# ---- seg7_scan_drv ----
Fig. 1: seg7_scan_drv, register map, names as in the netlist
Scale bar: 20 µm.
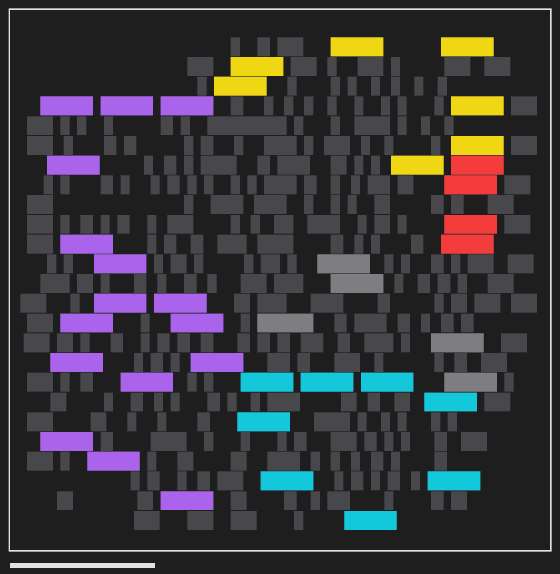

`src/rtl/seg7_scan_drv.sv`:
```
// Time-multiplexed 4-digit 7-segment driver: scans hh:mm one digit per slot,
// latches a whole frame at the wrap, and handles colon, blink and leading-zero blanking.
module seg7_scan_drv #(
    parameter int REFRESH_DIV = 250
) (
    input  logic       clk_i,
    input  logic       rst_i,
    input  logic [3:0] digit0_i,
    input  logic [3:0] digit1_i,
    input  logic [3:0] digit2_i,
    input  logic [3:0] digit3_i,
    input  logic       tick_1hz_i,
    input  logic [3:0] blink_mask_i,
    input  logic       lzb_en_i,
    output logic [6:0] seg_o,
    output logic       dp_o,
    output logic [3:0] an_o
);

    localparam int PW = (REFRESH_DIV > 1) ? $clog2(REFRESH_DIV) : 1;
    localparam logic [PW-1:0] PRES_LAST = PW'(REFRESH_DIV - 1);

    logic [PW-1:0]     pres_q, pres_d;
    logic [1:0]        idx_q, idx_d;
    logic [3:0][3:0]   shd_q, shd_d;
    logic              ph_q, ph_d;
    logic              vld_q, vld_d;
    logic [6:0]        seg_q, seg_d;
    logic              dp_q, dp_d;
    logic [3:0]        an_q, an_d;
    logic              wrap;
    logic              slot_end;
    logic [3:0]        cur_digit;

    function automatic logic [6:0] seg_decode(input logic [3:0] v);
        case (v)
            4'd0:    seg_decode = 7'h3F;
            4'd1:    seg_decode = 7'h06;
            4'd2:    seg_decode = 7'h5B;
            4'd3:    seg_decode = 7'h4F;
            4'd4:    seg_decode = 7'h66;
            4'd5:    seg_decode = 7'h6D;
            4'd6:    seg_decode = 7'h7D;
            4'd7:    seg_decode = 7'h07;
            4'd8:    seg_decode = 7'h7F;
            4'd9:    seg_decode = 7'h6F;
            default: seg_decode = 7'h40;
        endcase
    endfunction

    always_comb begin
        slot_end  = (pres_q == PRES_LAST);
        wrap      = slot_end && (idx_q == 2'd3);
        pres_d    = slot_end ? '0 : pres_q + PW'(1);
        idx_d     = slot_end ? idx_q + 2'd1 : idx_q;
        // Digits are captured only at the frame boundary so a frame never mixes old and new time.
        shd_d     = wrap ? {digit3_i, digit2_i, digit1_i, digit0_i} : shd_q;
        vld_d     = vld_q | wrap;
        ph_d      = ph_q ^ tick_1hz_i;
        cur_digit = shd_q[idx_q];

        seg_d = '0;
        dp_d  = 1'b0;
        an_d  = '0;
        if (vld_q) begin
            an_d  = 4'b0001 << idx_q;
            seg_d = seg_decode(cur_digit);
            if ((idx_q == 2'd3) && (cur_digit == 4'd0) && lzb_en_i) begin
                seg_d = '0;
            end
            if (blink_mask_i[idx_q] && !ph_q) begin
                seg_d = '0;
            end
            // In set mode the colon stays lit so the blinking digits stand out.
            if (idx_q == 2'd2) begin
                dp_d = (blink_mask_i == 4'd0) ? ph_q : 1'b1;
            end
        end
    end

    always_ff @(posedge clk_i) begin
        if (rst_i) begin
            pres_q <= PRES_LAST;
            idx_q  <= 2'd3;
            shd_q  <= '0;
            ph_q   <= 1'b1;
            vld_q  <= 1'b0;
            seg_q  <= '0;
            dp_q   <= 1'b0;
            an_q   <= '0;
        end else begin
            pres_q <= pres_d;
            idx_q  <= idx_d;
            shd_q  <= shd_d;
            ph_q   <= ph_d;
            vld_q  <= vld_d;
            seg_q  <= seg_d;
            dp_q   <= dp_d;
            an_q   <= an_d;
        end
    end

    assign seg_o = seg_q;
    assign dp_o  = dp_q;
    assign an_o  = an_q;

endmodule
```
`config.mk`:
```
export PLATFORM = sky130hd
export DESIGN_NAME = seg7_scan_drv
export DESIGN_NICKNAME = d
export VERILOG_FILES = /design/src/rtl/seg7_scan_drv.sv
export SDC_FILE = /design/constraint.sdc
export NUM_CORES = 1
export LEC_CHECK = 0
export ABC_AREA = 1
export CAP_MARGIN = 20
export CELL_PAD_IN_SITES_DETAIL_PLACEMENT = 1
export CELL_PAD_IN_SITES_GLOBAL_PLACEMENT = 1
export CORE_UTILIZATION = 37
export DETAILED_ROUTE_END_ITERATION = 10
export GPL_TIMING_DRIVEN = 0
export PLACE_DENSITY = 0.79
export SETUP_SLACK_MARGIN = 0.2
export SYNTH_ARGS = -nofsm -noshare
export SYNTH_HDL_FRONTEND = slang
export SYNTH_SLANG_ARGS = --single-unit
```
`constraint.sdc`:
```
create_clock -name clk_i -period 2.3 [get_ports clk_i]
set_input_delay 0.46 -clock clk_i [delete_from_list [all_inputs] [get_ports clk_i]]
set_output_delay 0.46 -clock clk_i [all_outputs]
set_load 0.02 [all_outputs]
```
# ---- layer_engine_flat ----
## config.mk

```make
export PLATFORM = sky130hd
export DESIGN_NAME = layer_engine_flat
export DESIGN_NICKNAME = d
export VERILOG_FILES = /design/src/rtl/layer_engine_if.sv /design/src/rtl/layer_engine.sv /design/src/flat_wrapper.sv
export SDC_FILE = /design/constraint.sdc
export NUM_CORES = 2
export LEC_CHECK = 0
export CAP_MARGIN = 25
export CORE_UTILIZATION = 65
export DETAILED_ROUTE_END_ITERATION = 7
export PLACE_DENSITY_LB_ADDON = 0.3
export SLEW_MARGIN = 20
export SYNTH_ARGS = -nofsm -noshare
export SYNTH_HDL_FRONTEND = slang
export SYNTH_SLANG_ARGS = --single-unit
```

## constraint.sdc

```tcl
create_clock -name clk -period 28.3 [get_ports clk]
set_clock_uncertainty 0.15 [all_clocks]
set_input_delay 5.66 -clock clk [delete_from_list [all_inputs] [get_ports clk]]
set_output_delay 5.66 -clock clk [all_outputs]
set_load 0.02 [all_outputs]
```

## src/rtl/layer_engine_if.sv

```systemverilog
// Streaming interface of the layer engine: scalar input samples in,
// scalar output samples out, each with a valid/ready handshake.
interface layer_engine_if #(
  parameter int BIT_SIZE = 16
) ();
  logic                x_valid;
  logic                x_ready;
  logic [BIT_SIZE-1:0] x;
  logic                y_valid;
  logic                y_ready;
  logic [BIT_SIZE-1:0] y;
  logic                y_last;

  modport master (
    output x_valid, x, y_ready,
    input  x_ready, y_valid, y, y_last
  );

  modport slave (
    input  x_valid, x, y_ready,
    output x_ready, y_valid, y, y_last
  );
endinterface

```

## src/rtl/layer_engine.sv

```systemverilog
// Multi-layer fixed-point fully connected engine: loads an input vector,
// runs up to LAYER_DEPTH layers in place over one buffer, then streams it out.
module layer_engine #(
  parameter int BIT_SIZE    = 16,
  parameter int LAYER_SIZE  = 4,
  parameter int LAYER_DEPTH = 4,
  parameter int FRAC_BITS   = 8,
  parameter int ACC_SIZE    = 2*BIT_SIZE + $clog2(LAYER_SIZE)
) (
  input  logic                               clk,
  input  logic                               rst,
  input  logic                               w_write,
  input  logic [$clog2(LAYER_DEPTH)-1:0]     w_layer,
  input  logic [$clog2(LAYER_SIZE)-1:0]      w_node,
  input  logic [LAYER_SIZE*BIT_SIZE-1:0]     w_in,
  input  logic [$clog2(LAYER_DEPTH):0]       num_layers,
  input  logic                               relu_en,
  layer_engine_if.slave                      io,
  output logic                               busy
);

  localparam int LW  = $clog2(LAYER_DEPTH);
  localparam int NW  = $clog2(LAYER_SIZE);
  localparam int CW  = $clog2(LAYER_SIZE + 1);
  localparam int PW  = 2*BIT_SIZE;
  localparam int EXT = ACC_SIZE - PW;

  localparam logic signed [ACC_SIZE-1:0] SAT_MAX =
    {{(ACC_SIZE-BIT_SIZE+1){1'b0}}, {(BIT_SIZE-1){1'b1}}};
  localparam logic signed [ACC_SIZE-1:0] SAT_MIN =
    {{(ACC_SIZE-BIT_SIZE+1){1'b1}}, {(BIT_SIZE-1){1'b0}}};

  typedef enum logic [1:0] {IDLE, MAC, ACT, OUT} state_t;

  state_t state, state_next;

  logic [LAYER_SIZE*BIT_SIZE-1:0] w_mem [LAYER_DEPTH][LAYER_SIZE];
  logic [LAYER_SIZE*BIT_SIZE-1:0] rd_row;

  logic signed [BIT_SIZE-1:0] data_buf [LAYER_SIZE];
  logic signed [ACC_SIZE-1:0] acc      [LAYER_SIZE];
  logic signed [ACC_SIZE-1:0] shifted  [LAYER_SIZE];
  logic signed [BIT_SIZE-1:0] act      [LAYER_SIZE];
  logic [PW-1:0]              wide_w   [LAYER_SIZE];
  logic [PW-1:0]              prod     [LAYER_SIZE];
  logic signed [ACC_SIZE-1:0] prod_ext [LAYER_SIZE];
  logic [PW-1:0]              wide_x;

  logic [NW-1:0] in_idx;
  logic [NW-1:0] out_idx;
  logic [NW-1:0] mac_sel;
  logic [CW-1:0] cnt;
  logic [LW-1:0] layer;
  logic [LW-1:0] last_layer;
  logic [LW:0]   nl_eff;
  logic          relu_s;

  always_ff @(posedge clk) begin
    if (rst) state <= IDLE;
    else     state <= state_next;
  end

  always_comb begin
    state_next = state;
    io.x_ready = 1'b0;
    io.y_valid = 1'b0;
    io.y       = '0;
    io.y_last  = 1'b0;
    case (state)
      IDLE: begin
        io.x_ready = 1'b1;
        if (io.x_valid && in_idx == NW'(LAYER_SIZE-1)) state_next = MAC;
      end
      MAC: begin
        if (cnt == CW'(LAYER_SIZE)) state_next = ACT;
      end
      ACT: begin
        state_next = (layer == last_layer) ? OUT : MAC;
      end
      OUT: begin
        io.y_valid = 1'b1;
        io.y       = data_buf[out_idx];
        io.y_last  = (out_idx == NW'(LAYER_SIZE-1));
        if (io.y_ready && out_idx == NW'(LAYER_SIZE-1)) state_next = IDLE;
      end
      default: state_next = IDLE;
    endcase
  end

  // Layer count is sampled with the first sample: 0 means one layer, excess clamps.
  always_comb begin
    if (num_layers == '0)
      nl_eff = (LW+1)'(1);
    else if (num_layers > (LW+1)'(LAYER_DEPTH))
      nl_eff = (LW+1)'(LAYER_DEPTH);
    else
      nl_eff = num_layers;
  end

  // Read data lags the issued index by one cycle, so the multiplier uses cnt-1.
  always_comb begin
    mac_sel = NW'(cnt - 1'b1);
    wide_x  = {{BIT_SIZE{data_buf[mac_sel][BIT_SIZE-1]}}, data_buf[mac_sel]};
    for (int j = 0; j < LAYER_SIZE; j++) begin
      wide_w[j]   = {{BIT_SIZE{rd_row[j*BIT_SIZE+BIT_SIZE-1]}},
                     rd_row[j*BIT_SIZE +: BIT_SIZE]};
      prod[j]     = wide_w[j] * wide_x;
      prod_ext[j] = {{EXT{prod[j][PW-1]}}, prod[j]};
    end
  end

  always_comb begin
    for (int j = 0; j < LAYER_SIZE; j++) begin
      shifted[j] = acc[j] >>> FRAC_BITS;
      act[j]     = shifted[j][BIT_SIZE-1:0];
      if (shifted[j] > SAT_MAX)
        act[j] = SAT_MAX[BIT_SIZE-1:0];
      else if (shifted[j] < SAT_MIN)
        act[j] = SAT_MIN[BIT_SIZE-1:0];
      if (relu_s && layer != last_layer && act[j][BIT_SIZE-1])
        act[j] = '0;
    end
  end

  // Weight store is never reset; writes are locked out while a vector is in flight.
  always_ff @(posedge clk) begin
    if (w_write && !busy) w_mem[w_layer][w_node] <= w_in;
    rd_row <= w_mem[layer][cnt[NW-1:0]];
  end

  always_ff @(posedge clk) begin
    if (rst) begin
      in_idx     <= '0;
      out_idx    <= '0;
      cnt        <= '0;
      layer      <= '0;
      last_layer <= '0;
      relu_s     <= 1'b0;
      busy       <= 1'b0;
      for (int j = 0; j < LAYER_SIZE; j++) begin
        acc[j]      <= '0;
        data_buf[j] <= '0;
      end
    end else begin
      case (state)
        IDLE: begin
          cnt   <= '0;
          layer <= '0;
          if (io.x_valid) begin
            data_buf[in_idx] <= io.x;
            in_idx <= (in_idx == NW'(LAYER_SIZE-1)) ? '0 : in_idx + 1'b1;
            if (in_idx == '0) begin
              busy       <= 1'b1;
              last_layer <= LW'(nl_eff - 1'b1);
              relu_s     <= relu_en;
            end
          end
        end
        MAC: begin
          cnt <= cnt + 1'b1;
          for (int j = 0; j < LAYER_SIZE; j++) begin
            if (cnt == '0) acc[j] <= '0;
            else           acc[j] <= acc[j] + prod_ext[j];
          end
        end
        ACT: begin
          cnt <= '0;
          for (int j = 0; j < LAYER_SIZE; j++) data_buf[j] <= act[j];
          if (layer != last_layer) layer <= layer + 1'b1;
        end
        OUT: begin
          if (io.y_ready) begin
            if (out_idx == NW'(LAYER_SIZE-1)) begin
              out_idx <= '0;
              busy    <= 1'b0;
            end else begin
              out_idx <= out_idx + 1'b1;
            end
          end
        end
        default: ;
      endcase
    end
  end

endmodule

```

## src/flat_wrapper.sv

```systemverilog
// flat-port wrapper written by rule: the top's interface ports become plain ports
module layer_engine_flat 
#(
  parameter int BIT_SIZE    = 16,
  parameter int LAYER_SIZE  = 4,
  parameter int LAYER_DEPTH = 4,
  parameter int FRAC_BITS   = 8,
  parameter int ACC_SIZE    = 2*BIT_SIZE + $clog2(LAYER_SIZE)
)
  (clk, rst, w_write, w_layer, w_node, w_in, num_layers, relu_en, busy, io_x_valid, io_x, io_y_ready, io_x_ready, io_y_valid, io_y, io_y_last);
  layer_engine_if #(.BIT_SIZE(BIT_SIZE)) io_i ();
  input  logic clk;
  input  logic rst;
  input  logic w_write;
  input  logic [$clog2(LAYER_DEPTH)-1:0] w_layer;
  input  logic [$clog2(LAYER_SIZE)-1:0] w_node;
  input  logic [LAYER_SIZE*BIT_SIZE-1:0] w_in;
  input  logic [$clog2(LAYER_DEPTH):0] num_layers;
  input  logic relu_en;
  output logic busy;
  input wire logic [$bits(io_i.x_valid)-1:0] io_x_valid;
  input wire logic [$bits(io_i.x)-1:0] io_x;
  input wire logic [$bits(io_i.y_ready)-1:0] io_y_ready;
  output wire logic [$bits(io_i.x_ready)-1:0] io_x_ready;
  output wire logic [$bits(io_i.y_valid)-1:0] io_y_valid;
  output wire logic [$bits(io_i.y)-1:0] io_y;
  output wire logic [$bits(io_i.y_last)-1:0] io_y_last;
  assign io_i.x_valid = io_x_valid;
  assign io_i.x = io_x;
  assign io_i.y_ready = io_y_ready;
  assign io_x_ready = io_i.x_ready;
  assign io_y_valid = io_i.y_valid;
  assign io_y = io_i.y;
  assign io_y_last = io_i.y_last;
  layer_engine #(.BIT_SIZE(BIT_SIZE), .LAYER_SIZE(LAYER_SIZE), .LAYER_DEPTH(LAYER_DEPTH), .FRAC_BITS(FRAC_BITS), .ACC_SIZE(ACC_SIZE)) u_core (.clk(clk), .rst(rst), .w_write(w_write), .w_layer(w_layer), .w_node(w_node), .w_in(w_in), .num_layers(num_layers), .relu_en(relu_en), .io(io_i), .busy(busy));
endmodule
```

Fig. 2: seg7_scan_drv, port wiring
Scale bar: 20 µm.
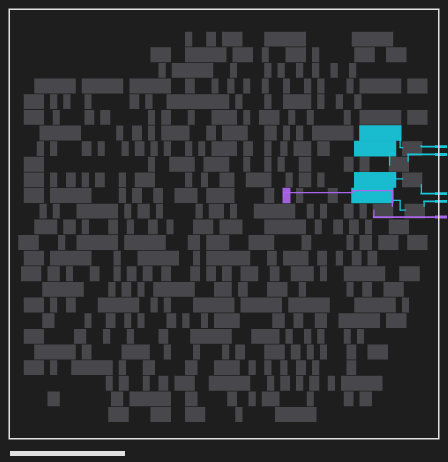
| color | port | bits | direction | edge | end cells | wire |
|---|---|---|---|---|---|---|
| cyan | `an_o` | 4 | output | right | 4 | 26.9 µm |
| purple | `lzb_en_i` | 1 | input | right | 1 | 34.6 µm |
count of input and output buffers: 35
Top-Level Pins: 36

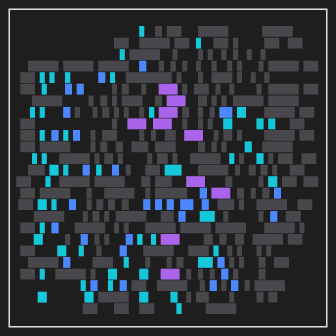
Fig. 3. Selected gate families (seg7_scan_drv).
| color | family | cells | most used |
|---|---|---|---|
| blue | inverting AOI/OAI gates | 31 | o21ai_0 |
| purple | adder and majority cells | 10 | ha_1 |
| cyan | NOR gates | 50 | nor2_1 |

Notes on Fig. 1 above:
| color | name in the netlist | placed flops |
|---|---|---|
| red | `an_o` | 4 |
| purple | `shd_q` | 16 |
| cyan | `pres_q` | 8 |
| yellow | `seg_o` | 7 |
not colored: 5
Post-Route Utilization: 50.95%
share of cell area taken by flip-flops and latches: 32.26%
sequential cell area in the final layout: 802.0 µm²

==> summary.rpt, seg7_scan_drv <==
IMPLEMENTATION SUMMARY REPORT
----------------------------------------------------
[Power and ir drop]
  Combinational power ........................ 1.67 mW
  Power density cells ........................ 1300 nW/µm²
  Total net switching power ........................ 1.431 mW

[Worst setup path]
  Cell class contributing the biggest share of worst-path delay ........................ simple AND/OR/NAND/NOR gates
  Type of element launching the critical path ........................ flop

[Synthesis]
  Netlist area before placement ........................ 1941 µm²
  Post-Synthesis Cells ........................ 264
  # Cells Yosys ........................ 264
  Flip-flops with a built-in enable ........................ 0

[Final layout]
  Combinational share of cell area ........................ 38.10%
  Clock tree cell share of total cell area ........................ 4.328%
  Final sequential cell count ........................ 40
  Non-clock buffer count ........................ 43

[Status]
  Status ........................ finished, final reports clean

[CTS]
  Total clock sinks ........................ 40
  Clk pin slew, worst setup/hold paths ........................ 80 ps
  Number of levels the H-tree was split into ........................ 2

[Job]
  OpenROAD warning count ........................ 33

[Routing]
  Number of DRC violations after detailed routing ........................ 0
  Met1 wire length ........................ 2170 µm

[Timing]
  Crit path time final ........................ 1853 ps

[Floorplanning]
  Placeable core area ........................ 4880 µm²

[Placed design]
  HPWL after DPL ........................ 3367 µm

[GRT]
  Global-route layer with the greatest usage ........................ met2

----------------------------------------------------
[seg7_scan_drv: cells by family (layout without fill, tap and decap cells)]
group | count (synthesis) | in the layout | synth area share, %
simple gates | 139 | 139 | 33.53
flops | 40 | 40 | 41.26
compound gates | 31 | 31 | 8.382
fa+ha+maj | 10 | 10 | 6.447
buf+inv | 43 | 86 | 9.929
xor+xnor | 1 | 1 | 0.4514
[seg7_scan_drv: worst paths after layout]
path	startpoint	end	cells past startpoint
setup / recovery	idx_q[0]	seg_o[6]	11
hold / removal	shd_q[10]	shd_q[10]	2
setup reg to reg	idx_q[0]	seg_o[6]	11
hold reg to reg	shd_q[10]	shd_q[10]	2
[seg7_scan_drv: cells in the mapped netlist (all sizes together) (2+ instances only)]
cell	instances	area, µm²
ha	10	125.1
o21ai	26	137.6
nand2	63	256.5
inv	34	127.6
nor3	7	45.04
nand3	23	130.1
buf	6	48.79
dfxtp	40	800.8
clkbuf	2	7.510
a21oi	5	25.02
nor2	42	192.7
[seg7_scan_drv: registers in the layout (all words and copies together) (netlist names)]
register / flops
shd_q: 16
pres_q: 8
seg_o: 7
an_o: 4
idx_q: 2
dp_o: 1
ph_q: 1
vld_q: 1
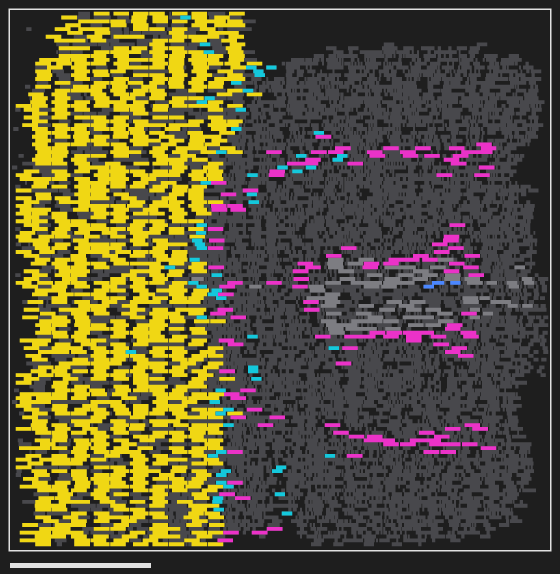
Fig. 4. Register map, names as in the netlist (layer_engine_flat).
Scale bar: 100 µm.
| color | name in the netlist | placed flops |
|---|---|---|
| blue | `u_core.cnt` | 3 |
| cyan | `u_core.rd_row` | 64 |
| yellow | `u_core.w_mem` | 1024 |
| magenta | `u_core.acc` | 136 |

==> summary.rpt, layer_engine_flat <==
IMPLEMENTATION SUMMARY REPORT
----------------------------------------------------
[Timing]
  Worst path setup slack after routing ........................ 18770 ps
  Setup Total Neg Slack ........................ 0 ps

[Synthesis]
  Ys async rst share ........................ 0%
  Yosys warning tally ........................ 0
  Count of different cell masters after synthesis ........................ 73
  Largest area contributor in the synthesized netlist ........................ edfxtp_1
  Flip-flops with a built-in enable ........................ 1224

[Routing]
  Number of DRC violations after detailed routing ........................ 3
  Routed via count ........................ 56200
  Highest metal used ........................ met5
  Vias per cell ........................ 6.119
  Met1 wire length ........................ 87080 µm
  Remaining antenna violation count ........................ 0

[GRT]
  Global routing usage on met2 ........................ 53.26%
  Number of antenna violations at the first check in global routing ........................ 22

[Hold path]
  Hold Path Stages ........................ 2

[Status]
  Violations in the final reports ........................ design-rule violations
  Status ........................ finished, violations left

[Power and ir drop]
  Power Total ........................ 8.283 mW
  Power density cells ........................ 81.54 nW/µm²
  Clock network fraction of total power ........................ 22.1%

[Worst setup path]
  Start point of the critical path ........................ u_core.cnt[1]
  Maximum fanout along the worst path ........................ 33
  End point of the critical path ........................ u_core.acc[2][32]
  Endpoint class of the critical path ........................ flop

[Final layout]
  Share of cell area taken by flip-flops and latches ........................ 37.83%
  Antenna Diode Count ........................ 8
  Non-clock buffer count ........................ 180

[CTS]
  Cell at the root of the clock tree ........................ clkbuf_16
  Hold-fix buffers, CTS ........................ 0
  Worst-skew pair later-pin latency ........................ 830 ps

----------------------------------------------------
## layer_engine_flat: cells by family after synthesis
| family | Yosys count |
|---|---|
| adder cells (fa/ha/maj) | 1635 |
| multiplexers | 356 |
| XOR/XNOR | 139 |
| AND/OR/NAND/NOR | 1597 |
| flip-flops | 1307 |
| AND-OR/OR-AND | 409 |
| buffers and inverters | 1698 |
## layer_engine_flat: sequential cells by signal, indices dropped and copies added, names as in the netlist, named ones only
name / count
u_core.last_layer: 2
u_core.data_buf: 64
u_core.busy: 1
u_core.state: 2
u_core.cnt: 3
u_core.in_idx: 2
u_core.acc: 136
u_core.rd_row: 64
u_core.w_mem: 1024
u_core.layer: 2
u_core.out_idx: 2
u_core.relu_s: 1
## layer_engine_flat: worst max-delay path: stages, from the launching register on
cell	delay, ps
dfxtp_1	430
inv_6	210
ha_1	870
mux4_2	900
buf_4	510
nand2_1	160
inv_1	130
fa_1	520
inv_1	160
fa_1	580
inv_1	240
fa_1	480
fa_1	530
fa_1	510
inv_1	50
fa_1	470
inv_1	40
ha_1	380
a21o_1	220
a21o_1	170
a21o_1	170
a21o_1	190
a21oi_1	130
o21ai_0	160
or4_1	560
nand2_1	90
xor2_1	150
nor2_1	60

# ---- xlink_bus_initiator_flat ----
Fig. 5: xlink_bus_initiator_flat, selected gate families
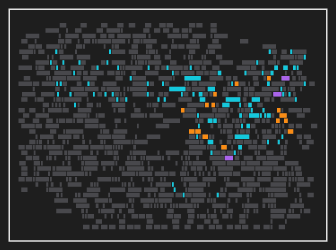

$ cat config.mk
export PLATFORM = sky130hd
export DESIGN_NAME = xlink_bus_initiator_flat
export DESIGN_NICKNAME = d
export VERILOG_FILES = /design/src/rtl/xlink_bus_initiator_if.sv /design/src/rtl/xlink_bus_initiator.sv /design/src/flat_wrapper.sv
export SDC_FILE = /design/constraint.sdc
export NUM_CORES = 1
export LEC_CHECK = 0
export CORE_AREA = 4 4 158 114
export DETAILED_ROUTE_END_ITERATION = 10
export DIE_AREA = 0 0 162 118
export GPL_TIMING_DRIVEN = 0
export SYNTH_ARGS = -nofsm -noshare
export SYNTH_HDL_FRONTEND = slang
export SYNTH_SLANG_ARGS = --single-unit
export TNS_END_PERCENT = 1
$ cat constraint.sdc
create_clock -name clk -period 2.8 [get_ports clk]
set_clock_uncertainty 0.2 [all_clocks]
set_input_delay 0.56 -clock clk [delete_from_list [all_inputs] [get_ports clk]]
set_output_delay 0.56 -clock clk [all_outputs]
set_load 0.02 [all_outputs]
$ cat src/rtl/xlink_bus_initiator_if.sv
// Bundle of request/response, TX token and RX token signals between a local controller,
// the XLink token FIFOs and the bus initiator.
interface xlink_bus_initiator_if;
    logic        req_valid;
    logic        req_ready;
    logic        req_write;
    logic [30:0] req_addr;
    logic [31:0] req_wdata;
    logic        rsp_valid;
    logic [31:0] rsp_rdata;
    logic        rsp_error;
    logic [8:0]  tx_token;
    logic        tx_token_valid;
    logic        tx_token_taken;
    logic [8:0]  rx_token;
    logic        rx_empty;
    logic        rx_ren;

    // Initiator side
    modport master (
        input  req_valid, req_write, req_addr, req_wdata,
        input  tx_token_taken, rx_token, rx_empty,
        output req_ready, rsp_valid, rsp_rdata, rsp_error,
        output tx_token, tx_token_valid, rx_ren
    );

    // Controller and token FIFO side
    modport slave (
        output req_valid, req_write, req_addr, req_wdata,
        output tx_token_taken, rx_token, rx_empty,
        input  req_ready, rsp_valid, rsp_rdata, rsp_error,
        input  tx_token, tx_token_valid, rx_ren
    );
endinterface

$ cat src/rtl/xlink_bus_initiator.sv
// XLink register-access initiator: serialises local read/write requests into request token
// packets and parses the target's ACK/NACK response packet into rsp_rdata/rsp_error.
module xlink_bus_initiator #(
    parameter logic [7:0] CT_WRITE       = 8'hC1,
    parameter logic [7:0] CT_READ        = 8'hC2,
    parameter logic [7:0] CT_END         = 8'h01,
    parameter logic [7:0] CT_ACK         = 8'h03,
    parameter logic [7:0] CT_NACK        = 8'h04,
    parameter int         TIMEOUT_CYCLES = 1024
) (
    input  logic                  clk,
    input  logic                  reset,
    xlink_bus_initiator_if.master bus
);

    localparam int CW = $clog2(TIMEOUT_CYCLES);
    // Last counter value seen before the idle count reaches TIMEOUT_CYCLES-1
    localparam logic [CW-1:0] TO_LAST = CW'(TIMEOUT_CYCLES - 2);

    typedef enum logic [3:0] {
        IDLE, SEND_HDR, SEND_ADDR, SEND_DATA, SEND_END,
        WAIT_ACK, RECV_DATA, WAIT_END, DRAIN, DONE
    } state_t;

    state_t          state_reg, state_next;
    logic [1:0]      idx_reg, idx_next;
    logic [CW-1:0]   count_reg, count_next;
    logic            write_reg, write_next;
    logic [31:0]     addr_reg, addr_next;
    logic [31:0]     wdata_reg, wdata_next;
    logic [31:0]     rdata_reg, rdata_next;
    logic            error_reg, error_next;
    logic [31:0]     rsp_rdata_reg;
    logic            rsp_error_reg;

    logic            tx_valid;
    logic [8:0]      tx_tok;
    logic            ready;
    logic            pop;
    logic            timeout;
    logic            rx_ctrl;
    logic [7:0]      rx_code;

    logic [7:0] addr_bytes  [4];
    logic [7:0] wdata_bytes [4];

    // Byte 0 is the most significant byte, matching wire order
    generate
        for (genvar gi = 0; gi < 4; gi++) begin : g_bytes
            assign addr_bytes[gi]  = addr_reg[31-8*gi -: 8];
            assign wdata_bytes[gi] = wdata_reg[31-8*gi -: 8];
        end
    endgenerate

    always_comb begin
        state_next = state_reg;
        idx_next   = idx_reg;
        count_next = count_reg;
        write_next = write_reg;
        addr_next  = addr_reg;
        wdata_next = wdata_reg;
        rdata_next = rdata_reg;
        error_next = error_reg;
        tx_valid   = 1'b0;
        tx_tok     = '0;
        ready      = 1'b0;
        timeout    = 1'b0;
        rx_ctrl    = bus.rx_token[8];
        rx_code    = bus.rx_token[7:0];
        // Everywhere except DONE the RX head is consumed; outside the wait states it is a stray
        pop        = !reset && !bus.rx_empty && (state_reg != DONE);

        if (state_reg inside {WAIT_ACK, RECV_DATA, WAIT_END, DRAIN}) begin
            if (pop) begin
                count_next = '0;
            end else begin
                count_next = count_reg + CW'(1);
                timeout    = (count_reg == TO_LAST);
            end
        end

        case (state_reg)
            IDLE: begin
                ready = !reset;
                if (bus.req_valid && !reset) begin
                    write_next = bus.req_write;
                    addr_next  = {1'b0, bus.req_addr};
                    wdata_next = bus.req_wdata;
                    rdata_next = '0;
                    error_next = 1'b0;
                    idx_next   = '0;
                    state_next = SEND_HDR;
                end
            end
            SEND_HDR: begin
                tx_valid = 1'b1;
                tx_tok   = {1'b1, write_reg ? CT_WRITE : CT_READ};
                if (bus.tx_token_taken) begin
                    idx_next   = '0;
                    state_next = SEND_ADDR;
                end
            end
            SEND_ADDR: begin
                tx_valid = 1'b1;
                tx_tok   = {1'b0, addr_bytes[idx_reg]};
                if (bus.tx_token_taken) begin
                    idx_next = idx_reg + 2'd1;
                    if (idx_reg == 2'd3)
                        state_next = write_reg ? SEND_DATA : SEND_END;
                end
            end
            SEND_DATA: begin
                tx_valid = 1'b1;
                tx_tok   = {1'b0, wdata_bytes[idx_reg]};
                if (bus.tx_token_taken) begin
                    idx_next = idx_reg + 2'd1;
                    if (idx_reg == 2'd3)
                        state_next = SEND_END;
                end
            end
            SEND_END: begin
                tx_valid = 1'b1;
                tx_tok   = {1'b1, CT_END};
                if (bus.tx_token_taken) begin
                    count_next = '0;
                    state_next = WAIT_ACK;
                end
            end
            WAIT_ACK: begin
                if (pop) begin
                    if (rx_ctrl && rx_code == CT_ACK) begin
                        idx_next   = '0;
                        state_next = write_reg ? WAIT_END : RECV_DATA;
                    end else if (rx_ctrl && rx_code == CT_NACK) begin
                        error_next = 1'b1;
                        state_next = DRAIN;
                    end else begin
                        error_next = 1'b1;
                        state_next = DRAIN;
                    end
                end else if (timeout) begin
                    error_next = 1'b1;
                    state_next = DONE;
                end
            end
            RECV_DATA: begin
                if (pop) begin
                    if (!rx_ctrl) begin
                        rdata_next = {rdata_reg[23:0], rx_code};
                        idx_next   = idx_reg + 2'd1;
                        if (idx_reg == 2'd3)
                            state_next = WAIT_END;
                    end else begin
                        error_next = 1'b1;
                        state_next = DRAIN;
                    end
                end else if (timeout) begin
                    error_next = 1'b1;
                    state_next = DONE;
                end
            end
            WAIT_END: begin
                if (pop) begin
                    if (rx_ctrl && rx_code == CT_END) begin
                        state_next = DONE;
                    end else begin
                        error_next = 1'b1;
                        state_next = DRAIN;
                    end
                end else if (timeout) begin
                    error_next = 1'b1;
                    state_next = DONE;
                end
            end
            DRAIN: begin
                if (pop) begin
                    if (rx_ctrl && rx_code == CT_END)
                        state_next = DONE;
                end else if (timeout) begin
                    error_next = 1'b1;
                    state_next = DONE;
                end
            end
            DONE: begin
                state_next = IDLE;
            end
            default: begin
                state_next = IDLE;
            end
        endcase
    end

    always_ff @(posedge clk) begin
        if (reset) begin
            state_reg     <= IDLE;
            idx_reg       <= '0;
            count_reg     <= '0;
            write_reg     <= 1'b0;
            addr_reg      <= '0;
            wdata_reg     <= '0;
            rdata_reg     <= '0;
            error_reg     <= 1'b0;
            rsp_rdata_reg <= '0;
            rsp_error_reg <= 1'b0;
        end else begin
            state_reg <= state_next;
            idx_reg   <= idx_next;
            count_reg <= count_next;
            write_reg <= write_next;
            addr_reg  <= addr_next;
            wdata_reg <= wdata_next;
            rdata_reg <= rdata_next;
            error_reg <= error_next;
            // Response fields are captured on entry to DONE and held until the next one
            if (state_next == DONE) begin
                rsp_error_reg <= error_next;
                rsp_rdata_reg <= (!write_reg && !error_next) ? rdata_reg : 32'h0;
            end
        end
    end

    assign bus.req_ready      = ready;
    assign bus.tx_token_valid = tx_valid && !reset;
    assign bus.tx_token       = reset ? 9'h000 : tx_tok;
    assign bus.rx_ren         = pop;
    assign bus.rsp_valid      = (state_reg == DONE) && !reset;
    assign bus.rsp_rdata      = rsp_rdata_reg;
    assign bus.rsp_error      = rsp_error_reg;

endmodule

$ cat src/flat_wrapper.sv
// flat-port wrapper written by rule: the top's interface ports become plain ports
module xlink_bus_initiator_flat 
#(
    parameter logic [7:0] CT_WRITE       = 8'hC1,
    parameter logic [7:0] CT_READ        = 8'hC2,
    parameter logic [7:0] CT_END         = 8'h01,
    parameter logic [7:0] CT_ACK         = 8'h03,
    parameter logic [7:0] CT_NACK        = 8'h04,
    parameter int         TIMEOUT_CYCLES = 1024
)
  (clk, reset, bus_req_valid, bus_req_write, bus_req_addr, bus_req_wdata, bus_tx_token_taken, bus_rx_token, bus_rx_empty, bus_req_ready, bus_rsp_valid, bus_rsp_rdata, bus_rsp_error, bus_tx_token, bus_tx_token_valid, bus_rx_ren);
  xlink_bus_initiator_if bus_i ();
  input  logic clk;
  input  logic reset;
  input wire logic [$bits(bus_i.req_valid)-1:0] bus_req_valid;
  input wire logic [$bits(bus_i.req_write)-1:0] bus_req_write;
  input wire logic [$bits(bus_i.req_addr)-1:0] bus_req_addr;
  input wire logic [$bits(bus_i.req_wdata)-1:0] bus_req_wdata;
  input wire logic [$bits(bus_i.tx_token_taken)-1:0] bus_tx_token_taken;
  input wire logic [$bits(bus_i.rx_token)-1:0] bus_rx_token;
  input wire logic [$bits(bus_i.rx_empty)-1:0] bus_rx_empty;
  output wire logic [$bits(bus_i.req_ready)-1:0] bus_req_ready;
  output wire logic [$bits(bus_i.rsp_valid)-1:0] bus_rsp_valid;
  output wire logic [$bits(bus_i.rsp_rdata)-1:0] bus_rsp_rdata;
  output wire logic [$bits(bus_i.rsp_error)-1:0] bus_rsp_error;
  output wire logic [$bits(bus_i.tx_token)-1:0] bus_tx_token;
  output wire logic [$bits(bus_i.tx_token_valid)-1:0] bus_tx_token_valid;
  output wire logic [$bits(bus_i.rx_ren)-1:0] bus_rx_ren;
  assign bus_i.req_valid = bus_req_valid;
  assign bus_i.req_write = bus_req_write;
  assign bus_i.req_addr = bus_req_addr;
  assign bus_i.req_wdata = bus_req_wdata;
  assign bus_i.tx_token_taken = bus_tx_token_taken;
  assign bus_i.rx_token = bus_rx_token;
  assign bus_i.rx_empty = bus_rx_empty;
  assign bus_req_ready = bus_i.req_ready;
  assign bus_rsp_valid = bus_i.rsp_valid;
  assign bus_rsp_rdata = bus_i.rsp_rdata;
  assign bus_rsp_error = bus_i.rsp_error;
  assign bus_tx_token = bus_i.tx_token;
  assign bus_tx_token_valid = bus_i.tx_token_valid;
  assign bus_rx_ren = bus_i.rx_ren;
  xlink_bus_initiator #(.CT_WRITE(CT_WRITE), .CT_READ(CT_READ), .CT_END(CT_END), .CT_ACK(CT_ACK), .CT_NACK(CT_NACK), .TIMEOUT_CYCLES(TIMEOUT_CYCLES)) u_core (.clk(clk), .reset(reset), .bus(bus_i));
endmodule
# ---- adma_as_chn_sched ----
**config.mk**
```make
export PLATFORM = sky130hd
export DESIGN_NAME = adma_as_chn_sched
export DESIGN_NICKNAME = d
export VERILOG_FILES = /design/src/rtl/adma_as_chn_sched.sv
export SDC_FILE = /design/constraint.sdc
export NUM_CORES = 1
export LEC_CHECK = 0
export ABC_AREA = 1
export CAP_MARGIN = 10
export CORE_AREA = 2 2 166 168
export CTS_BUF_LIST = sky130_fd_sc_hd__clkbuf_8
export DETAILED_ROUTE_END_ITERATION = 6
export DIE_AREA = 0 0 168 170
export PLACE_DENSITY_LB_ADDON = 0.08
export SLEW_MARGIN = 20
export SYNTH_ARGS = -nofsm -noshare
export SYNTH_HDL_FRONTEND = slang
export SYNTH_SLANG_ARGS = --single-unit
```
**constraint.sdc**
```tcl
create_clock -name clk -period 2.05 [get_ports clk]
set_input_delay 0.5125 -clock clk [delete_from_list [all_inputs] [get_ports clk]]
set_output_delay 0.5125 -clock clk [all_outputs]
set_load 0.02 [all_outputs]
```
**src/rtl/adma_as_chn_sched.sv**
```systemverilog
// adma_as_chn_sched: weighted round-robin scheduler forwarding per-channel DMA requests (chn_tx_*) into a one-entry output register (tx_*)
module adma_as_chn_sched #(
  parameter int DMA_CHN_NUM = 4,
  parameter int DMA_CHN_ARB_W = 3,
  parameter int DMA_LENGTH_W = 16,
  parameter int SRC_ADDR_W = 32,
  parameter int DST_ADDR_W = 32,
  localparam int DMA_CHN_NUM_W = $clog2(DMA_CHN_NUM)
) (
  input  logic                                  clk,
  input  logic                                  rst_n,
  input  logic [DMA_CHN_NUM*SRC_ADDR_W-1:0]     chn_tx_src_addr,
  input  logic [DMA_CHN_NUM*DST_ADDR_W-1:0]     chn_tx_dst_addr,
  input  logic [DMA_CHN_NUM*DMA_LENGTH_W-1:0]   chn_tx_len,
  input  logic [DMA_CHN_NUM-1:0]                chn_tx_vld,
  output logic [DMA_CHN_NUM-1:0]                chn_tx_rdy,
  input  logic [DMA_CHN_NUM*DMA_CHN_ARB_W-1:0]  chn_arb_weight,
  output logic [SRC_ADDR_W-1:0]                 tx_src_addr,
  output logic [DST_ADDR_W-1:0]                 tx_dst_addr,
  output logic [DMA_LENGTH_W-1:0]               tx_len,
  output logic [DMA_CHN_NUM_W-1:0]              tx_chn_id,
  output logic                                  tx_vld,
  input  logic                                  tx_rdy,
  output logic                                  sched_busy
);
  typedef enum logic {IDLE, GRANT} state_t;
  state_t state;
  logic [DMA_CHN_NUM_W-1:0] gnt, ptr, sel, idx, gnt_nxt;
  logic [DMA_CHN_ARB_W-1:0] crd;
  logic [DMA_CHN_NUM-1:0] elig;
  logic any, arm, out_free, xfer;
  for (genvar i = 0; i < DMA_CHN_NUM; i++) begin : g_elig
    assign elig[i] = chn_tx_vld[i] & |chn_arb_weight[i*DMA_CHN_ARB_W +: DMA_CHN_ARB_W];
  end
  always_comb begin
    any = |elig;
    sel = '0;
    idx = '0;
    for (int k = DMA_CHN_NUM - 1; k >= 0; k--) begin
      idx = DMA_CHN_NUM_W'((int'(ptr) + k) % DMA_CHN_NUM);
      sel = elig[idx] ? idx : sel;
    end
  end
  assign gnt_nxt = DMA_CHN_NUM_W'((int'(gnt) + 1) % DMA_CHN_NUM);
  assign out_free = ~tx_vld | tx_rdy;
  assign xfer = (state == GRANT) & chn_tx_vld[gnt] & out_free;
  assign chn_tx_rdy = (state == GRANT && out_free) ? DMA_CHN_NUM'(1) << gnt : '0;
  assign sched_busy = (state == GRANT) | tx_vld;
  always_ff @(posedge clk) begin
    if (!rst_n) begin
      state <= IDLE;
      gnt <= '0;
      crd <= '0;
      ptr <= '0;
      arm <= 1'b0;
      tx_vld <= 1'b0;
      tx_chn_id <= '0;
      tx_src_addr <= '0;
      tx_dst_addr <= '0;
      tx_len <= '0;
    end else begin
      arm <= 1'b1;
      if (xfer) begin
        tx_src_addr <= chn_tx_src_addr[gnt*SRC_ADDR_W +: SRC_ADDR_W];
        tx_dst_addr <= chn_tx_dst_addr[gnt*DST_ADDR_W +: DST_ADDR_W];
        tx_len <= chn_tx_len[gnt*DMA_LENGTH_W +: DMA_LENGTH_W];
        tx_chn_id <= gnt;
        tx_vld <= 1'b1;
      end else if (tx_rdy) begin
        tx_vld <= 1'b0;
      end
      if (state == IDLE) begin
        if (any && arm) begin
          state <= GRANT;
          gnt <= sel;
          crd <= chn_arb_weight[sel*DMA_CHN_ARB_W +: DMA_CHN_ARB_W];
        end
      end else if (!chn_tx_vld[gnt]) begin
        state <= IDLE;
        ptr <= gnt_nxt;
      end else if (out_free) begin
        crd <= crd - 1'b1;
        if (crd == DMA_CHN_ARB_W'(1)) begin
          state <= IDLE;
          ptr <= gnt_nxt;
        end
      end
    end
  end
endmodule

```
# ---- demux_1to2_sched ----
$ cat config.mk
export PLATFORM = sky130hd
export DESIGN_NAME = demux_1to2_sched
export DESIGN_NICKNAME = d
export VERILOG_FILES = /design/src/rtl/demux_1to2_sched.sv
export SDC_FILE = /design/constraint.sdc
export NUM_CORES = 1
export LEC_CHECK = 0
export ABC_AREA = 1
export CORE_ASPECT_RATIO = 0.7
export CORE_MARGIN = 2
export CORE_UTILIZATION = 41
export DETAILED_ROUTE_END_ITERATION = 10
export PLACE_DENSITY = 0.74
export SLEW_MARGIN = 20
export SYNTH_ARGS = -nofsm -noshare
export SYNTH_HDL_FRONTEND = slang
export SYNTH_SLANG_ARGS = --single-unit
export TNS_END_PERCENT = 20
$ cat constraint.sdc
create_clock -name clk -period 1.1 [get_ports clk]
set_clock_uncertainty 0.15 [all_clocks]
set_input_delay 0.22 -clock clk [delete_from_list [all_inputs] [get_ports clk]]
set_output_delay 0.22 -clock clk [all_outputs]
set_load 0.05 [all_outputs]
$ cat src/rtl/demux_1to2_sched.sv
// Valid/ready scheduler in front of a 1-to-2 demux: routes each input word to slot B or C
// by destination tag or round-robin, buffers one word per output and counts deliveries.

module demux_1to2 #(
  parameter int DATA_WIDTH = 2
) (
  input  logic [DATA_WIDTH-1:0] A,
  input  logic                  Select,
  output logic [DATA_WIDTH-1:0] B,
  output logic [DATA_WIDTH-1:0] C
);

  // Steer A onto the selected output; the other output is held at zero.
  always_comb begin
    B = {DATA_WIDTH{1'b0}};
    C = {DATA_WIDTH{1'b0}};
    case (Select)
      1'b0:    B = A;
      1'b1:    C = A;
      default: begin
        B = {DATA_WIDTH{1'b0}};
        C = {DATA_WIDTH{1'b0}};
      end
    endcase
  end

endmodule

module demux_1to2_sched #(
  parameter int DATA_WIDTH  = 2,
  parameter int COUNT_WIDTH = 8
) (
  input  logic                   clk,
  input  logic                   rst,
  input  logic                   mode,
  input  logic                   in_valid,
  output logic                   in_ready,
  input  logic [DATA_WIDTH-1:0]  in_data,
  input  logic                   in_dest,
  output logic                   b_valid,
  input  logic                   b_ready,
  output logic [DATA_WIDTH-1:0]  b_data,
  output logic                   c_valid,
  input  logic                   c_ready,
  output logic [DATA_WIDTH-1:0]  c_data,
  output logic                   rr_ptr,
  output logic [COUNT_WIDTH-1:0] cnt_b,
  output logic [COUNT_WIDTH-1:0] cnt_c
);

  logic                   tgt_s;
  logic                   free_b_s;
  logic                   free_c_s;
  logic                   accept_s;
  logic [DATA_WIDTH-1:0]  demux_b_s;
  logic [DATA_WIDTH-1:0]  demux_c_s;

  logic                   b_valid_r;
  logic                   c_valid_r;
  logic [DATA_WIDTH-1:0]  b_data_r;
  logic [DATA_WIDTH-1:0]  c_data_r;
  logic                   rr_ptr_r;
  logic [COUNT_WIDTH-1:0] cnt_b_r;
  logic [COUNT_WIDTH-1:0] cnt_c_r;

  demux_1to2 #(.DATA_WIDTH(DATA_WIDTH)) u_demux (
    .A      (in_data),
    .Select (tgt_s),
    .B      (demux_b_s),
    .C      (demux_c_s)
  );

  // Target choice and input handshake; in_ready deliberately ignores in_valid.
  always_comb begin
    tgt_s    = 1'b0;
    free_b_s = !b_valid_r || b_ready;
    free_c_s = !c_valid_r || c_ready;
    if (mode) begin
      tgt_s = rr_ptr_r;
    end else begin
      tgt_s = in_dest;
    end
    if (tgt_s) begin
      in_ready = free_c_s;
    end else begin
      in_ready = free_b_s;
    end
    accept_s = in_valid && in_ready;
  end

  // Output slots: a new word may land in the same cycle the old one drains.
  always_ff @(posedge clk or posedge rst) begin
    if (rst) begin
      b_valid_r <= 1'b0;
      c_valid_r <= 1'b0;
      b_data_r  <= {DATA_WIDTH{1'b0}};
      c_data_r  <= {DATA_WIDTH{1'b0}};
    end else begin
      if (accept_s && !tgt_s) begin
        b_valid_r <= 1'b1;
        b_data_r  <= demux_b_s;
      end else if (b_ready) begin
        b_valid_r <= 1'b0;
      end else begin
        b_valid_r <= b_valid_r;
      end
      if (accept_s && tgt_s) begin
        c_valid_r <= 1'b1;
        c_data_r  <= demux_c_s;
      end else if (c_ready) begin
        c_valid_r <= 1'b0;
      end else begin
        c_valid_r <= c_valid_r;
      end
    end
  end

  // Round-robin pointer advances only on accepts in round-robin mode; counters wrap.
  always_ff @(posedge clk or posedge rst) begin
    if (rst) begin
      rr_ptr_r <= 1'b0;
      cnt_b_r  <= {COUNT_WIDTH{1'b0}};
      cnt_c_r  <= {COUNT_WIDTH{1'b0}};
    end else begin
      if (accept_s && mode) begin
        rr_ptr_r <= ~rr_ptr_r;
      end
      if (b_valid_r && b_ready) begin
        cnt_b_r <= cnt_b_r + COUNT_WIDTH'(1);
      end
      if (c_valid_r && c_ready) begin
        cnt_c_r <= cnt_c_r + COUNT_WIDTH'(1);
      end
    end
  end

  assign b_valid = b_valid_r;
  assign c_valid = c_valid_r;
  assign b_data  = b_data_r;
  assign c_data  = c_data_r;
  assign rr_ptr  = rr_ptr_r;
  assign cnt_b   = cnt_b_r;
  assign cnt_c   = cnt_c_r;

endmodule

# ---- mult_div_unit ----
File: src/rtl/mult_div_unit.sv
// Multicycle signed MULT (Booth radix-2) / DIV (restoring) engine feeding HI/LO.
// Optional macro DIVZERO_EXC_EN: adds div_zero output and a fast divide-by-zero exit.
module mult_div_unit #(
  parameter int WIDTH = 32
) (
  input  logic             clk,
  input  logic             reset_n,
  input  logic             start,
  input  logic             op,
  input  logic [WIDTH-1:0] a,
  input  logic [WIDTH-1:0] b,
  output logic             busy,
  output logic             done,
  output logic [WIDTH-1:0] HI_out,
  output logic [WIDTH-1:0] LO_out
`ifdef DIVZERO_EXC_EN
  ,
  output logic             div_zero
`endif
);

  localparam int CW = $clog2(WIDTH) + 1;

  typedef enum logic [1:0] {S_IDLE, S_MULT, S_DIV, S_FINISH} state_t;

  state_t           state;
  logic [CW-1:0]    cnt;
  logic [WIDTH:0]   acc;    // MULT: Booth accumulator; DIV: partial remainder
  logic [WIDTH:0]   mcand;  // MULT: sign-extended multiplicand; DIV: |divisor|
  logic [WIDTH-1:0] qr;     // MULT: multiplier/product low; DIV: dividend/quotient
  logic             q1;
  logic             op_r;
  logic             neg_q;
  logic             neg_r;
`ifdef DIVZERO_EXC_EN
  logic             dz;
`endif

  logic [WIDTH:0]   booth_sum;
  logic [WIDTH:0]   div_shift;
  logic [WIDTH:0]   div_diff;
  logic             div_ge;
  logic [WIDTH-1:0] a_mag;
  logic [WIDTH-1:0] b_mag;
  logic             last;

  always_comb begin
    booth_sum = acc;
    case ({qr[0], q1})
      2'b01:   booth_sum = acc + mcand;
      2'b10:   booth_sum = acc - mcand;
      default: booth_sum = acc;
    endcase
  end

  assign div_shift = {acc[WIDTH-1:0], qr[WIDTH-1]};
  assign div_diff  = div_shift - mcand;
  assign div_ge    = (div_shift >= mcand);
  assign a_mag     = a[WIDTH-1] ? -a : a;
  assign b_mag     = b[WIDTH-1] ? -b : b;
  assign last      = (cnt == CW'(WIDTH - 1));

  always_ff @(posedge clk or negedge reset_n) begin
    if (!reset_n) begin
      state  <= S_IDLE;
      cnt    <= '0;
      acc    <= '0;
      mcand  <= '0;
      qr     <= '0;
      q1     <= 1'b0;
      op_r   <= 1'b0;
      neg_q  <= 1'b0;
      neg_r  <= 1'b0;
      busy   <= 1'b0;
      done   <= 1'b0;
      HI_out <= '0;
      LO_out <= '0;
`ifdef DIVZERO_EXC_EN
      dz       <= 1'b0;
      div_zero <= 1'b0;
`endif
    end else begin
      done <= 1'b0;
`ifdef DIVZERO_EXC_EN
      div_zero <= 1'b0;
`endif
      case (state)
        S_IDLE: begin
          if (start) begin
            busy <= 1'b1;
            cnt  <= '0;
            acc  <= '0;
            q1   <= 1'b0;
            op_r <= op;
`ifdef DIVZERO_EXC_EN
            dz   <= 1'b0;
`endif
            if (op) begin
              qr    <= a_mag;
              mcand <= {1'b0, b_mag};
              // A zero divisor leaves the quotient as all ones, so no negation.
              neg_q <= (a[WIDTH-1] ^ b[WIDTH-1]) & (|b);
              neg_r <= a[WIDTH-1];
`ifdef DIVZERO_EXC_EN
              if (b == '0) begin
                state <= S_FINISH;
                dz    <= 1'b1;
              end else
`endif
              state <= S_DIV;
            end else begin
              qr    <= b;
              mcand <= {a[WIDTH-1], a};
              state <= S_MULT;
            end
          end
        end
        S_MULT: begin
          acc <= {booth_sum[WIDTH], booth_sum[WIDTH:1]};
          qr  <= {booth_sum[0], qr[WIDTH-1:1]};
          q1  <= qr[0];
          cnt <= cnt + 1'b1;
          if (last) state <= S_FINISH;
        end
        S_DIV: begin
          acc <= div_ge ? div_diff : div_shift;
          qr  <= {qr[WIDTH-2:0], div_ge};
          cnt <= cnt + 1'b1;
          if (last) state <= S_FINISH;
        end
        S_FINISH: begin
          busy  <= 1'b0;
          done  <= 1'b1;
          state <= S_IDLE;
`ifdef DIVZERO_EXC_EN
          div_zero <= dz;
          if (!dz) begin
`else
          begin
`endif
            if (op_r) begin
              HI_out <= neg_r ? -acc[WIDTH-1:0] : acc[WIDTH-1:0];
              LO_out <= neg_q ? -qr : qr;
            end else begin
              HI_out <= acc[WIDTH-1:0];
              LO_out <= qr;
            end
          end
        end
        default: state <= S_IDLE;
      endcase
    end
  end

endmodule
File: config.mk
export PLATFORM = sky130hd
export DESIGN_NAME = mult_div_unit
export DESIGN_NICKNAME = d
export VERILOG_FILES = /design/src/rtl/mult_div_unit.sv
export SDC_FILE = /design/constraint.sdc
export NUM_CORES = 1
export LEC_CHECK = 0
export CAP_MARGIN = 0
export CORE_ASPECT_RATIO = 1.4
export CORE_MARGIN = 3
export CORE_UTILIZATION = 45
export DETAILED_ROUTE_END_ITERATION = 8
export PLACE_DENSITY = 0.67
export REMOVE_ABC_BUFFERS = 1
export SYNTH_ARGS = -nofsm -noshare
export SYNTH_HDL_FRONTEND = slang
export SYNTH_SLANG_ARGS = --single-unit
export TNS_END_PERCENT = 1
File: constraint.sdc
create_clock -name clk -period 3.48 [get_ports clk]
set_input_delay 0.522 -clock clk [delete_from_list [all_inputs] [get_ports clk]]
set_output_delay 0.522 -clock clk [all_outputs]
set_load 0.1 [all_outputs]
Fig. 6: xlink_bus_initiator_flat, track usage over the die
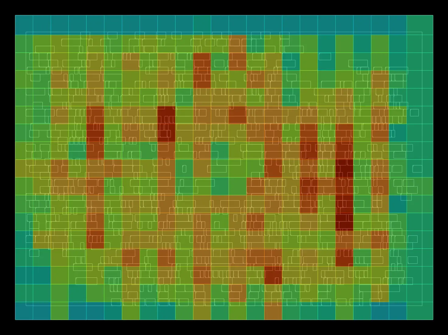
global routing usage on met2: 29.75%
global-route layer with the greatest usage: met1
met3 usage in global routing: 3.605%
Post-Route Utilization: 53.73%
met1 track demand over resource: 30.70%

## Picture notes: Fig. 5
| color | family | cells | most used |
|---|---|---|---|
| purple | adder and majority cells | 3 | ha_1 |
| cyan | NOR gates | 88 | nor2_1 |
| orange | AND and OR gates | 15 | and4_1 |

==> summary.rpt, xlink_bus_initiator_flat <==
IMPLEMENTATION SUMMARY REPORT
----------------------------------------------------
[Worst setup path]
  Slowest-stage cell, CP ........................ mux4_2
  Endpoint class of the critical path ........................ primary output
  Sequence of cells on the critical path ........................ buf_12 -> mux4_2 -> mux2_4 -> a22oi_2 -> o21ai_1 -> and2_4 -> buf_6

[GRT]
  Number of antenna violations at the first check in global routing ........................ 0
  Global-route wire length before repair ........................ 31010 µm

[Timing]
  Final hold slack ........................ 256.1 ps
  Count of endpoints failing setup in the final report ........................ 6
  RSZ-0062 raised after global routing ........................ yes
  Worst path setup slack after routing ........................ -208.5 ps

[Synthesis]
  Top area cell types ........................ dfxtp_1 45%, nand2_1 12%, mux2i_1 6.0%
  Most numerous cell in the Yosys netlist ........................ nand2_1
  Flip-flop and latch count after synthesis ........................ 146

[Status]
  Violations in the final reports ........................ negative setup slack
  Status ........................ finished, violations left

[CTS]
  Cell at the root of the clock tree ........................ clkbuf_16
  Hold-fix buffers, CTS ........................ 0
  Maximum number of buffers from clock root to sink ........................ 2
  Worst-skew pair later-pin latency ........................ 420 ps
  Clock tree from TritonCTS ........................ done

[Routing]
  Met1 wire length ........................ 9713 µm
  Routed via count ........................ 5927

[Final layout]
  Commonest non-fill, non-tap cell in the layout ........................ nand2_1
  Clock tree cell share of total cell area ........................ 6.444%

[Hold path]
  Hold Path Stages ........................ 2

[Floorplanning]
  Chip Height ........................ 118 µm

[Job]
  OpenROAD warning count ........................ 29

----------------------------------------------------
-- xlink_bus_initiator_flat: worst paths after layout --
| path | from | end | slack [ps] |
|---|---|---|---|
| worst max-delay path | u_core.idx_reg[0] | bus_tx_token[0] | -210 |
| worst min-delay path | u_core.addr_bytes[22] | u_core.addr_bytes[22] | 260 |
| worst max register to register | u_core.state_reg[3] | u_core.bus.rsp_rdata[31] | 270 |
| worst min register to register | u_core.addr_bytes[22] | u_core.addr_bytes[22] | 260 |
-- xlink_bus_initiator_flat: metrics by stage --
stage / TNS, ps / utilization, % / area (µm²)
final: -784.9 / 53.73 / 8757
after global routing: -1374 / 53.73 / 8757
after CTS: -921.1 / 53.44 / 8710
after detailed placement: -39120 / 49.26 / 8029
after global placement: -41090 / 49.26 / 8029
after floorplan: 0 / - / 6516
-- xlink_bus_initiator_flat: what timing repair did --
| action | 4_1_cts | 5_1_grt |
|---|---|---|
| resized | 69 | 14 |
| pin swaps | 1 | 2 |
| buffers inserted | 3 | 1 |
| endpoints found under the setup margin | 60 | 39 |
| gates cloned | 0 | 0 |
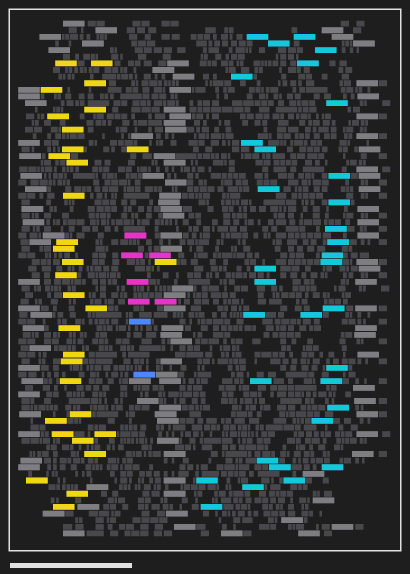
Fig. 7. Register map, names as in the netlist (mult_div_unit).
Scale bar: 50 µm.
| color | name in the netlist | placed flops |
|---|---|---|
| blue | `state` | 2 |
| cyan | `acc` | 33 |
| magenta | `cnt` | 6 |
| yellow | `qr` | 32 |
not colored: 103

==> summary.rpt, mult_div_unit <==
IMPLEMENTATION SUMMARY REPORT
----------------------------------------------------
[Status]
  Status ........................ finished, violations left
  Violations in the final reports ........................ negative setup slack

[Routing]
  Highest metal used ........................ met4
  Routed via count ........................ 15360
  Vias per cell ........................ 5.724
  Met1 wire length ........................ 20180 µm
  Wire length per cell after detailed routing ........................ 18.16 µm

[Worst setup path]
  Cell class contributing the biggest share of worst-path delay ........................ simple AND/OR/NAND/NOR gates
  Endpoint class of the critical path ........................ flop
  Worst Setup Path Type ........................ reg2reg
  Stages on the worst setup path ........................ 17

[GRT]
  Met1 track demand over resource ........................ 32.89%

[Synthesis]
  Count of different cell masters after synthesis ........................ 65
  Flip-flop cell with the highest count after synthesis ........................ dfrtp_1
  Ys async rst share ........................ 100.0%

[Timing]
  Count of endpoints failing setup in the final report ........................ 13
  Transition time at the pin with the least slew margin ........................ 979.6 ps
  Final Max-Slew Violation Tally ........................ 0
  Worst path setup slack after routing ........................ -201.6 ps
  Achievable clock frequency ........................ 271.6 MHz

[Final layout]
  Final sequential cell count ........................ 176
  Count of clock-net buffers in the final layout ........................ 18
  Area overhead of the layout relative to synthesis ........................ 29.72%
  Registers with the most flip-flops ........................ acc x33, mcand x33

[Job]
  Tally of max-capacitance violations ........................ 0
  OpenROAD warning count ........................ 30

[Floorplanning]
  Top-Level Pins ........................ 134
  Fp util ........................ 45.94%

----------------------------------------------------
-- mult_div_unit: cell usage after synthesis (15+ instances only) --
master / instances / area, µm²
dfrtp_1: 176 / 4404
a22oi_1: 40 / 300.3
o21ai_0: 203 / 1016
nand4_1: 17 / 106.4
a21oi_1: 200 / 1001
and3_1: 15 / 93.84
mux2i_1: 34 / 340.3
nor4_1: 18 / 112.6
clkbuf_1: 102 / 382.9
ha_1: 76 / 950.9
inv_1: 66 / 247.7
nor2_1: 192 / 720.7
xnor2_1: 119 / 1042
a31oi_1: 26 / 162.7
nor3_1: 25 / 125.1
o31ai_1: 20 / 150.1
nand2_1: 197 / 739.5
a21o_1: 36 / 270.3
o211ai_1: 19 / 142.6
nand3_1: 19 / 95.09
a211oi_1: 19 / 142.6
xor2_1: 84 / 735.7
-- mult_div_unit: repair_timing --
action                     CTS  global route
gates resized               32            29
gates cloned                 0             0
setup endpoints to repair   21            33
pin swaps                   31            16
buffers inserted             3             1
-- mult_div_unit: metrics by stage --
step	hold WS, ps
after detailed placement	484.8
after floorplan	226.4
after global placement	464.9
after global routing	60.58
final	30.72
after CTS	35.02
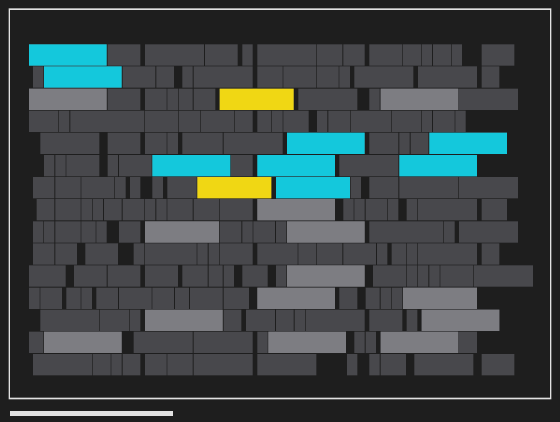
Fig. 8. Register map, names as in the netlist (demux_1to2_sched).
Scale bar: 20 µm.
| color | name in the netlist | placed flops |
|---|---|---|
| cyan | `cnt_b` | 8 |
| yellow | `c_data` | 2 |
share of cell area taken by flip-flops and latches: 26.45%
Post-Route Utilization: 89.23%
sequential cell area in the final layout: 598.1 µm²

==> summary.rpt, demux_1to2_sched <==
IMPLEMENTATION SUMMARY REPORT
----------------------------------------------------
[Floorplanning]
  Row cnt ........................ 15
  Die extent in x ........................ 66.43 µm

[Worst setup path]
  Worst Path Required ........................ 730 ps
  Maximum fanout along the worst path ........................ 2

[Synthesis]
  Post-Synthesis Cells ........................ 135
  # Cells Yosys ........................ 135

[Status]
  Violations in the final reports ........................ negative setup slack
  Status ........................ finished, violations left

[Timing]
  Count of endpoints failing setup in the final report ........................ 47
  Worst path setup slack after routing ........................ -449.9 ps

[CTS]
  Clk pin slew, worst setup/hold paths ........................ 90 ps

[Hold path]
  HP Class ........................ in2async

[GRT]
  All-layer global routing usage ........................ 29.54%

[Final layout]
  Layout Cells excl Fill ........................ 241

----------------------------------------------------
## demux_1to2_sched: synthesized netlist by cell type, drive strengths merged
master / count / area (µm²)
xor2: 4 / 35.03
nand2: 46 / 180.2
nor2: 10 / 52.55
nand4: 5 / 31.28
nand3: 11 / 60.06
xnor2: 4 / 35.03
dfrtp: 23 / 575.6
o21ai: 6 / 33.78
ha: 2 / 25.02
inv: 24 / 90.09
## demux_1to2_sched: path summary, 6_finish.rpt
check | start | end | depth (start not counted)
setup / recovery | c_valid | in_ready | 6
hold / removal | rst | cnt_c[6] | 3
setup reg to reg | c_valid | cnt_c[6] | 7
hold reg to reg | cnt_b[3] | cnt_b[3] | 1
max in group asynchronous | rst | cnt_b[3] | 3
min in group clk | in_valid | c_valid | 3
## demux_1to2_sched: logic make-up (layout without fill, tap and decap cells)
family	after synthesis	after routing	synth area share [%]
compound gates	6	6	3.020
xor+xnor	8	8	6.263
fa+ha+maj	2	2	2.237
buf+inv	24	96	8.054
flops	23	23	51.45
simple gates	72	72	28.97
## demux_1to2_sched: final cells by class
type	instances	area share, %
Timing Repair Buffer	68	39.13
Multi-Input combinational cell	88	26.56
Sequential cell	23	26.45
Inverter	24	3.985
Clock buffer	4	1.992
Tap cell	34	1.882
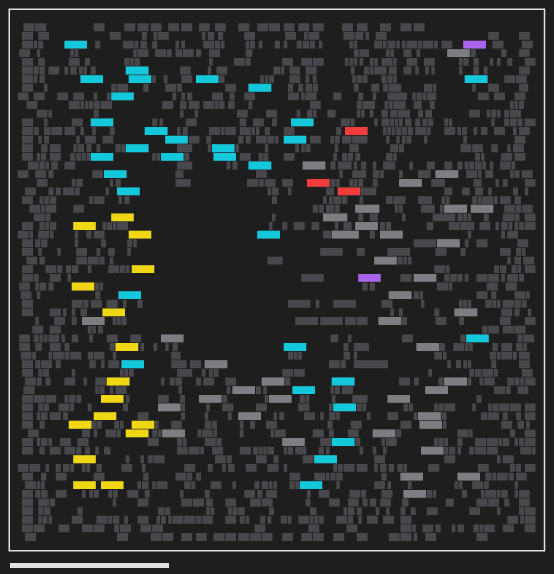
Fig. 9. Register map, names as in the netlist (adma_as_chn_sched).
Scale bar: 50 µm.
| color | name in the netlist | placed flops |
|---|---|---|
| red | `crd` | 3 |
| purple | `tx_chn_id` | 2 |
| cyan | `tx_dst_addr` | 32 |
| yellow | `tx_len` | 16 |
not colored: 39
Post-Route Utilization: 40.76%

==> summary.rpt, adma_as_chn_sched <==
IMPLEMENTATION SUMMARY REPORT
----------------------------------------------------
[CTS]
  Clk pin slew, worst setup/hold paths ........................ 100 ps
  Worst-skew pair later-pin latency ........................ 360 ps
  Post-CTS Setup Inserts ........................ 0
  Cell at the root of the clock tree ........................ clkbuf_8

[Synthesis]
  # Cells Yosys ........................ 972
  Xor+xnor area frac ........................ 0%
  Yosys warning tally ........................ 0
  Synthesized-area fraction occupied by ao, oa, aoi and oai cells ........................ 31.86%
  Count of different cell masters after synthesis ........................ 27
  Netlist area before placement ........................ 5918 µm²
  Main logic family after synthesis ........................ AND-OR/OR-AND gates

[Worst setup path]
  Cell repeated most along the worst path ........................ nor2_1
  Worst reg2reg endpoint ........................ tx_src_addr[14]
  Worst Setup Path Type ........................ in2out

[Hold path]
  Endpoint of the worst hold-timing path ........................ crd[1]

[Final layout]
  Most frequent cells in the layout ........................ 420 x clkdlybuf4s50_1, 335 x nor2_1, 181 x o21ai_0
  Area of all placed cells without fillers ........................ 10860 µm²

[Timing]
  Setup Total Neg Slack ........................ 0 ps
  Achievable clock frequency ........................ 500.4 MHz

[Routing]
  Remaining antenna violation count ........................ 0

[Placed design]
  Placer Congestion ........................ 0.8325

[Status]
  Status ........................ finished, final reports clean

----------------------------------------------------
==> adma_as_chn_sched: area by class of cell <==
type	count	share of cell area, %
Inverter	35	1.233
Sequential cell	92	17.01
Timing Repair Buffer	465	42.75
Multi-Input combinational cell	764	33.20
Clock inverter	6	0.5875
Tap cell	341	3.928
Antenna cell	1	0.02304
Clock buffer	10	1.267
==> adma_as_chn_sched: synth_stat cells, types with 4 or more instances <==
master,count,area (µm²)
o21ai_0,181,905.9
buf_6,7,78.83
o21ai_1,71,355.3
nor2_1,335,1257
a21oi_1,15,75.07
nand3_1,18,90.09
inv_1,22,82.58
o22ai_1,80,500.5
inv_2,13,48.80
nand2_1,40,150.1
ha_1,6,75.07
clkbuf_1,65,244.0
nand2_4,4,45.04
dfxtp_1,92,1842
buf_2,7,35.03
==> adma_as_chn_sched: worst max-delay path, delay by kind of cell <==
family	cells	cell delay, ps
buf+inv	3	710
simple gates	3	270

==> screenshots <==
Zoomed window.
panel A
Scale bar: 10 µm. Region (30, 30) to (55, 55) µm. Cells in gray, sequential cells in the stronger gray; small squares are vias.
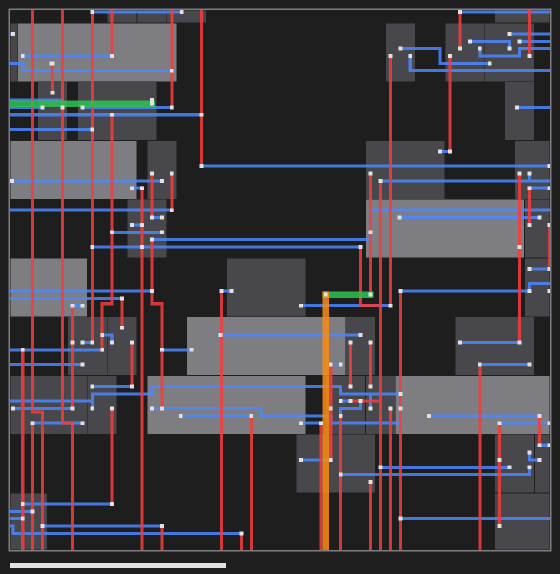
panel B
Scale bar: 10 µm. Region (28, 43) to (53, 68) µm. Cells in gray, sequential cells in the stronger gray; small squares are vias.
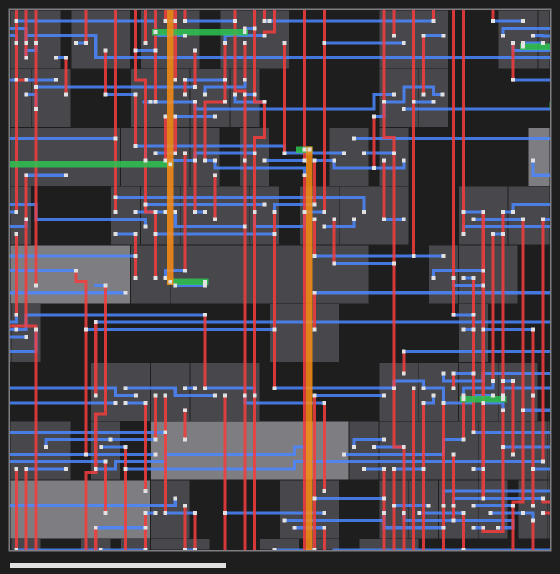
panel C
Scale bar: 10 µm. Region (4, 0) to (29, 25) µm. Cells in gray, sequential cells in the stronger gray; small squares are vias.
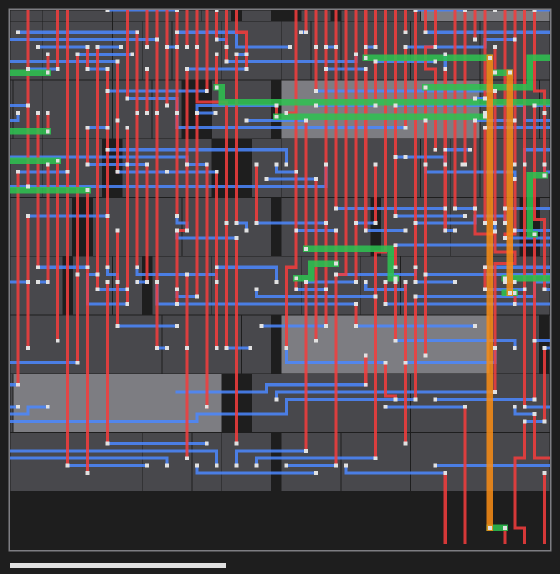
panel D
Scale bar: 10 µm. Region (28, 17) to (53, 42) µm. Cells in gray, sequential cells in the stronger gray; small squares are vias.
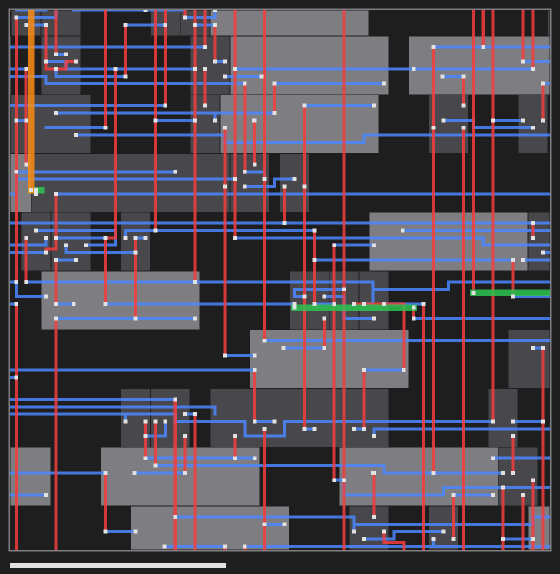
The one with the smallest die is panel C.
The one with the largest die is panel B.
Panel C comes from demux_1to2_sched.
Panel A comes from adma_as_chn_sched.
Panel B comes from mult_div_unit.
Panel D comes from xlink_bus_initiator_flat.

Key to panel C:
| color | layer |
|---|---|
| green | met3 |
| red | met2 |
| orange | met4 |
| blue | met1 |
most frequent: buf_4 (9), nand2_1 (8)
cells with their middle in the window: 57
sequential cells in the window: 3



==> notes/layouts.md <==
Pictures saved along the way, in no particular order.

Selected gate families.
picture 1
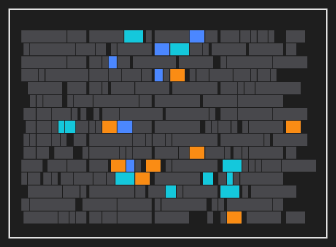
picture 2
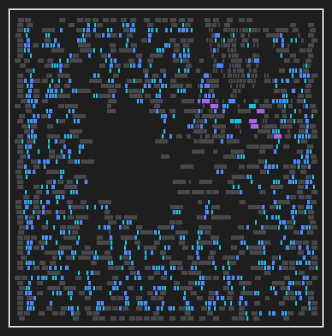
picture 3
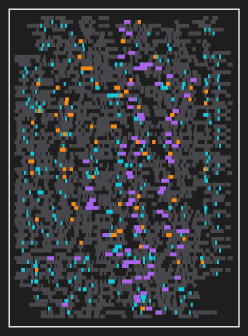
picture 3 -> mult_div_unit
picture 2 -> adma_as_chn_sched
picture 1 -> demux_1to2_sched

Key to picture 3:
| color | family | cells |
|---|---|---|
| orange | AND and OR gates | 65 |
| cyan | NOR gates | 252 |
| purple | adder and majority cells | 78 |


==> layout pictures side by side <==
Port wiring.
(a)
Scale bar: 50 µm.
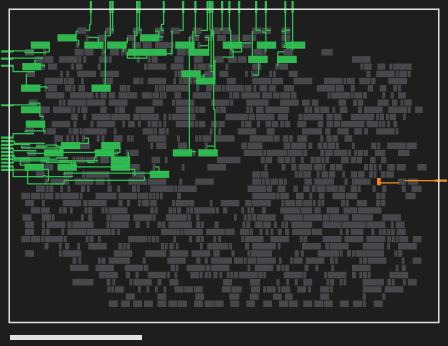
(b)
Scale bar: 100 µm.
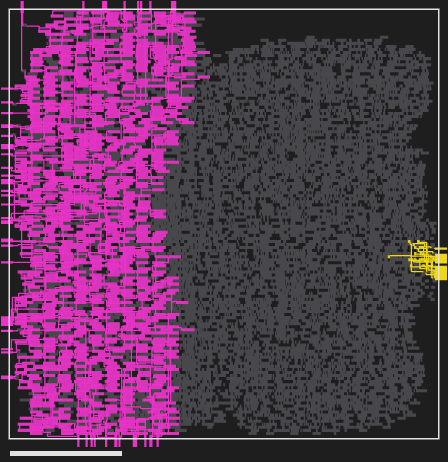
(c)
Scale bar: 50 µm.
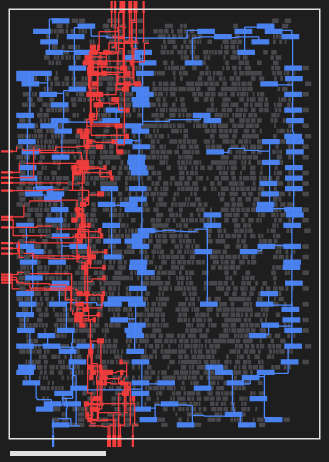
(d)
Scale bar: 50 µm.
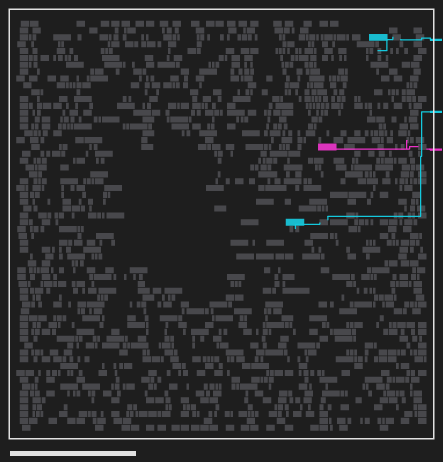
(e)
Scale bar: 20 µm.
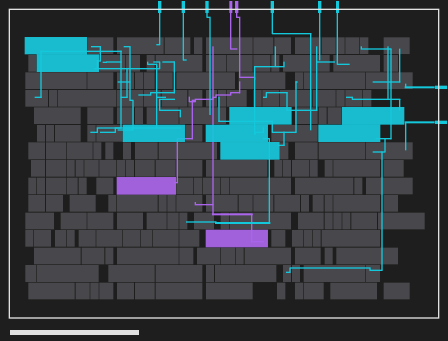
| from | picture |
|---|---|
| adma_as_chn_sched | (d) |
| demux_1to2_sched | (e) |
| xlink_bus_initiator_flat | (a) |
| layer_engine_flat | (b) |
| mult_div_unit | (c) |
- fewest cells: (e)
- smallest die: (e)

Power figures rest on the tool's default switching activity, not on a simulated workload.
